######## design 1 ########
**Design 1: wiring heat map**

(3 px per um) 22 x 22 tiles, from dark purple (low) to yellow (high), scaled to the fullest tile. Values are wire area over tile area, all layers added.
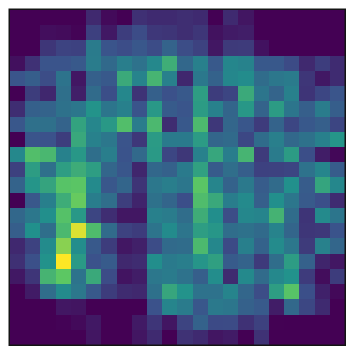

<file path="src/rtl/ifft_cp_inserter.sv">
// Frame buffer behind the IFFT: collects N samples, then replays the last CP_LEN samples followed by the whole frame.
// Optional frame/resync counters are enabled with `define IFFT_CP_FRAME_CNT_EN.
module ifft_cp_inserter #(
  parameter int N      = 4,
  parameter int CP_LEN = 1,
  parameter int W      = 16
) (
  input  logic         clk,
  input  logic         reset,
  input  logic         in_valid,
  output logic         in_ready,
  input  logic         in_sop,
  input  logic [W-1:0] in_real,
  input  logic [W-1:0] in_imag,
  output logic         out_valid,
  input  logic         out_ready,
  output logic [W-1:0] out_real,
  output logic [W-1:0] out_imag,
  output logic         out_sop,
  output logic         out_last,
  output logic         err_sync
`ifdef IFFT_CP_FRAME_CNT_EN
  ,
  output logic [15:0]  frame_cnt,
  output logic [7:0]   sync_err_cnt
`endif
);
  localparam int PW = $clog2(N);
  localparam logic [PW-1:0] LAST     = PW'(N - 1);
  localparam logic [PW-1:0] CP_START = PW'(N - CP_LEN);

  typedef enum logic [1:0] {FILL, EMIT_CP, EMIT_BODY} state_e;

  state_e        state_q, state_d;
  logic [PW-1:0] wr_ptr_q, wr_ptr_d;
  logic [PW-1:0] rd_ptr_q, rd_ptr_d;
  logic          first_q, first_d;
  logic          err_sync_q, err_sync_d;

  logic [W-1:0]  mem_re [N];
  logic [W-1:0]  mem_im [N];

  logic          accept, xfer, resync;
  logic [PW-1:0] wr_addr;

  assign in_ready  = (state_q == FILL);
  assign out_valid = (state_q != FILL);
  assign accept    = in_valid & in_ready;
  assign xfer      = out_valid & out_ready;
  assign resync    = accept & in_sop & (wr_ptr_q != '0);
  assign wr_addr   = resync ? '0 : wr_ptr_q;

  assign out_real  = mem_re[rd_ptr_q];
  assign out_imag  = mem_im[rd_ptr_q];
  assign out_sop   = out_valid & first_q;
  assign out_last  = (state_q == EMIT_BODY) && (rd_ptr_q == LAST);
  assign err_sync  = err_sync_q;

  always_comb begin
    state_d    = state_q;
    wr_ptr_d   = wr_ptr_q;
    rd_ptr_d   = rd_ptr_q;
    first_d    = first_q;
    err_sync_d = 1'b0;
    case (state_q)
      FILL: begin
        if (accept) begin
          if (resync) begin
            // a new frame start mid-fill restarts the frame at mem[0]
            wr_ptr_d   = PW'(1);
            err_sync_d = 1'b1;
          end else begin
            wr_ptr_d = wr_ptr_q + PW'(1);
            if (wr_ptr_q == LAST) begin
              first_d = 1'b1;
              if (CP_LEN == 0) begin
                state_d  = EMIT_BODY;
                rd_ptr_d = '0;
              end else begin
                state_d  = EMIT_CP;
                rd_ptr_d = CP_START;
              end
            end
          end
        end
      end
      EMIT_CP: begin
        if (xfer) begin
          first_d  = 1'b0;
          rd_ptr_d = rd_ptr_q + PW'(1);
          if (rd_ptr_q == LAST) state_d = EMIT_BODY;
        end
      end
      EMIT_BODY: begin
        if (xfer) begin
          first_d  = 1'b0;
          rd_ptr_d = rd_ptr_q + PW'(1);
          if (rd_ptr_q == LAST) state_d = FILL;
        end
      end
      default: state_d = FILL;
    endcase
  end

  always_ff @(posedge clk) begin
    if (!reset) begin
      state_q    <= FILL;
      wr_ptr_q   <= '0;
      rd_ptr_q   <= '0;
      first_q    <= 1'b0;
      err_sync_q <= 1'b0;
    end else begin
      state_q    <= state_d;
      wr_ptr_q   <= wr_ptr_d;
      rd_ptr_q   <= rd_ptr_d;
      first_q    <= first_d;
      err_sync_q <= err_sync_d;
    end
  end

  // buffer survives reset; only the pointers are cleared
  always_ff @(posedge clk) begin
    if (reset && accept) begin
      mem_re[wr_addr] <= in_real;
      mem_im[wr_addr] <= in_imag;
    end
  end

`ifdef IFFT_CP_FRAME_CNT_EN
  logic [15:0] frame_cnt_q, frame_cnt_d;
  logic [7:0]  sync_err_cnt_q, sync_err_cnt_d;

  always_comb begin
    frame_cnt_d    = frame_cnt_q + ((xfer && out_last) ? 16'd1 : 16'd0);
    sync_err_cnt_d = sync_err_cnt_q;
    if (err_sync_q && sync_err_cnt_q != 8'hFF) sync_err_cnt_d = sync_err_cnt_q + 8'd1;
  end

  always_ff @(posedge clk) begin
    if (!reset) begin
      frame_cnt_q    <= '0;
      sync_err_cnt_q <= '0;
    end else begin
      frame_cnt_q    <= frame_cnt_d;
      sync_err_cnt_q <= sync_err_cnt_d;
    end
  end

  assign frame_cnt    = frame_cnt_q;
  assign sync_err_cnt = sync_err_cnt_q;
`endif
endmodule

</file>
<file path="config.mk">
export PLATFORM = sky130hd
export DESIGN_NAME = ifft_cp_inserter
export DESIGN_NICKNAME = d
export VERILOG_FILES = /design/src/rtl/ifft_cp_inserter.sv
export SDC_FILE = /design/constraint.sdc
export NUM_CORES = 1
export LEC_CHECK = 0
export CAP_MARGIN = 25
export CORE_MARGIN = 4
export CORE_UTILIZATION = 49
export DETAILED_ROUTE_END_ITERATION = 6
export PLACE_DENSITY = 0.75
export RECOVER_POWER = 50
export SETUP_SLACK_MARGIN = 0.3
export SLEW_MARGIN = 20
export SYNTH_ARGS = -nofsm -noshare
export SYNTH_HDL_FRONTEND = slang
export SYNTH_SLANG_ARGS = --single-unit
</file>
<file path="constraint.sdc">
create_clock -name clk -period 4.3 [get_ports clk]
set_input_delay 0.86 -clock clk [delete_from_list [all_inputs] [get_ports clk]]
set_output_delay 0.86 -clock clk [all_outputs]
set_load 0.005 [all_outputs]
</file>
######## design 2 ########
===== src/rtl/mmio_arb2.sv =====
// mmio_arb2: arbitrates two MMIO requesters onto one target port whose read data returns one cycle after the offset.
// Define MMIO_ARB_RR_EN for round-robin arbitration; when it is undefined, m0 has fixed priority.
module mmio_arb2 #(
   parameter int W_OFFSET = 30,
   parameter int W_DATA   = 32
) (
   input  logic                CLK,
   input  logic                RST_X,
   input  logic                w_m0_req,
   input  logic                w_m0_we,
   input  logic [W_OFFSET-1:0] w_m0_offset,
   input  logic [W_DATA-1:0]   w_m0_wdata,
   output logic                w_m0_ack,
   output logic                w_m0_rvalid,
   output logic [W_DATA-1:0]   w_m0_rdata,
   input  logic                w_m1_req,
   input  logic                w_m1_we,
   input  logic [W_OFFSET-1:0] w_m1_offset,
   input  logic [W_DATA-1:0]   w_m1_wdata,
   output logic                w_m1_ack,
   output logic                w_m1_rvalid,
   output logic [W_DATA-1:0]   w_m1_rdata,
   output logic [W_OFFSET-1:0] w_offset,
   output logic                w_we,
   output logic [W_DATA-1:0]   w_wdata,
   output logic                w_re,
   input  logic [W_DATA-1:0]   w_rdata
);

   typedef enum logic [1:0] {
      IDLE  = 2'd0,
      ISSUE = 2'd1,
      WAIT  = 2'd2
   } state_t;

   state_t                state_r;
   logic                  winner_r;
   logic                  cmd_we_r;
   logic                  req_any_s;
   logic                  grant_s;
   logic                  sel_we_s;
   logic [W_OFFSET-1:0]   sel_offset_s;
   logic [W_DATA-1:0]     sel_wdata_s;
`ifdef MMIO_ARB_RR_EN
   logic                  last_r;
`endif

   // Winner selection and command mux for the IDLE decision
   always_comb begin
      req_any_s = w_m0_req | w_m1_req;
      grant_s   = 1'b0;
`ifdef MMIO_ARB_RR_EN
      // on a tie the requester that was not granted last wins
      if (w_m0_req && w_m1_req) begin
         grant_s = ~last_r;
      end else begin
         grant_s = ~w_m0_req;
      end
`else
      grant_s = ~w_m0_req;
`endif
      if (grant_s) begin
         sel_we_s     = w_m1_we;
         sel_offset_s = w_m1_offset;
         sel_wdata_s  = w_m1_wdata;
      end else begin
         sel_we_s     = w_m0_we;
         sel_offset_s = w_m0_offset;
         sel_wdata_s  = w_m0_wdata;
      end
   end

   // FSM with all requester and target outputs registered
   always_ff @(posedge CLK or negedge RST_X) begin
      if (!RST_X) begin
         state_r     <= IDLE;
         winner_r    <= 1'b0;
         cmd_we_r    <= 1'b0;
         w_offset    <= {W_OFFSET{1'b0}};
         w_wdata     <= {W_DATA{1'b0}};
         w_we        <= 1'b0;
         w_re        <= 1'b0;
         w_m0_ack    <= 1'b0;
         w_m1_ack    <= 1'b0;
         w_m0_rvalid <= 1'b0;
         w_m1_rvalid <= 1'b0;
         w_m0_rdata  <= {W_DATA{1'b0}};
         w_m1_rdata  <= {W_DATA{1'b0}};
`ifdef MMIO_ARB_RR_EN
         last_r      <= 1'b1;
`endif
      end else begin
         w_we        <= 1'b0;
         w_re        <= 1'b0;
         w_m0_ack    <= 1'b0;
         w_m1_ack    <= 1'b0;
         w_m0_rvalid <= 1'b0;
         w_m1_rvalid <= 1'b0;
         case (state_r)
            IDLE: begin
               if (req_any_s) begin
                  winner_r <= grant_s;
                  cmd_we_r <= sel_we_s;
                  // w_offset / w_wdata double as the latched command and hold until the next grant
                  w_offset <= sel_offset_s;
                  w_wdata  <= sel_wdata_s;
                  w_we     <= sel_we_s;
                  w_re     <= ~sel_we_s;
                  w_m0_ack <= ~grant_s;
                  w_m1_ack <= grant_s;
`ifdef MMIO_ARB_RR_EN
                  last_r   <= grant_s;
`endif
                  state_r  <= ISSUE;
               end else begin
                  state_r  <= IDLE;
               end
            end
            ISSUE: begin
               state_r <= WAIT;
            end
            WAIT: begin
               if (winner_r) begin
                  w_m1_rdata  <= cmd_we_r ? {W_DATA{1'b0}} : w_rdata;
                  w_m1_rvalid <= 1'b1;
               end else begin
                  w_m0_rdata  <= cmd_we_r ? {W_DATA{1'b0}} : w_rdata;
                  w_m0_rvalid <= 1'b1;
               end
               state_r <= IDLE;
            end
            default: begin
               state_r <= IDLE;
            end
         endcase
      end
   end

endmodule


===== config.mk =====
export PLATFORM = sky130hd
export DESIGN_NAME = mmio_arb2
export DESIGN_NICKNAME = d
export VERILOG_FILES = /design/src/rtl/mmio_arb2.sv
export SDC_FILE = /design/constraint.sdc
export NUM_CORES = 1
export LEC_CHECK = 0
export CORE_ASPECT_RATIO = 2
export CORE_MARGIN = 5
export CORE_UTILIZATION = 41
export DETAILED_ROUTE_END_ITERATION = 16
export PLACE_DENSITY = 0.81
export SKIP_CTS_REPAIR_TIMING = 1
export SYNTH_ARGS = -nofsm -noshare
export SYNTH_HDL_FRONTEND = slang
export SYNTH_SLANG_ARGS = --single-unit

===== constraint.sdc =====
create_clock -name CLK -period 2 [get_ports CLK]
set_input_delay 0.2 -clock CLK [delete_from_list [all_inputs] [get_ports CLK]]
set_output_delay 0.2 -clock CLK [all_outputs]
set_load 0.1 [all_outputs]

######## design 3 ########
**src/rtl/sobel_pkg.sv**
```systemverilog
// Shared types, width helpers and the saturation helper for the Sobel pipeline.
package sobel_pkg;

  typedef enum logic [1:0] {
    MODE_L1  = 2'd0,
    MODE_MAX = 2'd1,
    MODE_BIN = 2'd2,
    MODE_GX  = 2'd3
  } mode_e;

  localparam int STAGES = 3;

  // Weighted sum of three taps (1,2,1) needs two extra bits.
  function automatic int sum_w(input int pix_w);
    return pix_w + 2;
  endfunction

  function automatic int grad_w(input int pix_w);
    return pix_w + 3;
  endfunction

  function automatic int mag_w(input int pix_w);
    return pix_w + 2;
  endfunction

  function automatic int l1_w(input int pix_w);
    return pix_w + 3;
  endfunction

  // Clamp v to the largest value representable in w bits.
  function automatic logic [31:0] sat_pix(input logic [31:0] v, input int w);
    logic [31:0] lim;
    lim = (32'd1 << w) - 32'd1;
    return (v > lim) ? lim : v;
  endfunction

endpackage

```
**src/rtl/sobel_grad_abs.sv**
```systemverilog
// Signed difference of two weighted sums and its magnitude; one per gradient axis.
module sobel_grad_abs
  import sobel_pkg::*;
#(
  parameter int PIX_W = 8,
  localparam int SUM_W  = sum_w(PIX_W),
  localparam int GRAD_W = grad_w(PIX_W),
  localparam int MAG_W  = mag_w(PIX_W)
) (
  input  logic [SUM_W-1:0] pos_i,
  input  logic [SUM_W-1:0] neg_i,
  output logic [MAG_W-1:0] abs_o
);

  logic signed [GRAD_W-1:0] diff;
  logic        [GRAD_W-1:0] mag;

  always_comb begin
    diff = $signed(GRAD_W'(pos_i)) - $signed(GRAD_W'(neg_i));
    mag  = diff[GRAD_W-1] ? GRAD_W'(-diff) : GRAD_W'(diff);
    // Both sums are non-negative and < 2^SUM_W, so |diff| fits in MAG_W bits.
    abs_o = MAG_W'(mag);
  end

endmodule

```
**src/rtl/sobel_calc_pipe.sv**
```systemverilog
// Three-stage Sobel edge engine: weighted sums, gradient magnitudes, mode/saturate.
// Stages collapse bubbles under valid/ready backpressure; edge counter counts emitted hits.
module sobel_calc_pipe
  import sobel_pkg::*;
#(
  parameter int PIX_W     = 8,
  parameter int OUT_SHIFT = 0,
  parameter int CNT_W     = 32
) (
  input  logic             clk,
  input  logic             rst,
  input  logic             done_i,
  output logic             ready_o,
  input  logic [PIX_W-1:0] d0_i,
  input  logic [PIX_W-1:0] d1_i,
  input  logic [PIX_W-1:0] d2_i,
  input  logic [PIX_W-1:0] d3_i,
  input  logic [PIX_W-1:0] d4_i,
  input  logic [PIX_W-1:0] d5_i,
  input  logic [PIX_W-1:0] d6_i,
  input  logic [PIX_W-1:0] d7_i,
  input  logic [PIX_W-1:0] d8_i,
  input  logic [1:0]       mode_i,
  input  logic [PIX_W-1:0] thresh_i,
  output logic [PIX_W-1:0] grayscale_o,
  output logic             done_o,
  input  logic             ready_i,
  input  logic             clr_i,
  output logic [CNT_W-1:0] edge_cnt_o
);

  localparam int SUM_W = sum_w(PIX_W);
  localparam int MAG_W = mag_w(PIX_W);
  localparam int L1_W  = l1_w(PIX_W);

  typedef struct packed {
    logic [SUM_W-1:0] x_pos;
    logic [SUM_W-1:0] x_neg;
    logic [SUM_W-1:0] y_pos;
    logic [SUM_W-1:0] y_neg;
    mode_e            mode;
    logic [PIX_W-1:0] thr;
  } s1_t;

  typedef struct packed {
    logic [MAG_W-1:0] ax;
    logic [MAG_W-1:0] ay;
    mode_e            mode;
    logic [PIX_W-1:0] thr;
  } s2_t;

  typedef struct packed {
    logic [PIX_W-1:0] pix;
    logic             hit;
  } s3_t;

  logic [STAGES:1] vld_pipe_q, vld_pipe_d;
  s1_t             s1_q, s1_d;
  s2_t             s2_q, s2_d;
  s3_t             s3_q, s3_d;
  logic [CNT_W-1:0] cnt_q, cnt_d;

  logic             en1, en2, en3;
  logic [MAG_W-1:0] ax, ay, mx;
  logic [L1_W-1:0]  l1;
  logic [PIX_W-1:0] s_pix, m_pix, g_pix;
  logic             hit;

  function automatic logic [SUM_W-1:0] wsum(input logic [PIX_W-1:0] a,
                                            input logic [PIX_W-1:0] b,
                                            input logic [PIX_W-1:0] c);
    return SUM_W'(a) + (SUM_W'(b) << 1) + SUM_W'(c);
  endfunction

  sobel_grad_abs #(.PIX_W(PIX_W)) u_grad_x (
    .pos_i (s1_q.x_pos),
    .neg_i (s1_q.x_neg),
    .abs_o (ax)
  );

  sobel_grad_abs #(.PIX_W(PIX_W)) u_grad_y (
    .pos_i (s1_q.y_pos),
    .neg_i (s1_q.y_neg),
    .abs_o (ay)
  );

  // A stage may load when empty or when the stage after it is taking its contents.
  always_comb begin
    en3 = !vld_pipe_q[3] || ready_i;
    en2 = !vld_pipe_q[2] || en3;
    en1 = !vld_pipe_q[1] || en2;
  end

  // Centre tap d4 has zero weight in both kernels.
  always_comb begin
    s1_d = s1_q;
    if (en1 && done_i) begin
      s1_d.x_pos = wsum(d2_i, d5_i, d8_i);
      s1_d.x_neg = wsum(d0_i, d3_i, d6_i);
      s1_d.y_pos = wsum(d6_i, d7_i, d8_i);
      s1_d.y_neg = wsum(d0_i, d1_i, d2_i);
      s1_d.mode  = mode_e'(mode_i);
      s1_d.thr   = thresh_i;
    end
  end

  always_comb begin
    s2_d = s2_q;
    if (en2 && vld_pipe_q[1]) begin
      s2_d.ax   = ax;
      s2_d.ay   = ay;
      s2_d.mode = s1_q.mode;
      s2_d.thr  = s1_q.thr;
    end
  end

  always_comb begin
    l1    = L1_W'(s2_q.ax) + L1_W'(s2_q.ay);
    mx    = (s2_q.ax > s2_q.ay) ? s2_q.ax : s2_q.ay;
    s_pix = PIX_W'(sat_pix(32'(l1 >> OUT_SHIFT), PIX_W));
    m_pix = PIX_W'(sat_pix(32'(mx >> OUT_SHIFT), PIX_W));
    g_pix = PIX_W'(sat_pix(32'(s2_q.ax >> OUT_SHIFT), PIX_W));
    // Threshold always judges the L1 result, whatever the output mode.
    hit   = s_pix > s2_q.thr;

    s3_d = s3_q;
    if (en3 && vld_pipe_q[2]) begin
      s3_d.hit = hit;
      case (s2_q.mode)
        MODE_L1:  s3_d.pix = s_pix;
        MODE_MAX: s3_d.pix = m_pix;
        MODE_BIN: s3_d.pix = hit ? '1 : '0;
        MODE_GX:  s3_d.pix = g_pix;
        default:  s3_d.pix = s_pix;
      endcase
    end
  end

  always_comb begin
    vld_pipe_d[1] = en1 ? done_i        : vld_pipe_q[1];
    vld_pipe_d[2] = en2 ? vld_pipe_q[1] : vld_pipe_q[2];
    vld_pipe_d[3] = en3 ? vld_pipe_q[2] : vld_pipe_q[3];
  end

  always_comb begin
    cnt_d = cnt_q;
    if (vld_pipe_q[3] && ready_i && s3_q.hit)
      cnt_d = cnt_q + CNT_W'(1);
    if (clr_i)
      cnt_d = '0;
  end

  always_ff @(posedge clk) begin
    if (!rst) begin
      vld_pipe_q <= '0;
      s1_q       <= '0;
      s2_q       <= '0;
      s3_q       <= '0;
      cnt_q      <= '0;
    end else begin
      vld_pipe_q <= vld_pipe_d;
      s1_q       <= s1_d;
      s2_q       <= s2_d;
      s3_q       <= s3_d;
      cnt_q      <= cnt_d;
    end
  end

  assign ready_o     = en1;
  assign done_o      = vld_pipe_q[3];
  assign grayscale_o = s3_q.pix;
  assign edge_cnt_o  = cnt_q;

endmodule
```
**config.mk**
```make
export PLATFORM = sky130hd
export DESIGN_NAME = sobel_calc_pipe
export DESIGN_NICKNAME = d
export VERILOG_FILES = /design/src/rtl/sobel_pkg.sv /design/src/rtl/sobel_grad_abs.sv /design/src/rtl/sobel_calc_pipe.sv
export SDC_FILE = /design/constraint.sdc
export NUM_CORES = 1
export LEC_CHECK = 0
export CORE_AREA = 4 4 164 166
export DETAILED_ROUTE_END_ITERATION = 16
export DIE_AREA = 0 0 168 170
export PLACE_DENSITY = 0.54
export SLEW_MARGIN = 15
export SYNTH_ARGS = -nofsm -noshare
export SYNTH_HDL_FRONTEND = slang
export SYNTH_SLANG_ARGS = --single-unit
```
**constraint.sdc**
```tcl
create_clock -name clk -period 3.4 [get_ports clk]
set_input_delay 0.68 -clock clk [delete_from_list [all_inputs] [get_ports clk]]
set_output_delay 0.68 -clock clk [all_outputs]
set_load 0.01 [all_outputs]
```
######## design 4 ########
$ cat src/rtl/div_ratio_ctrl.sv
// div_ratio_ctrl: run-time controller for the divided-clock path.
// Owns the half-period count H of the divided output clock_p, sequences
// start/stop so clock_p never produces a runt pulse, and accepts new H values
// over a valid/ready handshake, applying them only at full-period boundaries.
//
// Ports:
//   clock      in   system clock, all logic on posedge
//   reset      in   asynchronous active-low reset
//   enable     in   1 = run the divider, 0 = stop at the next safe point
//   cfg_valid  in   new half-period offered
//   cfg_half   in   offered half-period in clock cycles (0 is rejected)
//   cfg_ready  out  1 = able to accept cfg_half
//   clock_p    out  divided square wave, period 2*H
//   tick       out  one-cycle pulse in the cycle clock_p goes 0->1
//   busy       out  1 when the FSM is not idle
//   cfg_err    out  one-cycle pulse: a zero half-period was rejected
module div_ratio_ctrl #(
  parameter int unsigned       CNT_W        = 24,
  parameter logic [CNT_W-1:0]  DEFAULT_HALF = CNT_W'(12500000)
) (
  input  logic             clock,
  input  logic             reset,
  input  logic             enable,
  input  logic             cfg_valid,
  input  logic [CNT_W-1:0] cfg_half,
  output logic             cfg_ready,
  output logic             clock_p,
  output logic             tick,
  output logic             busy,
  output logic             cfg_err
);

  typedef enum logic [1:0] {
    S_IDLE  = 2'd0,
    S_RUN   = 2'd1,
    S_DRAIN = 2'd2
  } state_e;

  state_e           state_q, state_d;
  logic [CNT_W-1:0] cnt_q, cnt_d;
  logic [CNT_W-1:0] half_q, half_d;
  logic [CNT_W-1:0] pend_q, pend_d;
  logic             pend_v_q, pend_v_d;
  logic             clk_p_q, clk_p_d;
  logic             tick_q, tick_d;
  logic             ready_q, ready_d;
  logic             err_q, err_d;
  logic             busy_q, busy_d;

  // Shared decode used by both the next-state and datapath logic.
  logic at_end;
  logic stop_now;
  logic adv;
  logic fall;
  logic xfer;

  // H is never 0, so H-1 cannot wrap.
  assign at_end   = (cnt_q == (half_q - CNT_W'(1)));
  // Low phase with enable dropped: stop without waiting for a boundary.
  assign stop_now = (state_q == S_RUN) && !enable && !clk_p_q;
  assign adv      = (state_q != S_IDLE) && !stop_now;
  assign fall     = adv && at_end && clk_p_q;
  assign xfer     = cfg_valid && ready_q;

  // State register.
  always_ff @(posedge clock or negedge reset) begin
    if (!reset) begin
      state_q <= S_IDLE;
    end else begin
      state_q <= state_d;
    end
  end

  // Next-state logic.
  always_comb begin
    state_d = state_q;
    case (state_q)
      S_IDLE: begin
        if (enable) state_d = S_RUN;
      end
      S_RUN: begin
        if (!enable) begin
          // High phase must complete; if it ends this cycle we are already safe.
          if (!clk_p_q || at_end) state_d = S_IDLE;
          else                    state_d = S_DRAIN;
        end
      end
      S_DRAIN: begin
        if (enable)      state_d = S_RUN;
        else if (at_end) state_d = S_IDLE;
      end
      default: state_d = S_IDLE;
    endcase
  end

  // Datapath and output next values.
  always_comb begin
    cnt_d    = '0;
    clk_p_d  = clk_p_q;
    tick_d   = 1'b0;
    half_d   = half_q;
    pend_d   = pend_q;
    pend_v_d = pend_v_q;
    ready_d  = ready_q;
    err_d    = 1'b0;
    busy_d   = (state_d != S_IDLE);

    if (adv) begin
      if (at_end) begin
        cnt_d   = '0;
        clk_p_d = !clk_p_q;
        tick_d  = !clk_p_q;
      end else begin
        cnt_d   = cnt_q + CNT_W'(1);
      end
    end else if (state_q == S_IDLE) begin
      clk_p_d = 1'b0;
    end

    // Apply a pending ratio only at a period boundary or while idle.
    if (pend_v_q && (fall || (state_q == S_IDLE))) begin
      half_d   = pend_q;
      pend_v_d = 1'b0;
      ready_d  = 1'b1;
    end

    // Handshake: ready implies nothing pending, so this never races the apply.
    if (xfer) begin
      if (cfg_half == '0) begin
        err_d = 1'b1;
      end else begin
        pend_d   = cfg_half;
        pend_v_d = 1'b1;
        ready_d  = 1'b0;
      end
    end
  end

  // Datapath registers.
  always_ff @(posedge clock or negedge reset) begin
    if (!reset) begin
      cnt_q    <= '0;
      half_q   <= DEFAULT_HALF;
      pend_q   <= '0;
      pend_v_q <= 1'b0;
      clk_p_q  <= 1'b0;
      tick_q   <= 1'b0;
      ready_q  <= 1'b1;
      err_q    <= 1'b0;
      busy_q   <= 1'b0;
    end else begin
      cnt_q    <= cnt_d;
      half_q   <= half_d;
      pend_q   <= pend_d;
      pend_v_q <= pend_v_d;
      clk_p_q  <= clk_p_d;
      tick_q   <= tick_d;
      ready_q  <= ready_d;
      err_q    <= err_d;
      busy_q   <= busy_d;
    end
  end

  assign cfg_ready = ready_q;
  assign clock_p   = clk_p_q;
  assign tick      = tick_q;
  assign busy      = busy_q;
  assign cfg_err   = err_q;

endmodule

$ cat config.mk
export PLATFORM = sky130hd
export DESIGN_NAME = div_ratio_ctrl
export DESIGN_NICKNAME = d
export VERILOG_FILES = /design/src/rtl/div_ratio_ctrl.sv
export SDC_FILE = /design/constraint.sdc
export NUM_CORES = 1
export LEC_CHECK = 0
export CAP_MARGIN = 5
export CORE_ASPECT_RATIO = 0.6
export CORE_MARGIN = 4
export CORE_UTILIZATION = 45
export CTS_CLUSTER_DIAMETER = 100
export DETAILED_ROUTE_END_ITERATION = 10
export HOLD_SLACK_MARGIN = 0.06
export RECOVER_POWER = 25
export SETUP_SLACK_MARGIN = 0.15
export SYNTH_ARGS = -nofsm -noshare
export SYNTH_HDL_FRONTEND = slang
export SYNTH_SLANG_ARGS = --single-unit
$ cat constraint.sdc
create_clock -name clock -period 7.7 [get_ports clock]
set_input_delay 0.77 -clock clock [delete_from_list [all_inputs] [get_ports clock]]
set_output_delay 0.77 -clock clock [all_outputs]
set_load 0.01 [all_outputs]
**Design 2: clock nets**

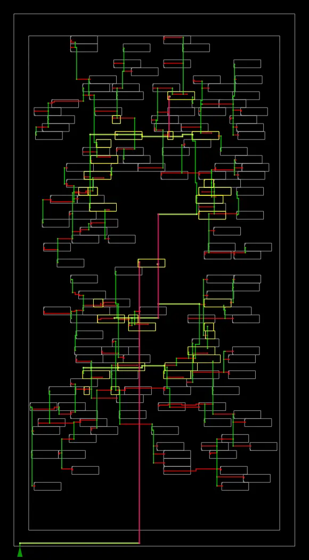
clk ins delay skew pair: 400 ps
clk_buf instances: 18
Num CTS Buffers: 17

==> summary.txt, design 2 <==
Reports from this run.

- The kind of end point of the critical path is a flop.
- The number of H-tree branching levels is 4.
- The initial antenna violation count reads 0.
- The final routed wirelength across all metal layers reads 17900 um.
- The number of ordinary inverters in the final layout reads 3.
- The number of nets in the synthesized netlist is 630.
- The number of well taps reads 192.
- The synthesis-stage register bit count reads 136.
- The kind of launch point of the worst setup path reads a flop.
- The wire length of the first global-routing pass is 27100 um.
- The flow ran to the end, and the final reports show no timing, DRC or antenna violations.
- The main area contributors are dfrtp_1, mux2_4, mux2_1, mux2_2, nand2_1.
- The minimum setup slack among reg-to-reg paths is 340 ps.
- The most used routing layer is met2.
- The delay of the slowest cell on the worst path reads 400 ps.
- The instance area after placement reads 8780 um2.
- The die is 95.8 um wide.
- Per the layout area report, the combinational fraction of cell area is 25.3%.
- The fraction of final layout cells sized beyond drive strength 1 is 35.2%.
- The remaining design rule violation count reads 0.
- The portion of synthesized cell area occupied by the leading cell type reads 56.4%.
- The chip occupies 17400 um2.
- The initialized floorplan defines 62 standard-cell rows.
- According to the finish report, the design has a final net count of 922.
- The detailed placement HPWL reads 14000 um.
-- design 2: cell families after synthesis --
kind of cell / synth area share (%)
compound gates: 6.59
buf+inv: 4.35
flops: 56.4
mux: 25.7
simple gates: 6.97
-- design 2: worst min path at each step --
stage / cells past startpoint / start / slack [ps] / end
after floorplan: 0 / RST_X / -100 / cmd_we_r
after global placement: 1 / RST_X / -10 / w_wdata[22]
after detailed placement: 1 / RST_X / -10 / w_wdata[17]
after CTS: 1 / RST_X / -450 / w_wdata[17]
after global routing: 2 / RST_X / 140 / w_wdata[17]
final: 2 / RST_X / 140 / w_wdata[17]
-- design 2: sequential cells by signal (all words and copies together), names as in the netlist --
name / count
w_we: 1
winner_r: 1
w_offset: 30
w_re: 1
state_r: 2
w_wdata: 32
w_m1_rdata: 32
w_m1_rvalid: 1
w_m0_rdata: 32
w_m1_ack: 1
w_m0_ack: 1
w_m0_rvalid: 1
cmd_we_r: 1
-- design 2: critical path: cells and delay by family (launching register included) --
kind	cells	cell delay, ps
muxes	1	310
buffers and inverters	1	270
and+or+nand+nor	1	200
AOI/OAI and AO/OA	1	360
DFF	1	400
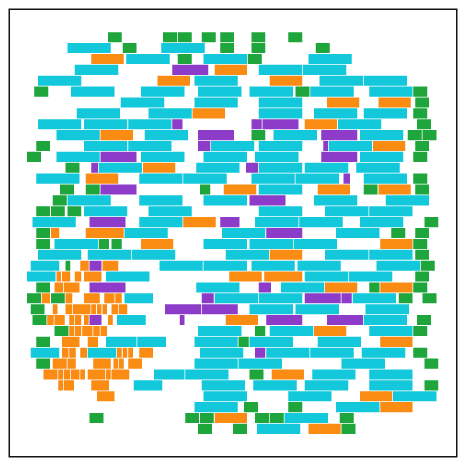
**Above:** design 1 (placement by cell class).
(4 px per um)
legend:
  orange:
    class: all other logic
    cells: 92
  purple:
    class: clock drivers and dummy loads
    cells: 31
  cyan:
    class: flip-flops
    cells: 138
  green:
    class: other buffers and delay cells
    cells: 80

About 'wiring heat map' of design 1:
nearly empty tiles: 14%
densest ninth of the die: left middle
mean over tiles: 0.12

==> summary.txt, design 1 <==
Reports from this run.

- Per the final report, max-transition violations number 33.
- The number of H-tree branching levels reads 4.
- The synthesized cell area reads 5250 um2.
- The minimum clock period is 3630 ps.
- The worst slew slack as a fraction of its limit is -40.0%.
- The number of global-route vias before repair reads 2723.
- The adder and majority cell fraction of the synthesized area reads 1.91%.
- The gate count after technology mapping reads 239.
- After detailed routing, the number of remaining DRC violations is 0.
- The average instance area after synthesis reads 22.0 um2.
- The count of maximum capacitance violations reads 1.
- The total number of vias reads 2611.
- TritonCTS built the clock tree.
- 0 antenna diodes ended up in the layout.
- The remaining global-route overflow is 0.
- The share of cell area taken by muxes after synthesis is 14.2%.
- The checks that failed: max-capacitance violations, max-slew violations.
- Counting flops and latches in the post-synthesis netlist gives 138.
- The share of flip-flops with an asynchronous set or reset after synthesis is 0%.
- The initial antenna violation count is 0.
- The largest total area in the synthesized netlist belongs to edfxtp_1.
- The fraction of final layout cells sized beyond drive strength 1 is 20.5%.
- The worst min-delay path startpoint is first_q.
- By instance count after routing, the leading logic cell types are edfxtp_1, clkdlybuf4s50_1, dlygate4sd3_1.
- The fraction of the yosys area taken by sequential cells reads 77.0%.
- The path type of the worst setup path reads in -> reg.
- The number of well taps reads 136.
- The number of filler instances in the final layout reads 725.
- The period utilization is 84.5%.
- The flow ran to the end, but the final reports show violations.
- In this run the remaining antenna-violating nets after routing total 0.
- The most common flop cell mapped by yosys is edfxtp_1.
design 1: per-layer routing:
layer | wire length, um | track usage, % | vias to the layer above | share of wire [%]
li1 | - | - | 1163 | -
met1 | 4100 | 21.0 | 1351 | 44
met2 | 4550 | 24.7 | 83 | 49
met3 | 473 | 5.33 | 14 | 5.1
met4 | 116 | 5.11 | 0 | 1.3
met5 | 0 | 0 | - | 0
design 1: flip-flops by register name, indices dropped and copies added (netlist names), named ones only:
name	flops
mem_re	64
first_q	1
state_q	2
err_sync	1
rd_ptr_q	2
wr_ptr_q	2
mem_im	64
design 1: path summary, 6_finish.rpt:
kind             endpoint  slack (ps)  cells after the start
max          mem_im[1][9]         670                      4
min               first_q         480                      2
max reg2reg  mem_im[1][9]         910                      5
min reg2reg       first_q         480                      2
design 1: per-stage QoR:
step / hold slack, ps / utilization [%] / area, um2 / setup slack, ps
after global routing: 513 / 64.0 / 6640 / 376
after floorplan: 443 / - / 5260 / 994
after detailed placement: 481 / 59.3 / 6150 / 1130
after CTS: 488 / 64.2 / 6660 / 709
final: 482 / 64.0 / 6640 / 666
after global placement: 464 / 59.3 / 6150 / 1180
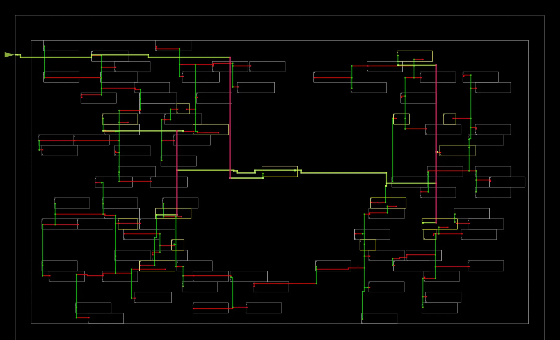
**Above:** design 4 (clock nets).
clk_buf instances: 10
Num CTS Buffers: 9
setup skew after layout: 7.31 ps
clk ins delay skew pair: 340 ps

**Design 4: wiring heat map**

(4 px per um) 27 x 17 tiles, from dark purple (low) to yellow (high), scaled to the fullest tile. Values are wire area over tile area, all layers added.
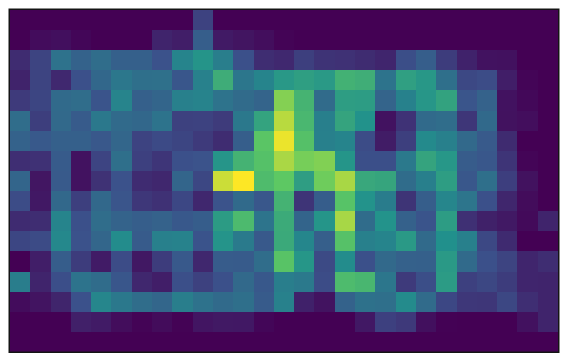
nearly empty tiles: 22%
emptiest ninth of the die: top right
tiles over half the peak: 14%

==> summary.txt, design 4 <==
Reports from this run.

- The flow ran to the end, but the final reports show violations.
- The checks that failed: max-capacitance violations, max-slew violations.
- The worst-case max-slew headroom was logged as -177%.
- The kind of launch point of the worst setup path is an input port.
- CTS reports a maximum clock tree buffer depth of 2.
- The cell type with the largest total area after synthesis is dfrtp_1.
- The count of maximum capacitance violations reads 1.
- The number of ordinary inverters in the final layout is 12.
- In the layout the commonest cells are dfrtp_1, xnor2_1, clkdlybuf4s50_1.
- The wire length on met1 reads 5510 um.
- Per the final report, max-transition violations number 81.
- The maximum fanout count along the critical path reads 80.
- The clock slew seen by the registers of the worst setup and hold paths is 70 ps.
- Setup repair after global routing left no endpoint under its margin.
- Per the timing report, the achievable frequency comes out to 0.237 GHz.
- The clock sink count is 80.
- The initial antenna violation count is 0.
- The synthesized cell area is 4490 um2.
- The net count after synthesis is 432.
- The layout multi-input combinational cell count reads 296.
[design 4: sequential cells by signal, summed over array words and instances, names as in the netlist, 2 cells and up]
register,flops
cnt_q,24
half_q,24
pend_q,24
state_q,2
[design 4: cell families (layout without fill, tap and decap cells)]
logic type / after synthesis / after routing
adders and majority gates: 2 / 2
buffers and inverters: 26 / 62
xor gates and xnor gates: 50 / 50
and+or+nand+nor: 149 / 149
AOI/OAI and AO/OA: 45 / 45
DFF: 80 / 80
muxes: 50 / 50
[design 4: per-layer routing]
metal	vias to the layer above	track usage (%)
met4	0	4.98
li1	1532	-
met5	-	0
met3	11	4.74
met1	1565	28.7
met2	79	23.6
[design 4: path summary, 6_finish.rpt]
kind	slack (ps)	endpoint	start	cells past startpoint
max in group clock	3940	half_q[0]	half_q[0]	9
max	3480	pend_q[5]	reset	1
min reg2reg	480	cfg_ready	cfg_ready	2
max reg2reg	3940	half_q[0]	half_q[0]	9
min in group asynchronous	1880	pend_v_q	reset	1
min	480	cfg_ready	cfg_ready	2
**Design 3: placement by cell class**

(3 px per um)
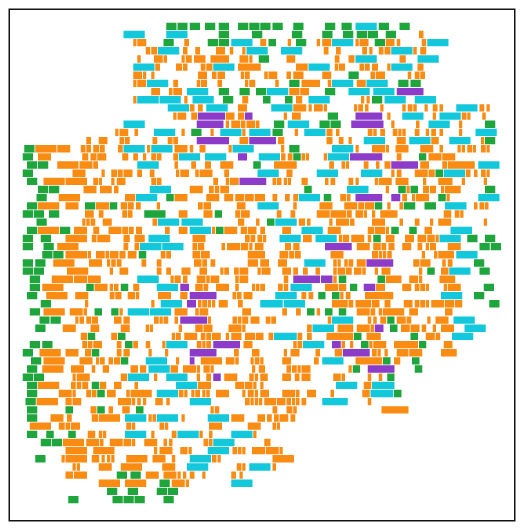
legend:
  orange:
    class: all other logic
    cells: 900
  green:
    class: other buffers and delay cells
    cells: 182
  purple:
    class: clock drivers and dummy loads
    cells: 31
  cyan:
    class: flip-flops
    cells: 124

**Design 3: wiring heat map**

(2 px per um) 34 x 34 tiles, from dark purple (low) to yellow (high), scaled to the fullest tile. Values are wire area over tile area, all layers added.
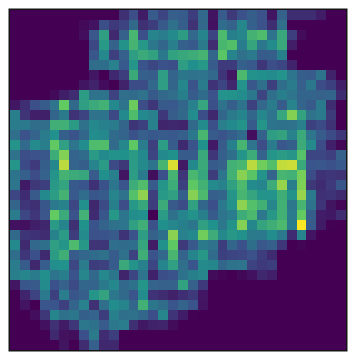
emptiest ninth of the die: bottom right
tiles over half the peak: 17%
fullest tile: 0.44
nearly empty tiles: 24%

==> summary.txt, design 3 <==
Reports from this run.

- The arrival time at the worst endpoint is 3610 ps.
- The floorplan step set the die height to 170 um.
- In the detailed route, the total length drawn on met3 is 613 um.
- The period utilization reads 96.9%.
- The delay of the slowest cell on the worst path is 340 ps.
- The number of placement rows reads 59.
- TritonCTS built the clock tree.
- The worst setup path is captured at a flop.
- The highest-delay cell along the critical path reads or2_2.
- The number of enable flip-flop cells reads 0.
- The critical path launch point is s2_q[13].
- The number of cells in the finished layout apart from fillers reads 1572.
- The end point of the critical path reads grayscale_o[3].
- Counting cells, the worst reg-to-reg path comes to 16.
- The largest register by flop count is s1_q.
- The synthesis-stage register bit count reads 124.
- The average instance in the mapped netlist occupies 8.22 um2.
- The most common flop cell mapped by yosys is dfxtp_1.
- The path type of the worst setup path reads reg -> reg.
- Per the detail_route log, met2 wirelength is 11000 um.
- The remaining design rule violation count is 0.
- The number of cells in the yosys synthesis report is 1074.
- The number of global-route vias before repair reads 7707.
- The cell type with the largest total area after synthesis reads dfxtp_1.
- The area of the die reads 28600 um2.
- The top metal layer carrying routed signals reads met4.
- The kind of launch point of the worst setup path reads a flop.
- The run finished with clean final reports.
- The violation count after the first detailed-route iteration is 337.
- The post-route setup TNS is 0 ps.
- The instance area after placement reads 10700 um2.
- The final antenna diode count is 0.
- The share of cell area taken by muxes after synthesis is 0.454%.
## design 3: Yosys cell counts (3+ instances only)
master and instances:
a22oi_1 6, dfxtp_1 124, a31o_2 3, nor2b_1 16, a21boi_0 5, and3_1 13, a31oi_1 9, o21bai_1 3
o21ai_0 60, o311ai_0 3, or3_1 14, o41ai_1 3, o221ai_1 10, a211oi_1 14, nand4_1 5, nand3_1 39
o22ai_1 4, nor4b_1 3, buf_2 4, nor3_1 21, fa_1 35, mux2i_1 4, a21o_1 6, nand2b_1 15
or2_2 3, buf_1 6, xnor2_1 29, inv_1 73, a221oi_1 7, buf_4 8, o31ai_1 6, nor2_1 89
and2_1 9, o21a_1 4, and4_1 3, xor2_1 39, nand2_1 126, clkbuf_1 31, a21oi_1 97, o211ai_1 4
ha_1 87
## design 3: layout make-up
class                           instances  area, um2  area share (%)
Inverter                               73        274            2.37
Clock inverter                         14        185            1.60
Clock buffer                           17        425            3.68
Sequential cell                       124       2490            21.6
Multi-Input combinational cell        827       6070            52.6
Tap cell                              335        419            3.63
Timing Repair Buffer                  182       1690            14.6

==> gallery <==
The metal 3 layer.
panel A
(3 px per um)
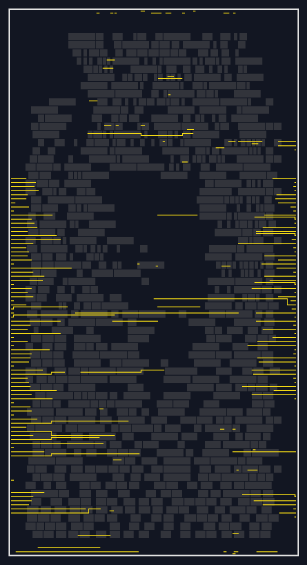
panel B
(3 px per um)
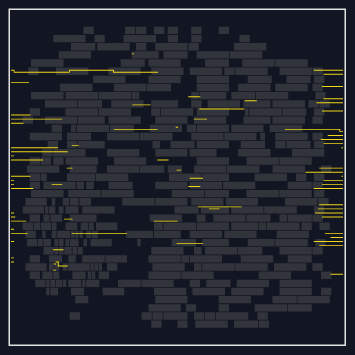
panel C
(2 px per um)
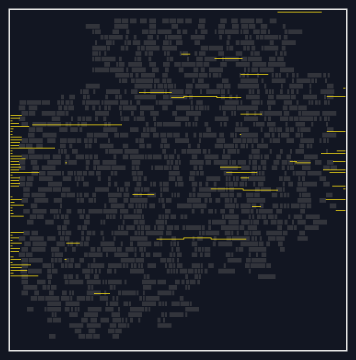
panel D
(4 px per um)
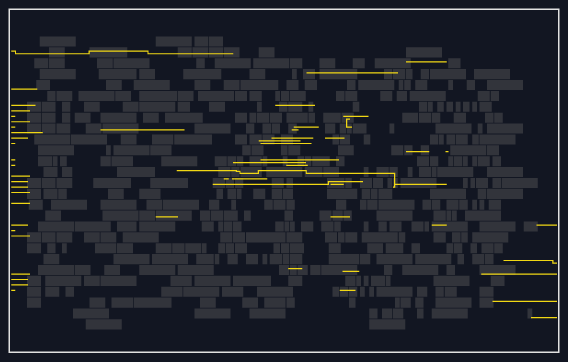
- panel B = design 1
- panel D = design 4
- panel A = design 2
- panel C = design 3
Of these, largest die: panel C

Key to panel D:
wire length on this layer: 508 um
main direction: horizontal
nets with wire on the layer: 50


######## design 5 ########
[src/rtl/temp_sample_ctrl_if.sv]
// Sensor strobes plus the formatted temperature outputs of temp_sample_ctrl.
// sensor_start, sensor_done and force_sample are single-cycle strobes; sensor_data is qualified by sensor_done.
interface temp_sample_ctrl_if;
    logic        sensor_start;
    logic        sensor_done;
    logic [15:0] sensor_data;
    logic        force_sample;
    logic        temp_sign;
    logic [3:0]  temp_tens;
    logic [3:0]  temp_ones;
    logic [3:0]  temp_frac;
    logic        temp_valid;
    logic        over_range;
    logic        sensor_fault;

    modport master (
        output sensor_start, temp_sign, temp_tens, temp_ones, temp_frac,
               temp_valid, over_range, sensor_fault,
        input  sensor_done, sensor_data, force_sample
    );

    modport slave (
        input  sensor_start, temp_sign, temp_tens, temp_ones, temp_frac,
               temp_valid, over_range, sensor_fault,
        output sensor_done, sensor_data, force_sample
    );
endinterface

[src/rtl/temp_sample_ctrl.sv]
// Periodic one-wire temperature sampler: requests a read, converts the raw
// 1/16 degC value to sign + BCD tens/units/tenths, and flags timeouts.
module temp_sample_ctrl #(
    parameter int SAMPLE_CYCLES  = 12000000,
    parameter int TIMEOUT_CYCLES = 24000000
) (
    input  logic                clk_in,
    input  logic                rst_n_in,
    temp_sample_ctrl_if.master  bus,
    output logic [2:0]          state_dbg
);

    typedef enum logic [2:0] {
        IDLE    = 3'd0,
        START   = 3'd1,
        WAIT    = 3'd2,
        CONVERT = 3'd3,
        UPDATE  = 3'd4
    } state_t;

    state_t      state, state_next;
    logic [31:0] dwell_cnt;
    logic [31:0] timeout_cnt;
    logic        booted;
    logic        pending;
    logic        first_done;
    logic [7:0]  int_sh;
    logic [7:0]  bcd;
    logic [2:0]  bit_cnt;
    logic [3:0]  frac_q;
    logic        sign_q;
    logic        over_q;

    logic [15:0] mag_in;
    logic [3:0]  frac_in;
    logic [7:0]  bcd_adj;
    logic        dwell_hit;
    logic        timeout_hit;
    logic        discard;

    function automatic logic [3:0] add3(input logic [3:0] d);
        return (d >= 4'd5) ? d + 4'd3 : d;
    endfunction

    assign mag_in      = bus.sensor_data[15] ? (~bus.sensor_data + 16'd1) : bus.sensor_data;
    assign frac_in     = 4'(({4'b0000, mag_in[3:0]} * 8'd10) >> 4);
    assign bcd_adj     = {add3(bcd[7:4]), add3(bcd[3:0])};
    assign dwell_hit   = (dwell_cnt == 32'(SAMPLE_CYCLES - 1));
    assign timeout_hit = (timeout_cnt == 32'(TIMEOUT_CYCLES - 1));
    // Only the very first accepted read after reset may be the sensor's power-on value.
    assign discard     = !first_done && (bus.sensor_data == 16'h0550);

    assign bus.sensor_start = (state == START);
    assign state_dbg        = state;

    always_comb begin
        state_next = state;
        case (state)
            IDLE:    if (!booted || dwell_hit || pending || bus.force_sample) state_next = START;
            START:   state_next = WAIT;
            WAIT: begin
                if (bus.sensor_done)  state_next = discard ? START : CONVERT;
                else if (timeout_hit) state_next = IDLE;
            end
            CONVERT: if (bit_cnt == 3'd7) state_next = UPDATE;
            UPDATE:  state_next = IDLE;
            default: state_next = IDLE;
        endcase
    end

    always_ff @(posedge clk_in or negedge rst_n_in) begin
        if (!rst_n_in) begin
            state            <= IDLE;
            dwell_cnt        <= '0;
            timeout_cnt      <= '0;
            booted           <= 1'b0;
            pending          <= 1'b0;
            first_done       <= 1'b0;
            int_sh           <= '0;
            bcd              <= '0;
            bit_cnt          <= '0;
            frac_q           <= '0;
            sign_q           <= 1'b0;
            over_q           <= 1'b0;
            bus.temp_sign    <= 1'b0;
            bus.temp_tens    <= '0;
            bus.temp_ones    <= '0;
            bus.temp_frac    <= '0;
            bus.temp_valid   <= 1'b0;
            bus.over_range   <= 1'b0;
            bus.sensor_fault <= 1'b0;
        end else begin
            state  <= state_next;
            booted <= 1'b1;

            // Dwell restarts from zero on every IDLE entry, not on a fixed cadence.
            if (state == IDLE && state_next == IDLE) dwell_cnt <= dwell_cnt + 32'd1;
            else                                     dwell_cnt <= '0;

            if (state == IDLE) begin
                if (state_next == START) pending <= 1'b0;
            end else if (bus.force_sample) begin
                pending <= 1'b1;
            end

            case (state)
                START: timeout_cnt <= '0;
                WAIT: begin
                    if (bus.sensor_done) begin
                        first_done <= 1'b1;
                        int_sh     <= mag_in[11:4];
                        frac_q     <= frac_in;
                        sign_q     <= bus.sensor_data[15] && (mag_in != 16'd0);
                        over_q     <= (mag_in[11:4] > 8'd99);
                        bcd        <= '0;
                        bit_cnt    <= '0;
                    end else if (timeout_hit) begin
                        bus.sensor_fault <= 1'b1;
                        bus.temp_valid   <= 1'b0;
                    end else begin
                        timeout_cnt <= timeout_cnt + 32'd1;
                    end
                end
                CONVERT: begin
                    // Hundreds digit falls off the top; it only matters when clamped anyway.
                    {bcd, int_sh} <= {bcd_adj, int_sh} << 1;
                    bit_cnt       <= bit_cnt + 3'd1;
                end
                UPDATE: begin
                    bus.temp_sign    <= sign_q;
                    bus.temp_tens    <= over_q ? 4'd9 : bcd[7:4];
                    bus.temp_ones    <= over_q ? 4'd9 : bcd[3:0];
                    bus.temp_frac    <= over_q ? 4'd9 : frac_q;
                    bus.over_range   <= over_q;
                    bus.temp_valid   <= 1'b1;
                    bus.sensor_fault <= 1'b0;
                end
                default: ;
            endcase
        end
    end

endmodule

[src/flat_wrapper.sv]
// flat-port wrapper written by rule: the top's interface ports become plain ports
module temp_sample_ctrl_flat 
#(
    parameter int SAMPLE_CYCLES  = 12000000,
    parameter int TIMEOUT_CYCLES = 24000000
)
  (clk_in, rst_n_in, state_dbg, bus_sensor_start, bus_temp_sign, bus_temp_tens, bus_temp_ones, bus_temp_frac, bus_temp_valid, bus_over_range, bus_sensor_fault, bus_sensor_done, bus_sensor_data, bus_force_sample);
  temp_sample_ctrl_if bus_i ();
  input  logic clk_in;
  input  logic rst_n_in;
  output logic [2:0] state_dbg;
  output wire logic [$bits(bus_i.sensor_start)-1:0] bus_sensor_start;
  output wire logic [$bits(bus_i.temp_sign)-1:0] bus_temp_sign;
  output wire logic [$bits(bus_i.temp_tens)-1:0] bus_temp_tens;
  output wire logic [$bits(bus_i.temp_ones)-1:0] bus_temp_ones;
  output wire logic [$bits(bus_i.temp_frac)-1:0] bus_temp_frac;
  output wire logic [$bits(bus_i.temp_valid)-1:0] bus_temp_valid;
  output wire logic [$bits(bus_i.over_range)-1:0] bus_over_range;
  output wire logic [$bits(bus_i.sensor_fault)-1:0] bus_sensor_fault;
  input wire logic [$bits(bus_i.sensor_done)-1:0] bus_sensor_done;
  input wire logic [$bits(bus_i.sensor_data)-1:0] bus_sensor_data;
  input wire logic [$bits(bus_i.force_sample)-1:0] bus_force_sample;
  assign bus_sensor_start = bus_i.sensor_start;
  assign bus_temp_sign = bus_i.temp_sign;
  assign bus_temp_tens = bus_i.temp_tens;
  assign bus_temp_ones = bus_i.temp_ones;
  assign bus_temp_frac = bus_i.temp_frac;
  assign bus_temp_valid = bus_i.temp_valid;
  assign bus_over_range = bus_i.over_range;
  assign bus_sensor_fault = bus_i.sensor_fault;
  assign bus_i.sensor_done = bus_sensor_done;
  assign bus_i.sensor_data = bus_sensor_data;
  assign bus_i.force_sample = bus_force_sample;
  temp_sample_ctrl #(.SAMPLE_CYCLES(SAMPLE_CYCLES), .TIMEOUT_CYCLES(TIMEOUT_CYCLES)) u_core (.clk_in(clk_in), .rst_n_in(rst_n_in), .bus(bus_i), .state_dbg(state_dbg));
endmodule
[config.mk]
export PLATFORM = sky130hd
export DESIGN_NAME = temp_sample_ctrl_flat
export DESIGN_NICKNAME = d
export VERILOG_FILES = /design/src/rtl/temp_sample_ctrl_if.sv /design/src/rtl/temp_sample_ctrl.sv /design/src/flat_wrapper.sv
export SDC_FILE = /design/constraint.sdc
export NUM_CORES = 1
export LEC_CHECK = 0
export CORE_MARGIN = 3
export CORE_UTILIZATION = 40
export CTS_BUF_LIST = sky130_fd_sc_hd__clkbuf_16
export DETAILED_ROUTE_END_ITERATION = 7
export SETUP_SLACK_MARGIN = 0.1
export SLEW_MARGIN = 25
export SYNTH_ARGS = -nofsm -noshare
export SYNTH_HDL_FRONTEND = slang
export SYNTH_SLANG_ARGS = --single-unit
[constraint.sdc]
create_clock -name clk_in -period 2.37 [get_ports clk_in]
set_input_delay 0.474 -clock clk_in [delete_from_list [all_inputs] [get_ports clk_in]]
set_output_delay 0.474 -clock clk_in [all_outputs]
set_load 0.02 [all_outputs]
######## design 6 ########
File: src/rtl/frmbuf_axi3_rd_splitter.sv
// rtl/frmbuf_axi3_rd_splitter.sv - AXI4 to AXI3 read burst splitter with DDR window remap
//
// Takes one AXI4 INCR read burst (up to 256 beats of 4 B) at a time from the
// framebuffer master and reissues it as AXI3 sub-bursts of at most 16 beats
// that never cross a 4 KB boundary. Addresses are remapped into the DDR window.
// Upstream rlast is regenerated from a beat count. R beats seen while idle are
// orphans from before a reset; they are accepted and dropped.
//
// Ports:
//   clk, rst             clock, synchronous active-high reset
//   s_axi_ar*            upstream AR (valid/ready/addr/len)
//   s_axi_r*             upstream R (valid/ready/data/resp/last)
//   m_axi_ar*            AXI3 AR (valid/ready/addr/len/size/burst)
//   m_axi_r*             AXI3 R (valid/ready/data/resp/last)
//   drop_pulse           high for each dropped orphan beat
module frmbuf_axi3_rd_splitter #(
    parameter logic [31:0] REMAP_BASE  = 32'h0FE0_0000,
    parameter int          WINDOW_BITS = 21,
    parameter int          MAX_OUTST   = 4
) (
    input  logic        clk,
    input  logic        rst,
    input  logic        s_axi_arvalid,
    output logic        s_axi_arready,
    input  logic [31:0] s_axi_araddr,
    input  logic [7:0]  s_axi_arlen,
    output logic        s_axi_rvalid,
    input  logic        s_axi_rready,
    output logic [31:0] s_axi_rdata,
    output logic [1:0]  s_axi_rresp,
    output logic        s_axi_rlast,
    output logic        m_axi_arvalid,
    input  logic        m_axi_arready,
    output logic [31:0] m_axi_araddr,
    output logic [3:0]  m_axi_arlen,
    output logic [2:0]  m_axi_arsize,
    output logic [1:0]  m_axi_arburst,
    input  logic        m_axi_rvalid,
    output logic        m_axi_rready,
    input  logic [31:0] m_axi_rdata,
    input  logic [1:0]  m_axi_rresp,
    input  logic        m_axi_rlast,
    output logic        drop_pulse
);

    typedef enum logic [1:0] {
        S_IDLE   = 2'd0,
        S_ISSUE  = 2'd1,
        S_WAIT_R = 2'd2
    } state_t;

    localparam logic [3:0] MAX_OUTST_C = 4'(MAX_OUTST);

    state_t                 state_q, state_d;
    logic [3:0]             outst_q, outst_d;
    logic [WINDOW_BITS-1:0] addr_q, addr_d;
    logic [8:0]             issue_rem_q, issue_rem_d;
    logic [8:0]             r_rem_q, r_rem_d;

    logic [10:0] to_4k;
    logic [4:0]  beats;
    logic        up_ar_fire;
    logic        ar_fire;
    logic        r_fire;
    logic        rlast_fire;

    // Upper local address bits and the byte offset are intentionally ignored.
    logic unused_addr_bits;
    assign unused_addr_bits = &{1'b0, s_axi_araddr[31:WINDOW_BITS], s_axi_araddr[1:0]};

    // Sub-burst size: remaining beats, capped at 16 and at the distance to
    // the next 4 KB page (1..1024 words). Derived only from flops, so the AR
    // payload holds while the slave stalls.
    assign to_4k = 11'd1024 - {1'b0, addr_q[11:2]};

    always_comb begin
        beats = 5'd16;
        if (issue_rem_q < 9'd16) begin
            beats = issue_rem_q[4:0];
        end
        if (to_4k < {6'd0, beats}) begin
            beats = to_4k[4:0];
        end
    end

    assign up_ar_fire = s_axi_arvalid && s_axi_arready;
    assign ar_fire    = m_axi_arvalid && m_axi_arready;
    assign r_fire     = (state_q != S_IDLE) && m_axi_rvalid && s_axi_rready;
    assign rlast_fire = r_fire && m_axi_rlast;

    // State register
    always_ff @(posedge clk) begin
        if (rst) begin
            state_q     <= S_IDLE;
            outst_q     <= 4'd0;
            addr_q      <= '0;
            issue_rem_q <= 9'd0;
            r_rem_q     <= 9'd0;
        end else begin
            state_q     <= state_d;
            outst_q     <= outst_d;
            addr_q      <= addr_d;
            issue_rem_q <= issue_rem_d;
            r_rem_q     <= r_rem_d;
        end
    end

    // Next-state and datapath
    always_comb begin
        state_d     = state_q;
        outst_d     = outst_q;
        addr_d      = addr_q;
        issue_rem_d = issue_rem_q;
        r_rem_d     = r_rem_q;

        case (state_q)
            S_IDLE: begin
                if (up_ar_fire) begin
                    state_d = S_ISSUE;
                end
            end
            S_ISSUE: begin
                if (ar_fire && (issue_rem_q == {4'd0, beats})) begin
                    state_d = S_WAIT_R;
                end
            end
            S_WAIT_R: begin
                if (r_fire && (r_rem_q == 9'd1)) begin
                    state_d = S_IDLE;
                end
            end
            default: state_d = S_IDLE;
        endcase

        if (up_ar_fire) begin
            addr_d      = {s_axi_araddr[WINDOW_BITS-1:2], 2'b00};
            issue_rem_d = {1'b0, s_axi_arlen} + 9'd1;
            r_rem_d     = {1'b0, s_axi_arlen} + 9'd1;
        end

        // Window wrap falls out of the addr_q width.
        if (ar_fire) begin
            addr_d      = addr_q + {{(WINDOW_BITS-7){1'b0}}, beats, 2'b00};
            issue_rem_d = issue_rem_q - {4'd0, beats};
        end

        if (r_fire) begin
            r_rem_d = r_rem_q - 9'd1;
        end

        // Simultaneous issue and completion cancel out.
        case ({ar_fire, rlast_fire && (outst_q != 4'd0)})
            2'b10:   outst_d = outst_q + 4'd1;
            2'b01:   outst_d = outst_q - 4'd1;
            default: outst_d = outst_q;
        endcase
    end

    // Outputs
    always_comb begin
        s_axi_arready = (state_q == S_IDLE);
        m_axi_arvalid = (state_q == S_ISSUE) && (outst_q < MAX_OUTST_C);
        m_axi_araddr  = {REMAP_BASE[31:WINDOW_BITS], addr_q};
        m_axi_arlen   = 4'(beats - 5'd1);
        m_axi_arsize  = 3'b010;
        m_axi_arburst = 2'b01;
        s_axi_rdata   = m_axi_rdata;
        s_axi_rresp   = m_axi_rresp;

        if (state_q == S_IDLE) begin
            // No burst owns these beats: sink them.
            s_axi_rvalid = 1'b0;
            s_axi_rlast  = 1'b0;
            m_axi_rready = 1'b1;
            drop_pulse   = m_axi_rvalid;
        end else begin
            s_axi_rvalid = m_axi_rvalid;
            s_axi_rlast  = m_axi_rlast && (r_rem_q == 9'd1);
            m_axi_rready = s_axi_rready;
            drop_pulse   = 1'b0;
        end
    end

endmodule

File: config.mk
export PLATFORM = sky130hd
export DESIGN_NAME = frmbuf_axi3_rd_splitter
export DESIGN_NICKNAME = d
export VERILOG_FILES = /design/src/rtl/frmbuf_axi3_rd_splitter.sv
export SDC_FILE = /design/constraint.sdc
export NUM_CORES = 1
export LEC_CHECK = 0
export ABC_AREA = 1
export CAP_MARGIN = 10
export CORE_MARGIN = 1
export CORE_UTILIZATION = 30
export DETAILED_ROUTE_END_ITERATION = 16
export GPL_ROUTABILITY_DRIVEN = 0
export REMOVE_ABC_BUFFERS = 1
export SLEW_MARGIN = 20
export SYNTH_ARGS = -nofsm -noshare
export SYNTH_HDL_FRONTEND = slang
export SYNTH_SLANG_ARGS = --single-unit
File: constraint.sdc
create_clock -name clk -period 4.8 [get_ports clk]
set_input_delay 0.96 -clock clk [delete_from_list [all_inputs] [get_ports clk]]
set_output_delay 0.96 -clock clk [all_outputs]
set_load 0.05 [all_outputs]
######## design 7 ########
### src/rtl/neighbourhood_window.sv
// neighbourhood_window
//   Consumer end of the multitap line buffer. Each accepted raster pixel arrives as
//   NUM_TAPS vertically stacked taps. The block shifts them into a NUM_TAPS x WINDOW_COLS
//   column store and tracks the raster position of the incoming pixel. For every fully
//   populated position it emits one registered window, one cycle after the pixel.
//
// Ports
//   clk            clock
//   reset          synchronous active-high; also latches r_width / r_height
//   r_width        row length in pixels (0 means 2^COORD_BITS), sampled during reset
//   r_height       frame height in rows (0 means 2^COORD_BITS), sampled during reset
//   in_valid       in_taps carries a pixel this cycle
//   in_taps        tap k = pixel (in_x, in_y-1-k)
//   out_valid      window outputs valid this cycle
//   out_window     [r][c]; r=0 top (oldest) row, c=0 leftmost column
//   out_x          column of the window's left edge
//   out_y          row of the window's top edge
//   out_frame_end  last window of the frame
module neighbourhood_window #(
  parameter int unsigned DATA_BITS   = 8,
  parameter int unsigned NUM_TAPS    = 3,
  parameter int unsigned WINDOW_COLS = 3,
  parameter int unsigned COORD_BITS  = 8
) (
  input  logic                                                 clk,
  input  logic                                                 reset,
  input  logic [COORD_BITS-1:0]                                r_width,
  input  logic [COORD_BITS-1:0]                                r_height,
  input  logic                                                 in_valid,
  input  logic [NUM_TAPS-1:0][DATA_BITS-1:0]                   in_taps,
  output logic                                                 out_valid,
  output logic [NUM_TAPS-1:0][WINDOW_COLS-1:0][DATA_BITS-1:0]  out_window,
  output logic [COORD_BITS-1:0]                                out_x,
  output logic [COORD_BITS-1:0]                                out_y,
  output logic                                                 out_frame_end
);

  localparam logic [COORD_BITS-1:0] FirstRow = COORD_BITS'(NUM_TAPS);
  localparam logic [COORD_BITS-1:0] FirstCol = COORD_BITS'(WINDOW_COLS - 1);
  localparam logic [COORD_BITS-1:0] One      = COORD_BITS'(1);

  typedef logic [NUM_TAPS-1:0][WINDOW_COLS-1:0][DATA_BITS-1:0] window_t;

  // Frame geometry, latched during reset
  logic [COORD_BITS-1:0] width_q, height_q;

  // Raster position of the pixel presented on in_taps
  logic [COORD_BITS-1:0] in_x_q, in_x_d;
  logic [COORD_BITS-1:0] in_y_q, in_y_d;

  // Column store
  window_t win_q, win_d;

  // Output registers
  logic                  out_valid_q, out_valid_d;
  logic                  out_frame_end_q, out_frame_end_d;
  window_t               out_window_q, out_window_d;
  logic [COORD_BITS-1:0] out_x_q, out_x_d;
  logic [COORD_BITS-1:0] out_y_q, out_y_d;

  logic last_col, last_row, qualify;

  // A zero dimension wraps to all-ones here, giving the 2^COORD_BITS behaviour for free.
  assign last_col = (in_x_q == width_q - One);
  assign last_row = (in_y_q == height_q - One);

  // Requiring in_x >= WINDOW_COLS-1 guarantees every column in the store belongs to
  // the current row, so leftovers from the previous row are never emitted.
  assign qualify = in_valid && (in_y_q >= FirstRow) && (in_x_q >= FirstCol);

  // Raster counters
  always_comb begin
    in_x_d = in_x_q;
    in_y_d = in_y_q;
    if (in_valid) begin
      if (last_col) begin
        in_x_d = '0;
        in_y_d = last_row ? '0 : in_y_q + One;
      end else begin
        in_x_d = in_x_q + One;
      end
    end
  end

  // Column store: shift left, newest column enters on the right. Row 0 is the oldest
  // row, which is the deepest tap.
  always_comb begin
    win_d = win_q;
    if (in_valid) begin
      for (int r = 0; r < int'(NUM_TAPS); r++) begin
        for (int c = 0; c < int'(WINDOW_COLS) - 1; c++) begin
          win_d[r][c] = win_q[r][c+1];
        end
        win_d[r][WINDOW_COLS-1] = in_taps[NUM_TAPS-1-r];
      end
    end
  end

  // Output next-state; window and coordinates hold when nothing qualifies
  always_comb begin
    out_valid_d     = qualify;
    out_frame_end_d = qualify && last_col && last_row;
    out_window_d    = out_window_q;
    out_x_d         = out_x_q;
    out_y_d         = out_y_q;
    if (qualify) begin
      out_window_d = win_d;
      out_x_d      = in_x_q - FirstCol;
      out_y_d      = in_y_q - FirstRow;
    end
  end

  always_ff @(posedge clk) begin
    if (reset) begin
      width_q         <= r_width;
      height_q        <= r_height;
      in_x_q          <= '0;
      in_y_q          <= '0;
      win_q           <= '0;
      out_valid_q     <= 1'b0;
      out_frame_end_q <= 1'b0;
      out_window_q    <= '0;
      out_x_q         <= '0;
      out_y_q         <= '0;
    end else begin
      in_x_q          <= in_x_d;
      in_y_q          <= in_y_d;
      win_q           <= win_d;
      out_valid_q     <= out_valid_d;
      out_frame_end_q <= out_frame_end_d;
      out_window_q    <= out_window_d;
      out_x_q         <= out_x_d;
      out_y_q         <= out_y_d;
    end
  end

  assign out_valid     = out_valid_q;
  assign out_frame_end = out_frame_end_q;
  assign out_window    = out_window_q;
  assign out_x         = out_x_q;
  assign out_y         = out_y_q;

endmodule
### config.mk
export PLATFORM = sky130hd
export DESIGN_NAME = neighbourhood_window
export DESIGN_NICKNAME = d
export VERILOG_FILES = /design/src/rtl/neighbourhood_window.sv
export SDC_FILE = /design/constraint.sdc
export NUM_CORES = 1
export LEC_CHECK = 0
export ABC_AREA = 1
export CAP_MARGIN = 20
export CORE_MARGIN = 4
export CORE_UTILIZATION = 30
export DETAILED_ROUTE_END_ITERATION = 10
export REMOVE_ABC_BUFFERS = 1
export SYNTH_ARGS = -nofsm -noshare
export SYNTH_HDL_FRONTEND = slang
export SYNTH_SLANG_ARGS = --single-unit
### constraint.sdc
create_clock -name clk -period 4 [get_ports clk]
set_clock_uncertainty 0.1 [all_clocks]
set_input_delay 0.8 -clock clk [delete_from_list [all_inputs] [get_ports clk]]
set_output_delay 0.8 -clock clk [all_outputs]
set_load 0.01 [all_outputs]
######## design 8 ########
**config.mk**
```make
export PLATFORM = sky130hd
export DESIGN_NAME = countdown_16
export DESIGN_NICKNAME = d
export VERILOG_FILES = /design/src/rtl/countdown_16.sv
export SDC_FILE = /design/constraint.sdc
export NUM_CORES = 1
export LEC_CHECK = 0
export CAP_MARGIN = 25
export CORE_AREA = 2 2 39 41
export DETAILED_ROUTE_END_ITERATION = 6
export DIE_AREA = 0 0 41 43
export PLACE_DENSITY = 0.62
export REMOVE_ABC_BUFFERS = 1
export SYNTH_ARGS = -nofsm -noshare
export SYNTH_HDL_FRONTEND = slang
export SYNTH_SLANG_ARGS = --single-unit
```
**constraint.sdc**
```tcl
create_clock -name clock -period 1.6 [get_ports clock]
set_input_delay 0.32 -clock clock [delete_from_list [all_inputs] [get_ports clock]]
set_output_delay 0.32 -clock clock [all_outputs]
set_load 0.05 [all_outputs]
```
**src/rtl/countdown_16.sv**
```systemverilog
// Loadable down-counter sequencer: start captures N, counts down on enabled
// cycles, and emits a one-cycle done pulse after the terminal-count cycle.
module countdown_16 #(
    parameter int WIDTH = 4
) (
    input  logic             clock,
    input  logic             reset,
    input  logic             start,
    input  logic [WIDTH-1:0] load_value,
    input  logic             enable,
    input  logic             abort,
    output logic [WIDTH-1:0] count,
    output logic             busy,
    output logic             tick,
    output logic             done
);

    typedef enum logic [1:0] {
        IDLE = 2'd0,
        RUN  = 2'd1,
        DONE = 2'd2
    } state_t;

    state_t           state_reg;
    logic [WIDTH-1:0] count_reg;
    logic             busy_reg;
    logic             done_reg;
    logic             count_is_zero;

    assign count_is_zero = (count_reg == '0);

    always_ff @(posedge clock) begin
        if (reset) begin
            state_reg <= IDLE;
            count_reg <= '0;
            busy_reg  <= 1'b0;
            done_reg  <= 1'b0;
        end else begin
            busy_reg <= 1'b0;
            done_reg <= 1'b0;
            case (state_reg)
                IDLE: begin
                    if (start) begin
                        state_reg <= RUN;
                        count_reg <= load_value;
                        busy_reg  <= 1'b1;
                    end
                end
                RUN: begin
                    // start is deliberately ignored here: no reload mid-run
                    if (abort) begin
                        state_reg <= IDLE;
                    end else if (enable && !count_is_zero) begin
                        count_reg <= count_reg - WIDTH'(1);
                        busy_reg  <= 1'b1;
                    end else if (enable) begin
                        state_reg <= DONE;
                        done_reg  <= 1'b1;
                    end else begin
                        busy_reg <= 1'b1;
                    end
                end
                DONE: begin
                    // abort has no effect here; the pulse is already out
                    if (start) begin
                        state_reg <= RUN;
                        count_reg <= load_value;
                        busy_reg  <= 1'b1;
                    end else begin
                        state_reg <= IDLE;
                    end
                end
                default: begin
                    state_reg <= IDLE;
                end
            endcase
        end
    end

    assign count = count_reg;
    assign busy  = busy_reg;
    assign done  = done_reg;
    assign tick  = (state_reg == RUN) && enable && !count_is_zero;

endmodule
```
**Design 8: cell sizes after repair**

(6 px per um)
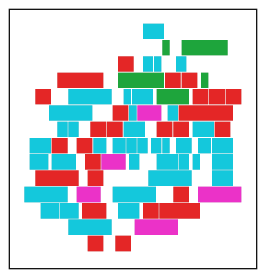
legend:
  green:
    size: drive 2
    cells: 5
  magenta:
    size: drive 6 and up
    cells: 5
  red:
    size: drive 3 to 4
    cells: 26
  cyan:
    size: drive 1 or less
    cells: 39

==> summary.txt, design 8 <==
Reports from this run.

- Summing the sequential cell areas from Yosys gives 40.1% of the chip area.
- The detailed route wirelength on metal3 is 72 um.
- The buffering overhead is 37.6%.
- In this run, post-CTS hold repair placed 0 buffers.
- The number of H-tree branching levels is 1.
- The number of hold violations in the final report reads 0.
- The final routed wirelength across all metal layers reads 1040 um.
- No sink is reached through more buffers than the 2 on the longest clock path.
- In the final report, the number of endpoints failing setup comes to 1.
- The least setup slack across all paths after layout is -14.4 ps.
- The clock slew seen by the registers of the worst setup and hold paths is 50 ps.
- The via density per instance reads 4.84.
- The number of well taps is 16.
- The initial antenna violation count is 0.
- The flow ran to the end, but the final reports show violations.
- The report counts max-capacitance violations totalling 0.
- The final reports fail on negative setup slack.
- The count of yosys warnings during synthesis reads 0.
- According to the floorplan report, the placeable core area is 1380 um2.
- The later pin in the worst-skew pair is clocked with a latency of 250 ps.
- The slowest stage of the critical path belongs to the cell dfxtp_2.
- The share of power burned in the clock network is 23.1%.
- The power density over cell area reads 861 nW/um2.
- The vertical die dimension reads 43 um.
design 8: critical path: cells and delay by family, from the launching register on:
family | cells | cell delay, ps
adder cells (fa/ha/maj) | 1 | 130
AND/OR/NAND/NOR | 2 | 250
buffers and inverters | 3 | 350
flip-flops | 1 | 320
design 8: path summary, 6_finish.rpt:
kind / endpoint / slack (ps) / from / cells after the start
hold reg to reg: state_reg[0] / 550 / state_reg[1] / 2
setup reg to reg: count[0] / 0 / count[0] / 7
setup / recovery: tick / -10 / count[1] / 6
hold / removal: state_reg[0] / 550 / state_reg[1] / 2
design 8: cell usage after synthesis, types with 2 or more instances:
| library cell | count | area (um2) |
|---|---|---|
| nand3_1 | 2 | 10.0 |
| dfxtp_1 | 8 | 160 |
| nor4b_1 | 2 | 17.5 |
| nor2_1 | 3 | 11.3 |
| mux2i_1 | 2 | 20.0 |
| inv_1 | 4 | 15.0 |
| a21oi_1 | 5 | 25.0 |
design 8: stage by stage:
step	std cells	utilization, %
final	91	55.3
after global routing	91	55.3
after CTS	91	54.6
after detailed placement	84	47.9
after global placement	84	47.9
after floorplan	41	-
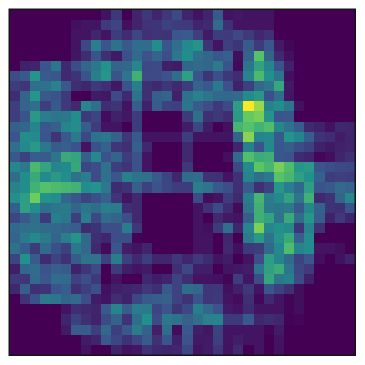
**Above:** design 7 (wiring heat map).
(2 px per um) 34 x 34 tiles, from dark purple (low) to yellow (high), scaled to the fullest tile. Values are wire area over tile area, all layers added.
fullest tile: 0.48
mean over tiles: 0.095
tiles over half the peak: 6.7%

==> summary.txt, design 7 <==
Reports from this run.

- The setup slack after placement reads 1480 ps.
- The number of cells in the yosys synthesis report reads 851.
- By instance count after routing, the leading logic cell types are nor2_1, dfxtp_1, clkdlybuf4s50_1.
- The report lists the cells along the critical path as ha_1 -> nor2_2 -> nand4_2 -> nor2_2 -> a21oi_2 -> nand2_4 -> inv_6 -> buf_4 -> nor2_1 -> a211oi_2.
- At the end of the flow the core is filled with cells to 38.9%.
- Entering global routing, the biggest net connects 78 pins.
- For this run, the post-layout net count is 1007.
- The path category of the worst min-delay check is reg -> reg.
- The count of yosys warnings during synthesis is 0.
- The DRC violation total left in the routed layout is recorded as 0.
- According to the report, the first pass of detailed routing completed in 6 iterations.
- The synthesized design contains 194 register bits.
- The post-synthesis xor/xnor area fraction reads 2.70%.
- The run finished with clean final reports.
- The number of I/O pins is 133.
- The number of cells in the finished layout apart from fillers reads 1305.
- The final antenna diode count reads 0.
- The worst min-delay path startpoint is out_y[1].
- By count the netlist is led by nor2_1, dfxtp_1, nand2_1, a211oi_2, mux2i_1.
- The most common cell type on the critical path is nor2_2.
- The gate count after technology mapping is 851.
- The least setup slack across all paths after layout reads 1650 ps.
- OpenSTA lists the critical path endpoint as out_window[11].
- The depth of the worst register-to-register path is 10.
- The period utilization reads 58.7%.
- The family of cells with the greatest summed delay on the critical path is buffers and inverters.
- According to the timing report, the arrival time at the worst endpoint equals 2600 ps.
- The effective utilization at floorplan reads 30.8%.
- The count of maximum capacitance violations is 0.
- The number of placement rows reads 59.
[design 7: cell families after synthesis]
family                   Yosys count
adder cells (fa/ha/maj)            7
XOR/XNOR                          25
flip-flops                       194
AND/OR/NAND/NOR                  341
buffers and inverters            101
multiplexers                      72
AND-OR/OR-AND                    111
[design 7: sequential cells by signal (all words and copies together) (netlist names)]
name,cells
out_window,72
height_q,8
in_y_q,8
win_q,72
out_y,8
in_x_q,8
out_frame_end,1
width_q,8
out_x,8
out_valid,1
[design 7: final cells by class]
type                       count  share of cell area [%]
sequential                   194                    39.5
multi-input combinational    556                    34.7
timing repair buffer         139                    13.8
clock buffer                  18                    4.20
tap                          335                    4.10
inverter                      49                    1.85
clock inverter                14                    1.77
[design 7: per-layer routing]
layer  vias to the layer above  part of all wire [%]  global-route usage (%)
met5                         -                     0                       0
met4                         0                   1.0                    2.97
met3                        13                   7.2                    4.80
met2                       127                    45                    19.9
met1                      2675                    46                    15.3
li1                       3041                     -                       -
[design 7: worst min-delay path: stages, from the launching register on]
cell	delay, ps
dfxtp_1	330
nor2_1	50
nor2_1	80
[design 7: power by group]
part | internal (uW) | switching (uW)
combinational | 112 | 156
sequential | 2000 | 29.5
clock | 911 | 849
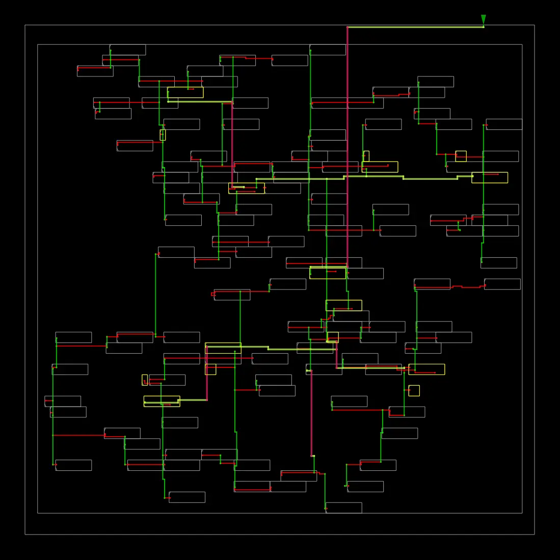
**Above:** design 5 (clock nets).
clk sinks: 111
clock network power: 1400 uW
setup skew after layout: 10.1 ps
Num CTS Buffers: 9
clk_buf instances: 9

==> summary.txt, design 5 <==
Reports from this run.

- The final antenna diode count reads 0.
- The share of total power dissipated in sequential elements is 44.2%.
- The combinational cell area excluding buffers and inverters is 3230 um2.
- The design area is 7370 um2.
- The chip area line of the yosys report is 6160 um2.
- The fraction of final layout cells sized beyond drive strength 1 reads 13.0%.
- The kind of end point of the critical path reads a flop.
- Per the log, the first TritonRoute iteration ended with a DRC count of 273.
- The total routing usage reported by global routing is 18.2%.
- The startpoint of the most critical register-to-register path is u_core.timeout_cnt[2].
- The power density over cell area reads 727 nW/um2.
- The number of sequential storage elements is 111.
- The report puts the cell count of the worst reg-to-reg path at 5.
- The met1 track demand over resource in global routing is 24.3%.
- The number of I/O pins is 40.
- The internal power contribution is 3520 uW.
- The largest net degree at the start of global routing is 44.
- The run finished with clean final reports.
- The post-cts resize count is 7.
- The detailed placement HPWL is 10700 um.
- Buffers placed on the I/O ports in this run total 39.
- The chip occupies 16900 um2.
- The number of global-route vias before repair is 5258.
- The top metal layer carrying routed signals is met4.
- The delay of the slowest cell on the worst path reads 500 ps.
- The critical path starts at bus_sensor_data[1].
- The number of hold violations in the final report is 0.
- The highest-delay cell along the critical path is or4b_4.
-- design 5: flip-flops by register name, indices dropped and copies added, names as in the netlist, 3 cells and up --
| name | flops |
|---|---|
| u_core.bcd | 8 |
| u_core.state_dbg | 3 |
| u_core.frac_q | 4 |
| u_core.bus.temp_ones | 4 |
| u_core.int_sh | 8 |
| u_core.bit_cnt | 3 |
| u_core.bus.temp_tens | 4 |
| u_core.dwell_cnt | 32 |
| u_core.timeout_cnt | 32 |
| u_core.bus.temp_frac | 4 |
-- design 5: per-stage QoR --
stage	hold slack [ps]	total power (uW)	setup TNS [ps]	cells
3_3_place_gp	455	3970	-1890	915
3_5_place_dp	457	4020	-2470	915
2_1_floorplan	178	3370	0	681
6_report	67.8	5360	0	932
4_1_cts	77.5	5430	0	931
5_1_grt	96.1	5750	0	932
-- design 5: cells by family after synthesis --
kind of cell | count (synthesis) | synth area share (%)
AOI/OAI and AO/OA | 140 | 14.5
muxes | 10 | 1.69
adders and majority gates | 13 | 2.76
other | 1 | 0.0609
and+or+nand+nor | 306 | 26.3
buffers and inverters | 58 | 3.62
DFF | 111 | 45.1
xor gates and xnor gates | 42 | 5.97
**Design 6: cell sizes after repair**

(2 px per um)
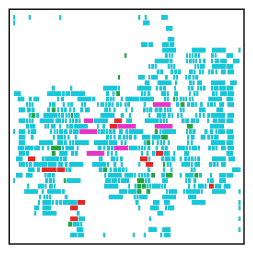
legend:
  green:
    size: drive 2
    cells: 26
  magenta:
    size: drive 6 and up
    cells: 7
  cyan:
    size: drive 1 or less
    cells: 562
  red:
    size: drive 3 to 4
    cells: 12

**Design 6: placement by cell class**

(4 px per um)
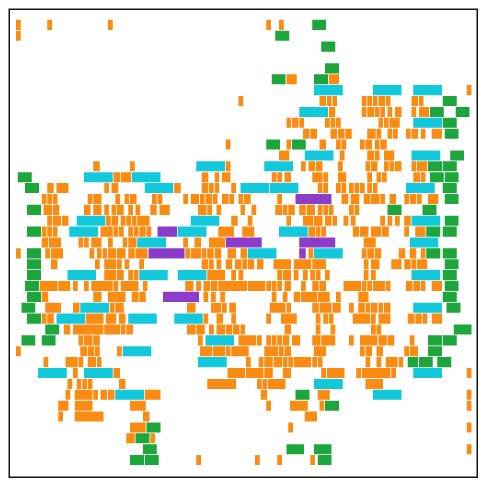
legend:
  orange:
    class: all other logic
    cells: 494
  purple:
    class: clock drivers and dummy loads
    cells: 7
  green:
    class: other buffers and delay cells
    cells: 63
  cyan:
    class: flip-flops
    cells: 43

==> summary.txt, design 6 <==
Reports from this run.

- The flow ran to the end, and the final reports show no timing, DRC or antenna violations.
- The power density over cell area is 305 nW/um2.
- The design area reads 4530 um2.
- The fraction of final cell area spent on non-clock buffers in this run is 14.0%.
- Of the cells placed in the final design, the portion with a size suffix greater than 1 is 7.41%.
- The end point of the critical path is m_axi_arlen[2].
- The average instance area after synthesis reads 6.72 um2.
- In the synthesized netlist, the number of instances is 586.
- Buffers inserted to repair hold after CTS numbered 0.
- Per the placement log, port buffering inserted 62 buffers.
- The clock tree has to reach 43 sinks.
- After layout, the design draws a total of 1380 uW.
- In this run, placement finished with an instance count of 772.
- The distinct cell type count after synthesis is 44.
- Per Yosys stat, the portion of area used by sequential elements is 21.8%.
## design 6: cell usage in the layout, fill, tap and decap left out, drive strengths merged, types with 10 or more instances in the layout
| cell type | count |
|---|---|
| nand2 | 138 |
| inv | 81 |
| clkdlybuf4s50 | 59 |
| nand3 | 45 |
| dfxtp | 43 |
| nor2 | 37 |
| a21oi | 35 |
| o21ai | 29 |
| ha | 22 |
| conb | 18 |
| xor2 | 11 |
| o21a | 10 |
| nand4 | 10 |
## design 6: metal layers
layer  GRT usage (%)  up-vias  wire length, um
met1            22.0     1687             5220
li1                -     1892                -
met4            2.36        4               45
met5            4.81        -               85
met3            7.73        6             1310
met2            27.7      180             4820
## design 6: repair_timing
| action | in CTS | in global routing |
|---|---|---|
| buffers inserted | 0 | 0 |
| gates resized | 0 | 3 |
| setup endpoints to repair | 0 | 3 |
## design 6: cells by family (layout without fill, tap and decap cells)
family	after synthesis	in the layout
xor gates and xnor gates	17	17
AOI/OAI and AO/OA	101	101
DFF	43	43
other	2	18
and+or+nand+nor	252	252
buffers and inverters	146	151
adders and majority gates	25	25
## design 6: power breakdown
part | internal (uW) | total [uW] | switching, uW
clock | 203 | 335 | 132
sequential | 391 | 431 | 40.5
combinational | 217 | 615 | 398

######## design 9 ########
**Design 9: cell sizes after repair**

(1.5 px per um)
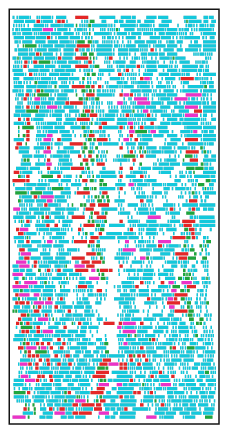

## src/rtl/envelope_vca.sv

```systemverilog
// Envelope VCA: shapes an oscillator sample by an envelope level and a master gain.
// Three-stage valid/ready pipeline: S1 envelope multiply, S2 gain multiply,
// S3 round and limit. Envelope and gain are captured with their sample.
// Optional macro ENVELOPE_VCA_SATURATE_EN: clamp the result and flag clipping on clip_o;
// otherwise the result wraps to DATA_WIDTH bits and clip_o is tied low.
module envelope_vca #(
  parameter int unsigned DATA_WIDTH = 16,
  parameter int unsigned GAIN_WIDTH = 16
) (
  input  logic                         clk_i,
  input  logic                         rst_ni,
  input  logic signed [DATA_WIDTH-1:0] sample_i,
  input  logic                         sample_valid_i,
  output logic                         sample_ready_o,
  input  logic signed [DATA_WIDTH-1:0] envelope_i,
  input  logic        [GAIN_WIDTH-1:0] gain_i,
  output logic signed [DATA_WIDTH-1:0] sample_o,
  output logic                         valid_o,
  input  logic                         ready_i,
  output logic                         clip_o
);

  localparam int unsigned PW = 2 * DATA_WIDTH + 1;          // envelope product width
  localparam int unsigned AW = DATA_WIDTH + 1;              // S1 result width
  localparam int unsigned BW = DATA_WIDTH + GAIN_WIDTH + 2; // S2 result width

  localparam logic signed [PW-1:0] RoundS1 = PW'(16384);    // half LSB of Q1.15
  localparam logic signed [BW-1:0] RoundS3 = BW'(2048);     // half LSB of Q4.12

  // Stage state
  logic                         r_s1_valid, r_s2_valid, r_s3_valid;
  logic signed [AW-1:0]         r_s1_a;
  logic        [GAIN_WIDTH-1:0] r_s1_gain;
  logic signed [BW-1:0]         r_s2_b;
  logic signed [DATA_WIDTH-1:0] r_s3_data;

  // Handshake and datapath wires
  logic                         w_s1_en, w_s2_en, w_s3_en, w_in_xfer;
  logic signed [DATA_WIDTH-1:0] w_env;
  logic signed [PW-1:0]         w_prod, w_prod_rnd;
  logic signed [AW-1:0]         w_a;
  logic signed [BW-1:0]         w_b, w_c_full;
  logic signed [DATA_WIDTH-1:0] w_c_lim;
  logic                         w_c_clip;
  logic                         w_unused_a;

  // A stage may load when empty or when its content moves on this cycle.
  assign w_s3_en        = ~r_s3_valid | ready_i;
  assign w_s2_en        = ~r_s2_valid | w_s3_en;
  assign w_s1_en        = ~r_s1_valid | w_s2_en;
  assign w_in_xfer      = sample_valid_i & w_s1_en;
  assign sample_ready_o = w_s1_en;

  // S1: clamp negative envelope to zero, multiply, round half up, drop 15 fraction bits.
  assign w_env      = envelope_i[DATA_WIDTH-1] ? '0 : envelope_i;
  assign w_prod     = PW'(sample_i) * PW'(w_env);
  assign w_prod_rnd = w_prod + RoundS1;
  assign w_a        = w_prod_rnd[DATA_WIDTH+15:15];
  assign w_unused_a = ^{w_prod_rnd[PW-1:DATA_WIDTH+16], w_prod_rnd[14:0]};

  // S2: full-precision gain multiply; gain is unsigned so it is zero-extended.
  assign w_b = BW'(r_s1_a) * BW'($signed({1'b0, r_s1_gain}));

  // S3: round half up and drop 12 fraction bits.
  assign w_c_full = (r_s2_b + RoundS3) >>> 12;

`ifdef ENVELOPE_VCA_SATURATE_EN
  localparam logic signed [BW-1:0] MaxS = {{(GAIN_WIDTH+3){1'b0}}, {(DATA_WIDTH-1){1'b1}}};
  localparam logic signed [BW-1:0] MinS = {{(GAIN_WIDTH+3){1'b1}}, {(DATA_WIDTH-1){1'b0}}};

  logic r_s3_clip;

  // Clamp to the signed output range and flag when clamping happened.
  always_comb begin
    w_c_lim  = w_c_full[DATA_WIDTH-1:0];
    w_c_clip = 1'b0;
    if (w_c_full > MaxS) begin
      w_c_lim  = MaxS[DATA_WIDTH-1:0];
      w_c_clip = 1'b1;
    end else if (w_c_full < MinS) begin
      w_c_lim  = MinS[DATA_WIDTH-1:0];
      w_c_clip = 1'b1;
    end
  end

  // Clip flag travels with the output sample.
  always_ff @(posedge clk_i or negedge rst_ni) begin
    if (!rst_ni) begin
      r_s3_clip <= 1'b0;
    end else if (w_s3_en && r_s2_valid) begin
      r_s3_clip <= w_c_clip;
    end
  end

  assign clip_o = r_s3_clip;
`else
  logic w_unused_c;

  // Two's-complement wrap: keep only the low DATA_WIDTH bits.
  assign w_c_lim    = w_c_full[DATA_WIDTH-1:0];
  assign w_c_clip   = 1'b0;
  assign w_unused_c = ^{w_c_full[BW-1:DATA_WIDTH], w_c_clip};
  assign clip_o     = 1'b0;
`endif

  // Stage valid bits; reset discards everything in flight.
  always_ff @(posedge clk_i or negedge rst_ni) begin
    if (!rst_ni) begin
      r_s1_valid <= 1'b0;
      r_s2_valid <= 1'b0;
      r_s3_valid <= 1'b0;
    end else begin
      if (w_s1_en) r_s1_valid <= sample_valid_i;
      if (w_s2_en) r_s2_valid <= r_s1_valid;
      if (w_s3_en) r_s3_valid <= r_s2_valid;
    end
  end

  // Internal data registers need no reset; they are qualified by the valid bits.
  always_ff @(posedge clk_i) begin
    if (w_in_xfer) begin
      r_s1_a    <= w_a;
      r_s1_gain <= gain_i;
    end
    if (w_s2_en && r_s1_valid) begin
      r_s2_b <= w_b;
    end
  end

  // Output data register, reset so sample_o reads zero after reset.
  always_ff @(posedge clk_i or negedge rst_ni) begin
    if (!rst_ni) begin
      r_s3_data <= '0;
    end else if (w_s3_en && r_s2_valid) begin
      r_s3_data <= w_c_lim;
    end
  end

  assign sample_o = r_s3_data;
  assign valid_o  = r_s3_valid;

endmodule

```

## config.mk

```make
export PLATFORM = sky130hd
export DESIGN_NAME = envelope_vca
export DESIGN_NICKNAME = d
export VERILOG_FILES = /design/src/rtl/envelope_vca.sv
export SDC_FILE = /design/constraint.sdc
export NUM_CORES = 1
export LEC_CHECK = 0
export ABC_AREA = 1
export CORE_ASPECT_RATIO = 2
export CORE_MARGIN = 1
export CORE_UTILIZATION = 59
export DETAILED_ROUTE_END_ITERATION = 7
export GPL_TIMING_DRIVEN = 0
export PLACE_DENSITY = 0.78
export SKIP_CTS_REPAIR_TIMING = 1
export SYNTH_ARGS = -nofsm -noshare
export SYNTH_HDL_FRONTEND = slang
export SYNTH_SLANG_ARGS = --single-unit
export TNS_END_PERCENT = 50
```

## constraint.sdc

```tcl
create_clock -name clk_i -period 5.93 [get_ports clk_i]
set_clock_uncertainty 0.15 [all_clocks]
set_input_delay 1.186 -clock clk_i [delete_from_list [all_inputs] [get_ports clk_i]]
set_output_delay 1.186 -clock clk_i [all_outputs]
set_load 0.01 [all_outputs]
```

######## design 10 ########
`src/rtl/twos_to_signmag_serial.sv`:
```
// twos_to_signmag_serial: bit-serial two's complement to sign-magnitude decoder.
// Negative operands are negated LSB first (copy up to the first 1, invert after); others bypass.
module twos_to_signmag_serial #(
    parameter int WIDTH = 32,
    parameter int CNT_W = 6
) (
    input  logic             clk,
    input  logic             rst_n,
    input  logic             start,
    input  logic [WIDTH-1:0] in_data,
    output logic             busy,
    output logic             done,
    output logic             sign,
    output logic [WIDTH-1:0] mag,
    output logic             min_neg
);
    typedef enum logic [1:0] {IDLE, RUN, DONE} state_t;

    localparam logic [WIDTH-1:0] MIN_MAG = {1'b1, {(WIDTH-1){1'b0}}};

    state_t           r_state;
    logic [WIDTH-1:0] r_shreg;
    logic [WIDTH-1:0] r_res;
    logic [CNT_W-1:0] r_cnt;
    logic             r_seen;
    logic             r_busy;
    logic             r_done;
    logic             r_sign;
    logic [WIDTH-1:0] r_mag;
    logic             r_min_neg;
    logic             w_out_bit;
    logic [WIDTH-1:0] w_res;

    assign w_out_bit = r_seen ? ~r_shreg[0] : r_shreg[0];
    assign w_res     = {w_out_bit, r_res[WIDTH-1:1]};

    always_ff @(posedge clk or negedge rst_n) begin
        if (!rst_n) begin
            r_state   <= IDLE;
            r_shreg   <= '0;
            r_res     <= '0;
            r_cnt     <= '0;
            r_seen    <= 1'b0;
            r_busy    <= 1'b0;
            r_done    <= 1'b0;
            r_sign    <= 1'b0;
            r_mag     <= '0;
            r_min_neg <= 1'b0;
        end else begin
            r_done <= 1'b0;
            case (r_state)
                RUN: begin
                    r_res   <= w_res;
                    r_shreg <= r_shreg >> 1;
                    r_seen  <= r_seen | r_shreg[0];
                    r_cnt   <= r_cnt + 1'b1;
                    if (r_cnt == CNT_W'(WIDTH-1)) begin
                        r_state   <= DONE;
                        r_busy    <= 1'b0;
                        r_done    <= 1'b1;
                        r_sign    <= 1'b1;
                        r_mag     <= w_res;
                        r_min_neg <= (w_res == MIN_MAG);
                    end
                end
                default: begin
                    // IDLE and DONE both accept a new request
                    if (!start) begin
                        r_state <= IDLE;
                    end else if (in_data[WIDTH-1]) begin
                        r_state <= RUN;
                        r_busy  <= 1'b1;
                        r_shreg <= in_data;
                        r_res   <= '0;
                        r_seen  <= 1'b0;
                        r_cnt   <= '0;
                    end else begin
                        r_state   <= DONE;
                        r_done    <= 1'b1;
                        r_sign    <= 1'b0;
                        r_mag     <= in_data;
                        r_min_neg <= 1'b0;
                    end
                end
            endcase
        end
    end

    assign busy    = r_busy;
    assign done    = r_done;
    assign sign    = r_sign;
    assign mag     = r_mag;
    assign min_neg = r_min_neg;
endmodule
```
`config.mk`:
```
export PLATFORM = sky130hd
export DESIGN_NAME = twos_to_signmag_serial
export DESIGN_NICKNAME = d
export VERILOG_FILES = /design/src/rtl/twos_to_signmag_serial.sv
export SDC_FILE = /design/constraint.sdc
export NUM_CORES = 1
export LEC_CHECK = 0
export ABC_AREA = 1
export CORE_ASPECT_RATIO = 1.4
export CORE_MARGIN = 2
export CORE_UTILIZATION = 35
export DETAILED_ROUTE_END_ITERATION = 8
export PLACE_DENSITY = 0.6
export RECOVER_POWER = 50
export REMOVE_ABC_BUFFERS = 1
export SETUP_SLACK_MARGIN = 0.3
export SYNTH_ARGS = -nofsm -noshare
export SYNTH_HDL_FRONTEND = slang
export SYNTH_SLANG_ARGS = --single-unit
```
`constraint.sdc`:
```
create_clock -name clk -period 1.7 [get_ports clk]
set_input_delay 0.34 -clock clk [delete_from_list [all_inputs] [get_ports clk]]
set_output_delay 0.34 -clock clk [all_outputs]
set_load 0.1 [all_outputs]
```
**Design 10: cell sizes after repair**

(2 px per um)
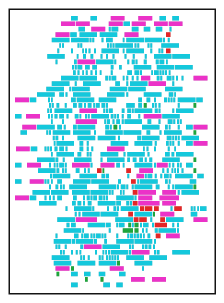
legend:
  red:
    size: drive 3 to 4
    cells: 17
  cyan:
    size: drive 1 or less
    cells: 527
  magenta:
    size: drive 6 and up
    cells: 49
  green:
    size: drive 2
    cells: 18

==> summary.txt, design 10 <==
Reports from this run.

- The flow ran to the end, and the final reports show no timing, DRC or antenna violations.
- The core occupancy in the finished layout reads 47.4%.
- The number of placement rows is 50.
- RePlAce ended its routability-driven mode at a weighted congestion of 0.775.
- The post-route worst hold slack reads 474 ps.
- The adder and majority cell fraction of the synthesized area reads 0.529%.
- The maximum fanout count along the critical path reads 2.
- The total stage count of the critical path is 1.
- The routed layout has 3852 vias.
- Buffers placed on the I/O ports in this run total 70.
- The flow measured a signed area growth from synthesis to layout of 33.0%.
- Counting every sink on the clock net gives 108.
- The chip area line of the yosys report is 4730 um2.
- The critical path launch point is mag[13].
- Nets still carrying antenna violations after routing amount to 0.
- Per the detail_route log, met2 wirelength is 5570 um.
- Logic depth along the worst register-to-register path is recorded as 6.
- The end point of the critical path reads mag[13].
- The worst min-delay path startpoint is mag[21].
- In the hold timing report, the worst path depth is 2.
- The synthesized netlist contains 24 unique library cells.
- The required time of the worst setup path is 1360 ps.
- The number of I/O pins is 71.
- The last timing report of the flow puts the setup violation total at 0.
- Global routing used 2.41% of the available met3 tracks.
- The largest buffer count on any clock path reads 2.
- The most used routing layer reads met2.
- The number of iterations in the first detailed-routing pass is 5.
- The arrival time at the worst endpoint is 1160 ps.
- The period utilization is 88.4%.
- STA classifies the critical path startpoint as a flop.
- Setup slack on the worst reg-to-reg path comes out at 250 ps.
- The top metal layer carrying routed signals reads met4.
- The initial antenna violation count is 0.
- The count of warning messages emitted by the tools reads 26.
design 10: flip-flops by register name, summed over array words and instances, names as in the netlist:
signal   count
sign         1
r_shreg     32
r_res       31
r_seen       1
done         1
mag         32
r_cnt        6
r_state      2
min_neg      1
busy         1
design 10: cell usage after synthesis (all sizes together):
| cell type | instances | area share (%) |
|---|---|---|
| nor2 | 22 | 2.4 |
| o211ai | 31 | 4.9 |
| inv | 46 | 3.8 |
| clkbuf | 5 | 0.40 |
| buf | 24 | 3.4 |
| a2bb2oi | 1 | 0.19 |
| o22ai | 32 | 4.2 |
| nand2 | 214 | 17 |
| a22o | 1 | 0.19 |
| ha | 2 | 0.53 |
| o21ai | 38 | 4.0 |
| dfrtp | 108 | 57 |
| nand3 | 9 | 1.2 |
| nand4 | 1 | 0.13 |
design 10: final cells by class:
type	count	area, um2
repair buffers	91	1150
fillers	1318	6980
multi-input cells	351	1680
clock buffers	10	239
clock inverters	5	100
flip-flops and latches	108	2700
well taps	182	228
inverters	46	188
design 10: cells by family after synthesis:
family / count (synthesis)
compound gates: 103
flops: 108
fa+ha+maj: 2
simple gates: 246
buf+inv: 75
**Design 9: placement by cell class**

(2 px per um)
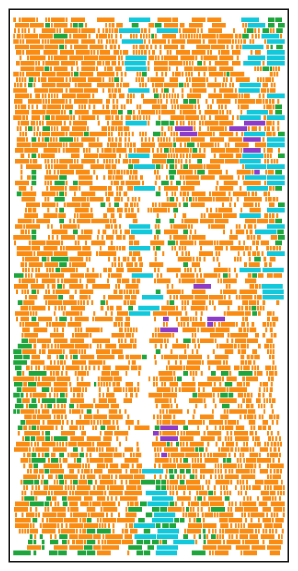
legend:
  cyan:
    class: flip-flops
    cells: 69
  green:
    class: other buffers and delay cells
    cells: 273
  orange:
    class: all other logic
    cells: 2627
  purple:
    class: clock drivers and dummy loads
    cells: 16

**Design 9: clock nets**

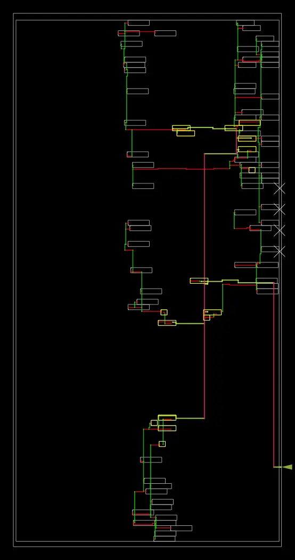
clk_buf instances: 10
sequential cell count of the final layout: 69

About 'cell sizes after repair' of design 9:
legend:
  magenta:
    size: drive 6 and up
    cells: 71
  green:
    size: drive 2
    cells: 215
  cyan:
    size: drive 1 or less
    cells: 2452
  red:
    size: drive 3 to 4
    cells: 247

==> summary.txt, design 9 <==
Reports from this run.

- The largest buffer count on any clock path is 2.
- The final reports fail on design-rule violations, negative setup slack.
- The fraction of the yosys area taken by sequential cells reads 8.96%.
- The distinct cell type count after synthesis is 47.
- The final number of setup-violating endpoints is 18.
- The worst slew slack as a fraction of its limit reads 42.6%.
- STA lists the startpoint of the worst register-to-register path as r_s1_gain[0].
- The most used routing layer is met2.
- The total routing usage reported by global routing is 39.7%.
- For this design the top-level I/O count stands at 71.
- The flow ran to the end, but the final reports show violations.
- The actual slew at the worst max-slew pin is 859 ps.
- The total area inside the core boundary comes to 36700 um2.
- The main area contributors are fa_1, inv_1, nand2_1, ha_1, edfxtp_1.
- For this run, design rule violations remaining after detail routing come to 4.
- The least setup slack across all paths after layout is -850 ps.
- The H-tree generated during clock tree synthesis spans 3 levels.
design 9: sequential cells by signal, indices dropped and copies added (netlist names):
signal and cells:
r_s2_b 17, valid_o 1, sample_o 16, r_s1_gain 16, r_s1_valid 1, r_s1_a 17
r_s2_valid 1
design 9: final cells by class:
cell class / instances / area (um2)
Multi-Input combinational cell: 1782 / 17900
Timing Repair Buffer: 212 / 1990
Fill cell: 2882 / 10100
Inverter: 845 / 3300
Clock inverter: 6 / 73.8
Tap cell: 454 / 568
Buffer: 61 / 528
Sequential cell: 69 / 1980
Clock buffer: 10 / 250
design 9: kinds of logic after synthesis:
logic type                 after synthesis  share of synthesized area [%]
adders and majority gates              642                           52.6
other                                    1                         0.0170
and+or+nand+nor                        970                           17.8
DFF                                     69                           8.96
AOI/OAI and AO/OA                      125                           3.12
buffers and inverters                  926                           15.8
xor gates and xnor gates                44                           1.75
design 9: metrics by stage:
step                      TNS, ps  hold WS, ps  setup slack (ps)  instances
after floorplan             -3570          298              -263       2777
after global placement     -44360          307             -2170       3292
after detailed placement   -46150          316             -2290       3292
after CTS                  -40240          332             -1900       3308
after global routing       -13180          366              -960       3439
final                       -9970          330              -850       3439

######## design 11 ########
**Design 11: placement by cell class**

(6 px per um)
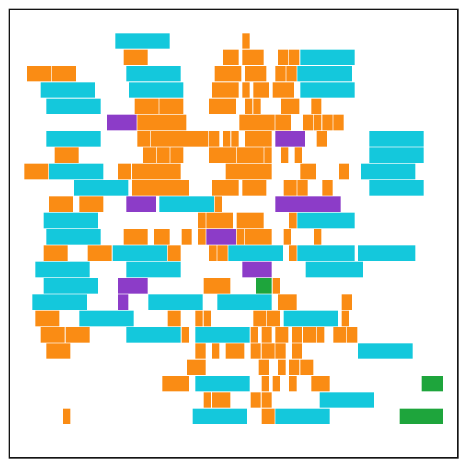

## src/rtl/cd4511_mux.sv

```systemverilog
// cd4511_mux: latches DIGITS BCD nibbles, decodes with CD4511 rules and time-multiplexes them onto one segment bus
module cd4511_mux #(
  parameter int DIGITS = 4,
  parameter int SCAN_DIV = 1000,
  parameter int COMMON_ANODE = 0,
  parameter int TAILS = 0
) (
  input  logic                  CLK,
  input  logic                  RST_N,
  input  logic [4*DIGITS-1:0]   BCD,
  input  logic                  LightTest,
  input  logic                  BLanking,
  input  logic                  LatchEnable,
  input  logic                  ZeroBlank,
  output logic                  COMC,
  output logic [6:0]            SEG,
  output logic [DIGITS-1:0]     AN
);
  localparam int IW = DIGITS > 1 ? $clog2(DIGITS) : 1;
  localparam int CW = $clog2(SCAN_DIV);
  localparam logic [6:0] SEG_OFF = COMMON_ANODE != 0 ? 7'h7F : 7'h00;
  localparam logic [DIGITS-1:0] AN_OFF = COMMON_ANODE != 0 ? '0 : '1;
  logic [3:0] dig [DIGITS];
  logic [CW-1:0] cnt;
  logic [IW-1:0] idx;
  logic [DIGITS-1:0] lz;
  logic [3:0] cur;
  logic [6:0] raw, glyph;
  logic dark, last;
  assign COMC = COMMON_ANODE == 0;
  assign cur = dig[idx];
  assign last = cnt == CW'(SCAN_DIV - 1);
  // lz[k]: this digit and every more significant one are zero
  always_comb begin
    lz = '0;
    lz[DIGITS-1] = dig[DIGITS-1] == 4'd0;
    for (int k = DIGITS - 2; k >= 0; k--) lz[k] = lz[k+1] & (dig[k] == 4'd0);
  end
  always_comb begin
    raw = 7'h00;
    case (cur)
      4'd0: raw = 7'h3F;
      4'd1: raw = 7'h06;
      4'd2: raw = 7'h5B;
      4'd3: raw = 7'h4F;
      4'd4: raw = 7'h66;
      4'd5: raw = 7'h6D;
      4'd6: raw = TAILS != 0 ? 7'h7D : 7'h7C;
      4'd7: raw = 7'h07;
      4'd8: raw = 7'h7F;
      4'd9: raw = TAILS != 0 ? 7'h6F : 7'h67;
      default: raw = 7'h00;
    endcase
  end
  assign dark = !BLanking || cur > 4'd9 || (ZeroBlank && idx != '0 && lz[idx]);
  assign glyph = !LightTest ? 7'h7F : dark ? 7'h00 : raw;
  // cnt==0 is the ghost slot: everything off while the select moves to the next digit
  always_ff @(posedge CLK or negedge RST_N) begin
    if (!RST_N) begin
      for (int k = 0; k < DIGITS; k++) dig[k] <= '0;
      cnt <= '0;
      idx <= '0;
      SEG <= SEG_OFF;
      AN <= AN_OFF;
    end else begin
      if (!LatchEnable) for (int k = 0; k < DIGITS; k++) dig[k] <= BCD[4*k +: 4];
      cnt <= last ? '0 : cnt + 1'b1;
      if (last) idx <= idx == IW'(DIGITS - 1) ? '0 : idx + 1'b1;
      SEG <= cnt == '0 ? SEG_OFF : glyph ^ SEG_OFF;
      AN <= cnt == '0 ? AN_OFF : AN_OFF ^ (DIGITS'(1) << idx);
    end
  end
endmodule
```

## config.mk

```make
export PLATFORM = sky130hd
export DESIGN_NAME = cd4511_mux
export DESIGN_NICKNAME = d
export VERILOG_FILES = /design/src/rtl/cd4511_mux.sv
export SDC_FILE = /design/constraint.sdc
export NUM_CORES = 1
export LEC_CHECK = 0
export CAP_MARGIN = 20
export CORE_MARGIN = 2
export CORE_UTILIZATION = 40
export CTS_CLUSTER_SIZE = 20
export DETAILED_ROUTE_END_ITERATION = 7
export DONT_BUFFER_PORTS = 1
export GPL_ROUTABILITY_DRIVEN = 0
export HOLD_SLACK_MARGIN = 0.06
export PLACE_DENSITY = 0.55
export SYNTH_ARGS = -nofsm -noshare
export SYNTH_HDL_FRONTEND = slang
export SYNTH_SLANG_ARGS = --single-unit
```

## constraint.sdc

```tcl
create_clock -name CLK -period 2.75 [get_ports CLK]
set_clock_uncertainty 0.15 [all_clocks]
set_input_delay 0.55 -clock CLK [delete_from_list [all_inputs] [get_ports CLK]]
set_output_delay 0.55 -clock CLK [all_outputs]
set_load 0.05 [all_outputs]
```

######## design 12 ########
==> src/rtl/addsub_pkg.sv <==
// rtl/addsub_pkg.sv - shared constants and saturation helpers for addsub_pipe
package addsub_pkg;

    localparam int ADDSUB_WIDTH = 16;
    localparam int ADDSUB_SLICE = 4;

    // Bit positions of the flags inside the registered flag vector
    localparam int FLAG_N = 2;
    localparam int FLAG_Z = 1;
    localparam int FLAG_V = 0;

    // Largest positive two's-complement value of a w-bit word (0111..1)
    function automatic logic [63:0] sat_max_pos(input int w);
        sat_max_pos = (64'd1 << (w - 1)) - 64'd1;
    endfunction

    // Most negative two's-complement value of a w-bit word (1000..0)
    function automatic logic [63:0] sat_min_neg(input int w);
        sat_min_neg = 64'd1 << (w - 1);
    endfunction

endpackage

==> src/rtl/addsub_slice.sv <==
// rtl/addsub_slice.sv - combinational SLICE-bit ripple adder slice
// Ports: a, b_eff (B already conditionally inverted), cin -> s, cout,
//        c_msb (carry into the top bit of the slice). SLICE must be >= 2.
module addsub_slice #(
    parameter int SLICE = 4
) (
    input  logic [SLICE-1:0] a,
    input  logic [SLICE-1:0] b_eff,
    input  logic             cin,
    output logic [SLICE-1:0] s,
    output logic             cout,
    output logic             c_msb
);

    // Low bits summed together; the extra top bit is the carry into the MSB
    logic [SLICE-1:0] low;

    assign low   = {1'b0, a[SLICE-2:0]} + {1'b0, b_eff[SLICE-2:0]} + {{(SLICE-1){1'b0}}, cin};
    assign c_msb = low[SLICE-1];
    assign s     = {a[SLICE-1] ^ b_eff[SLICE-1] ^ c_msb, low[SLICE-2:0]};
    assign cout  = (a[SLICE-1] & b_eff[SLICE-1]) | (c_msb & (a[SLICE-1] ^ b_eff[SLICE-1]));

endmodule

==> src/rtl/addsub_pipe.sv <==
// rtl/addsub_pipe.sv - pipelined WIDTH-bit two's-complement add/sub with N/Z/V flags
// Ports: clk, rst_n (async active-low); in_valid/in_ready, A, B, sub (operand beat);
//        out_valid/out_ready, Sum, Flag_N, Flag_Z, Flag_V (result beat).
// Build macro: ADDSUB_SAT_EN clamps Sum on signed overflow (Flag_V stays raw).
// WIDTH must be a multiple of SLICE and at least 2*SLICE.
module addsub_pipe
    import addsub_pkg::*;
#(
    parameter int WIDTH = ADDSUB_WIDTH,
    parameter int SLICE = ADDSUB_SLICE
) (
    input  logic             clk,
    input  logic             rst_n,
    input  logic             in_valid,
    output logic             in_ready,
    input  logic [WIDTH-1:0] A,
    input  logic [WIDTH-1:0] B,
    input  logic             sub,
    output logic             out_valid,
    input  logic             out_ready,
    output logic [WIDTH-1:0] Sum,
    output logic             Flag_N,
    output logic             Flag_Z,
    output logic             Flag_V
);

    localparam int NSTAGE = WIDTH / SLICE;

    // One enable for the whole pipe: everything moves unless the output is blocked
    logic adv;
    assign adv      = !out_valid || out_ready;
    assign in_ready = adv;

    for (genvar k = 0; k < NSTAGE; k++) begin : stg
        localparam int LO = k * SLICE;
        localparam int BW = WIDTH - LO;

        logic             v_q;
        logic             sub_q;
        logic             c_q;    // carry into this slice (sub itself for stage 0)
        logic [WIDTH-1:0] ar_q;   // finished result below LO, operand A from LO up
        logic [BW-1:0]    bh_q;   // operand B from LO up
        logic [SLICE-1:0] s;
        logic             cout;
        logic             cmsb;
        logic [WIDTH-1:0] ar_nx;

        addsub_slice #(.SLICE(SLICE)) u_slice (
            .a     (ar_q[LO +: SLICE]),
            .b_eff (bh_q[SLICE-1:0] ^ {SLICE{sub_q}}),
            .cin   (c_q),
            .s     (s),
            .cout  (cout),
            .c_msb (cmsb)
        );

        // Splice this slice's result over the A bits it consumed
        always_comb begin
            ar_nx            = ar_q;
            ar_nx[LO +: SLICE] = s;
        end

        if (k == 0) begin : g_first
            always_ff @(posedge clk or negedge rst_n) begin
                if (!rst_n) begin
                    v_q   <= 1'b0;
                    sub_q <= 1'b0;
                    c_q   <= 1'b0;
                    ar_q  <= '0;
                    bh_q  <= '0;
                end else if (adv) begin
                    v_q <= in_valid;
                    if (in_valid) begin
                        sub_q <= sub;
                        c_q   <= sub;
                        ar_q  <= A;
                        bh_q  <= B;
                    end
                end
            end
        end else begin : g_next
            always_ff @(posedge clk or negedge rst_n) begin
                if (!rst_n) begin
                    v_q   <= 1'b0;
                    sub_q <= 1'b0;
                    c_q   <= 1'b0;
                    ar_q  <= '0;
                    bh_q  <= '0;
                end else if (adv) begin
                    v_q   <= stg[k-1].v_q;
                    sub_q <= stg[k-1].sub_q;
                    c_q   <= stg[k-1].cout;
                    ar_q  <= stg[k-1].ar_nx;
                    bh_q  <= stg[k-1].bh_q[BW+SLICE-1:SLICE];
                end
            end
        end

        // Only the top slice's MSB carry feeds the overflow flag
        if (k < NSTAGE - 1) begin : g_mid
            logic unused_cmsb;
            assign unused_cmsb = cmsb;
        end
    end

    logic [WIDTH-1:0] raw;
    logic [WIDTH-1:0] res;
    logic             ovf;

    assign raw = stg[NSTAGE-1].ar_nx;
    assign ovf = stg[NSTAGE-1].cout ^ stg[NSTAGE-1].cmsb;

`ifdef ADDSUB_SAT_EN
    localparam logic [WIDTH-1:0] SAT_MAX = WIDTH'(sat_max_pos(WIDTH));
    localparam logic [WIDTH-1:0] SAT_MIN = WIDTH'(sat_min_neg(WIDTH));

    // On overflow the true result has the sign of A, so clamp toward it.
    // The last stage's ar_q MSB is still operand A's MSB.
    always_comb begin
        res = raw;
        if (ovf) begin
            res = stg[NSTAGE-1].ar_q[WIDTH-1] ? SAT_MIN : SAT_MAX;
        end
    end
`else
    assign res = raw;
`endif

    logic [2:0] flags_d;
    logic [2:0] flags_q;

    always_comb begin
        flags_d         = '0;
        flags_d[FLAG_N] = res[WIDTH-1];
        flags_d[FLAG_Z] = (res == '0);
        flags_d[FLAG_V] = ovf;
    end

    always_ff @(posedge clk or negedge rst_n) begin
        if (!rst_n) begin
            out_valid <= 1'b0;
            Sum       <= '0;
            flags_q   <= '0;
        end else if (adv) begin
            out_valid <= stg[NSTAGE-1].v_q;
            if (stg[NSTAGE-1].v_q) begin
                Sum     <= res;
                flags_q <= flags_d;
            end
        end
    end

    assign Flag_N = flags_q[FLAG_N];
    assign Flag_Z = flags_q[FLAG_Z];
    assign Flag_V = flags_q[FLAG_V];

endmodule

==> config.mk <==
export PLATFORM = sky130hd
export DESIGN_NAME = addsub_pipe
export DESIGN_NICKNAME = d
export VERILOG_FILES = /design/src/rtl/addsub_pkg.sv /design/src/rtl/addsub_slice.sv /design/src/rtl/addsub_pipe.sv
export SDC_FILE = /design/constraint.sdc
export NUM_CORES = 1
export LEC_CHECK = 0
export ABC_AREA = 1
export CAP_MARGIN = 5
export CORE_ASPECT_RATIO = 0.6
export CORE_MARGIN = 3
export CORE_UTILIZATION = 52
export DETAILED_ROUTE_END_ITERATION = 10
export PLACE_DENSITY = 0.74
export SLEW_MARGIN = 5
export SYNTH_ARGS = -nofsm -noshare
export SYNTH_HDL_FRONTEND = slang
export SYNTH_SLANG_ARGS = --single-unit
==> constraint.sdc <==
create_clock -name clk -period 2.5 [get_ports clk]
set_clock_uncertainty 0.05 [all_clocks]
set_input_delay 0.75 -clock clk [delete_from_list [all_inputs] [get_ports clk]]
set_output_delay 0.75 -clock clk [all_outputs]
set_load 0.02 [all_outputs]
**Design 12: placement by cell class**

(4 px per um)
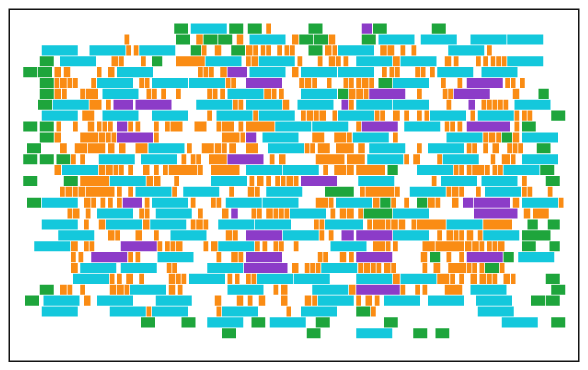
legend:
  purple:
    class: clock drivers and dummy loads
    cells: 32
  green:
    class: other buffers and delay cells
    cells: 71
  orange:
    class: all other logic
    cells: 445
  cyan:
    class: flip-flops
    cells: 134

==> summary.txt, design 12 <==
Reports from this run.

- The worst IR drop on VDD reads 0.665 mV.
- Setup total negative slack on the finished layout was measured at 0 ps.
- The clock tree from TritonCTS is done.
- The most common cell after layout, fill and taps aside is nand2_1.
- The critical path endpoint has a required time of 1700 ps.
- The portion of synthesized cell area occupied by the leading cell type is 58.1%.
- The startpoint of the most critical register-to-register path reads stg[3].sub_q.
- The clock root buffer master reads clkbuf_16.
- The arrival time at the worst endpoint reads 1640 ps.
- The flow ran to the end, and the final reports show no timing, DRC or antenna violations.
- The launch point of the critical path was reported as out_ready.
- The wire length of the first global-routing pass reads 20100 um.
- The routed wire length on met2 is 5460 um.
- Per the log, the first TritonRoute iteration ended with a DRC count of 203.
- The end point of the critical path reads in_ready.
- The number of H-tree branching levels is 4.
- The number of enable flip-flop cells reads 0.
- Looking at the clock tree report, the maximum root-to-sink buffer count equals 2.
==> design 12: stage by stage <==
step                      setup WS (ps)  cells  area, um2  hold WS, ps  total power (uW)
final                              61.3    821       7060          185              9720
after global routing               37.9    821       7060          186             10500
after CTS                          55.3    821       7060          182              9810
after detailed placement           -209    789       6420          408              7060
after global placement             -212    789       6420          404              6890
after floorplan                     374    615       5770          392              6000
==> design 12: kinds of logic after synthesis <==
| family | Yosys count | share of synthesized area (%) |
|---|---|---|
| simple gates | 292 | 20.3 |
| flops | 134 | 58.1 |
| xor+xnor | 20 | 3.03 |
| buf+inv | 79 | 6.85 |
| fa+ha+maj | 19 | 5.55 |
| compound gates | 71 | 6.16 |
==> design 12: final cells by class <==
class | count | area [um2] | area share, %
well taps | 139 | 174 | 2.46
repair buffers | 71 | 709 | 10.0
inverters | 43 | 161 | 2.28
clock inverters | 12 | 174 | 2.46
flip-flops and latches | 134 | 3350 | 47.5
multi-input cells | 402 | 2020 | 28.7
clock buffers | 20 | 467 | 6.61
==> design 12: sequential cells by signal (all words and copies together) (netlist names) <==
name,cells
stg.v_q,4
stg.ar_q,64
flags_q,2
out_valid,1
Sum,16
stg.sub_q,3
stg.bh_q,40
stg.c_q,4
**Design 11: wiring heat map**

(4 px per um) 15 x 15 tiles, from dark purple (low) to yellow (high), scaled to the fullest tile. Values are wire area over tile area, all layers added.
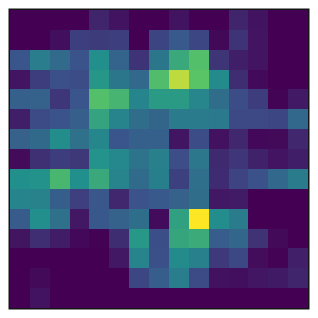
mean over tiles: 0.11
fullest tile: 0.49
nearly empty tiles: 24%

**Design 11: clock nets**

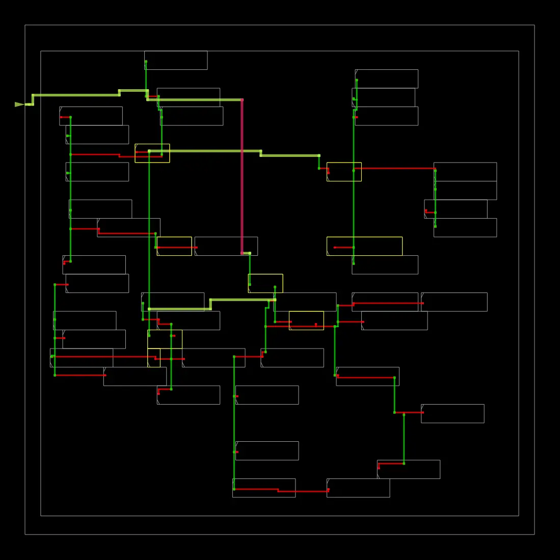
clk_buf instances: 6
clk ins delay skew pair: 290 ps
clock network power: 481 uW
Num CTS Buffers: 5
clk sinks: 39

About 'placement by cell class' of design 11:
legend:
  cyan:
    class: flip-flops
    cells: 39
  green:
    class: other buffers and delay cells
    cells: 3
  orange:
    class: all other logic
    cells: 125
  purple:
    class: clock drivers and dummy loads
    cells: 8

==> summary.txt, design 11 <==
Reports from this run.

- The adder and majority cell fraction of the synthesized area reads 7.55%.
- The detailed placement HPWL is 2790 um.
- The distinct cell type count after synthesis reads 34.
- For this run, the number of Yosys warnings is 0.
- Across all stage logs, warnings added up to 35.
- The number of filler instances in the final layout reads 477.
- The period utilization reads 88.8%.
- The cell-mix breakdown from Yosys lists the compound-gate area share as 8.55%.
- Hold repair after CTS inserted 2 buffers.
- The final-report max-slew violation count is 0.
- The synthesized cell area reads 1990 um2.
- The number of enable flip-flop cells is 0.
- The clock root buffer master reads clkbuf_8.
- The flow ran to the end, and the final reports show no timing, DRC or antenna violations.
- The sequential fraction of total cell area reads 45.1%.
-- design 11: stage by stage --
step                      utilization (%)  setup slack, ps  cell area (um2)  power [uW]  hold WS (ps)
after CTS                            45.8              275             2180        1300           188
after detailed placement             42.7              301             2030         798           106
after floorplan                         -              579             1990         781           104
final                                45.8              309             2180        1280           198
after global placement               42.7              432             2030         792           106
after global routing                 45.8              124             2180        1350           184
-- design 11: where the power goes --
| part | internal, uW | switching [uW] | total [uW] |
|---|---|---|---|
| combinational | 60.3 | 61.7 | 122 |
| sequential | 609 | 69.0 | 678 |
| clock | 293 | 188 | 481 |
| total | 963 | 319 | 1280 |
-- design 11: layer usage --
metal  track usage [%]  vias to the layer above
met5                 0                        -
met4              4.76                        0
met3              6.37                        2
met2              22.7                       44
met1              19.7                      610
li1                  -                      609
-- design 11: cells in the final DEF (no fill, tap or decap), types with 5 or more instances in the layout --
| cell type | instances |
|---|---|
| dfrtp_1 | 35 |
| mux2_2 | 17 |
| ha_1 | 12 |
| nor2_1 | 11 |
| nand2_1 | 11 |
| a21oi_1 | 11 |
| inv_1 | 10 |
| o21ai_0 | 8 |
| nor4_1 | 6 |
| clkbuf_8 | 6 |
| nand3_1 | 5 |


==> screenshots <==
Wiring heat map.
picture 1
(2 px per um) 14 x 28 tiles, from dark purple (low) to yellow (high), scaled to the fullest tile. Values are wire area over tile area, all layers added.
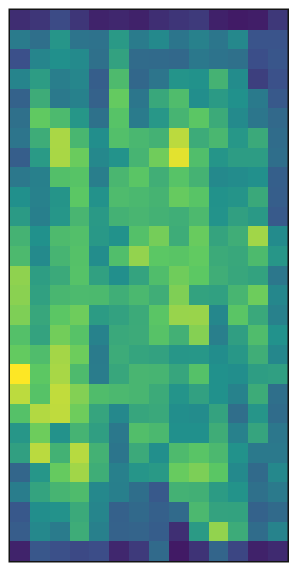
picture 2
(3 px per um) 19 x 36 tiles, from dark purple (low) to yellow (high), scaled to the fullest tile. Values are wire area over tile area, all layers added.
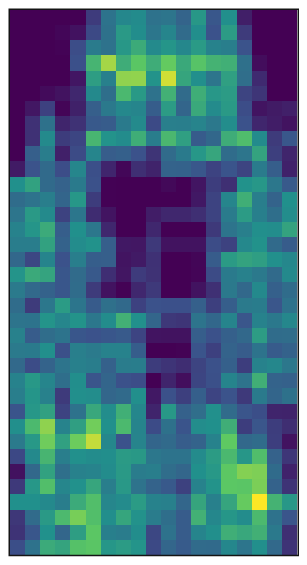
picture 3
(3 px per um) 20 x 28 tiles, from dark purple (low) to yellow (high), scaled to the fullest tile. Values are wire area over tile area, all layers added.
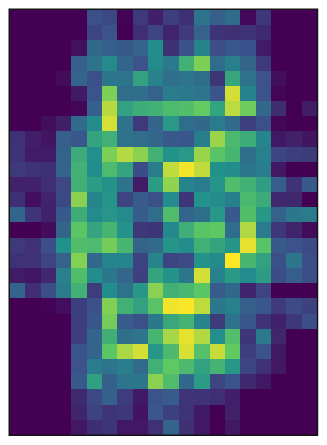
picture 4
(3 px per um) 28 x 18 tiles, from dark purple (low) to yellow (high), scaled to the fullest tile. Values are wire area over tile area, all layers added.
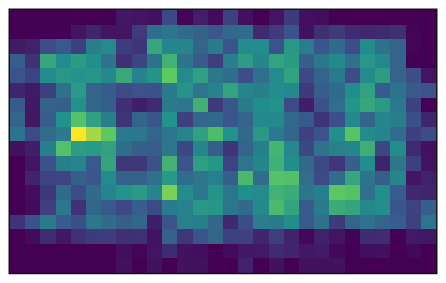
picture 5
(3 px per um) 26 x 26 tiles, from dark purple (low) to yellow (high), scaled to the fullest tile. Values are wire area over tile area, all layers added.
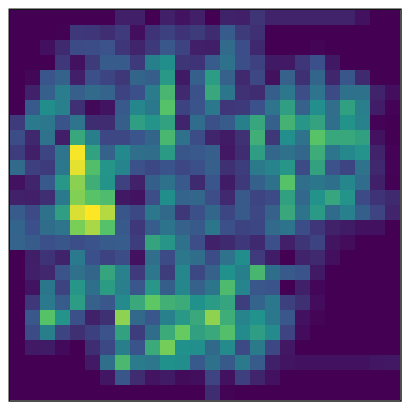
picture 6
(3 px per um) 23 x 23 tiles, from dark purple (low) to yellow (high), scaled to the fullest tile. Values are wire area over tile area, all layers added.
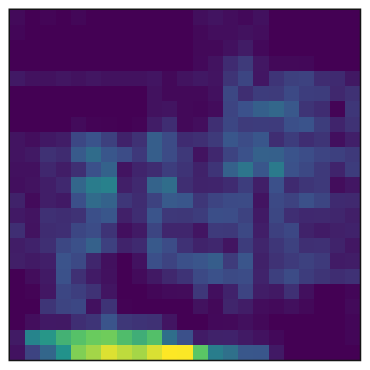
- picture 6 = design 6
- picture 1 = design 9
- picture 3 = design 10
- picture 4 = design 12
- picture 2 = design 2
- picture 5 = design 5
Of these, largest die: picture 1

Key to picture 6:
emptiest ninth of the die: top left
tiles over half the peak: 3.4%
nearly empty tiles: 26%
mean over tiles: 0.15


## Gallery

Clock nets.
Plate I
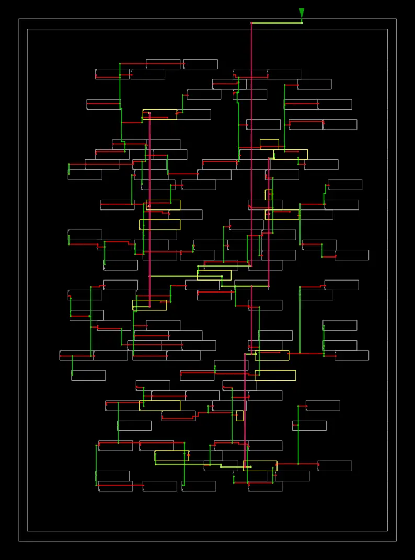
Plate II
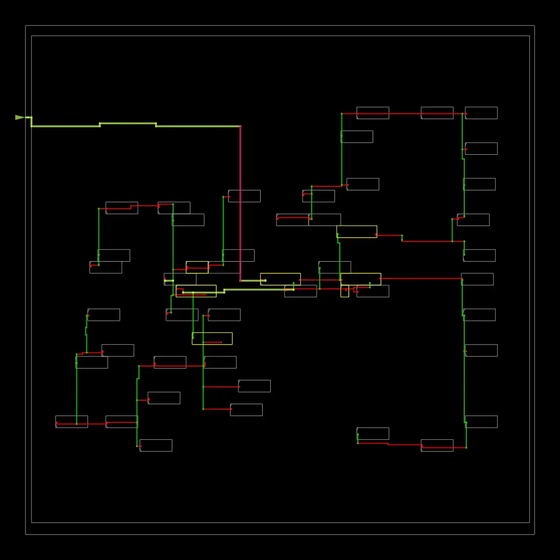
Plate III
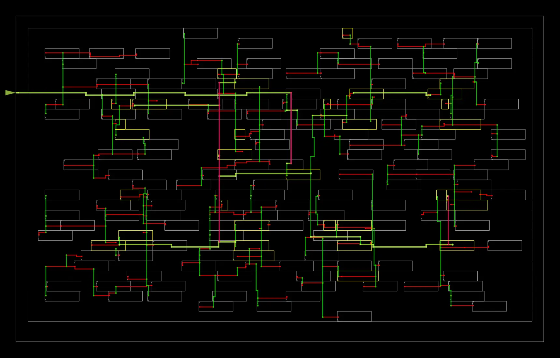
Plate IV
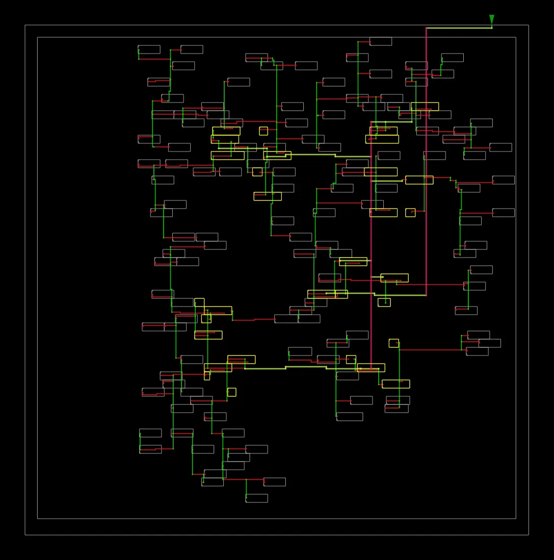
Plate V
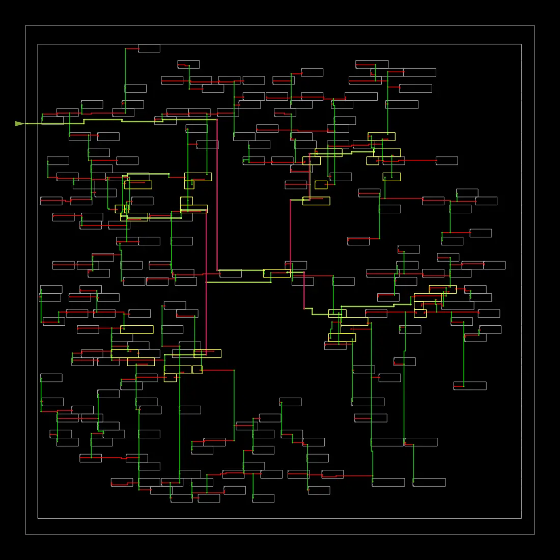
Plate VI
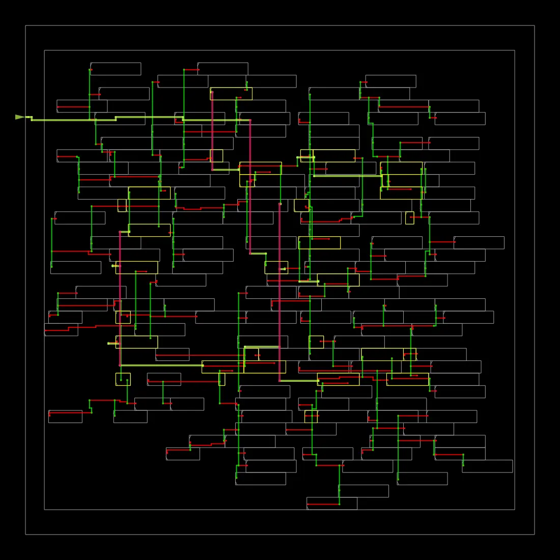
| from | picture |
|---|---|
| design 12 | Plate III |
| design 1 | Plate VI |
| design 7 | Plate V |
| design 3 | Plate IV |
| design 10 | Plate I |
| design 6 | Plate II |
Of these, fewest clock buffers: Plate II

Power and IR drop assume default switching activity.
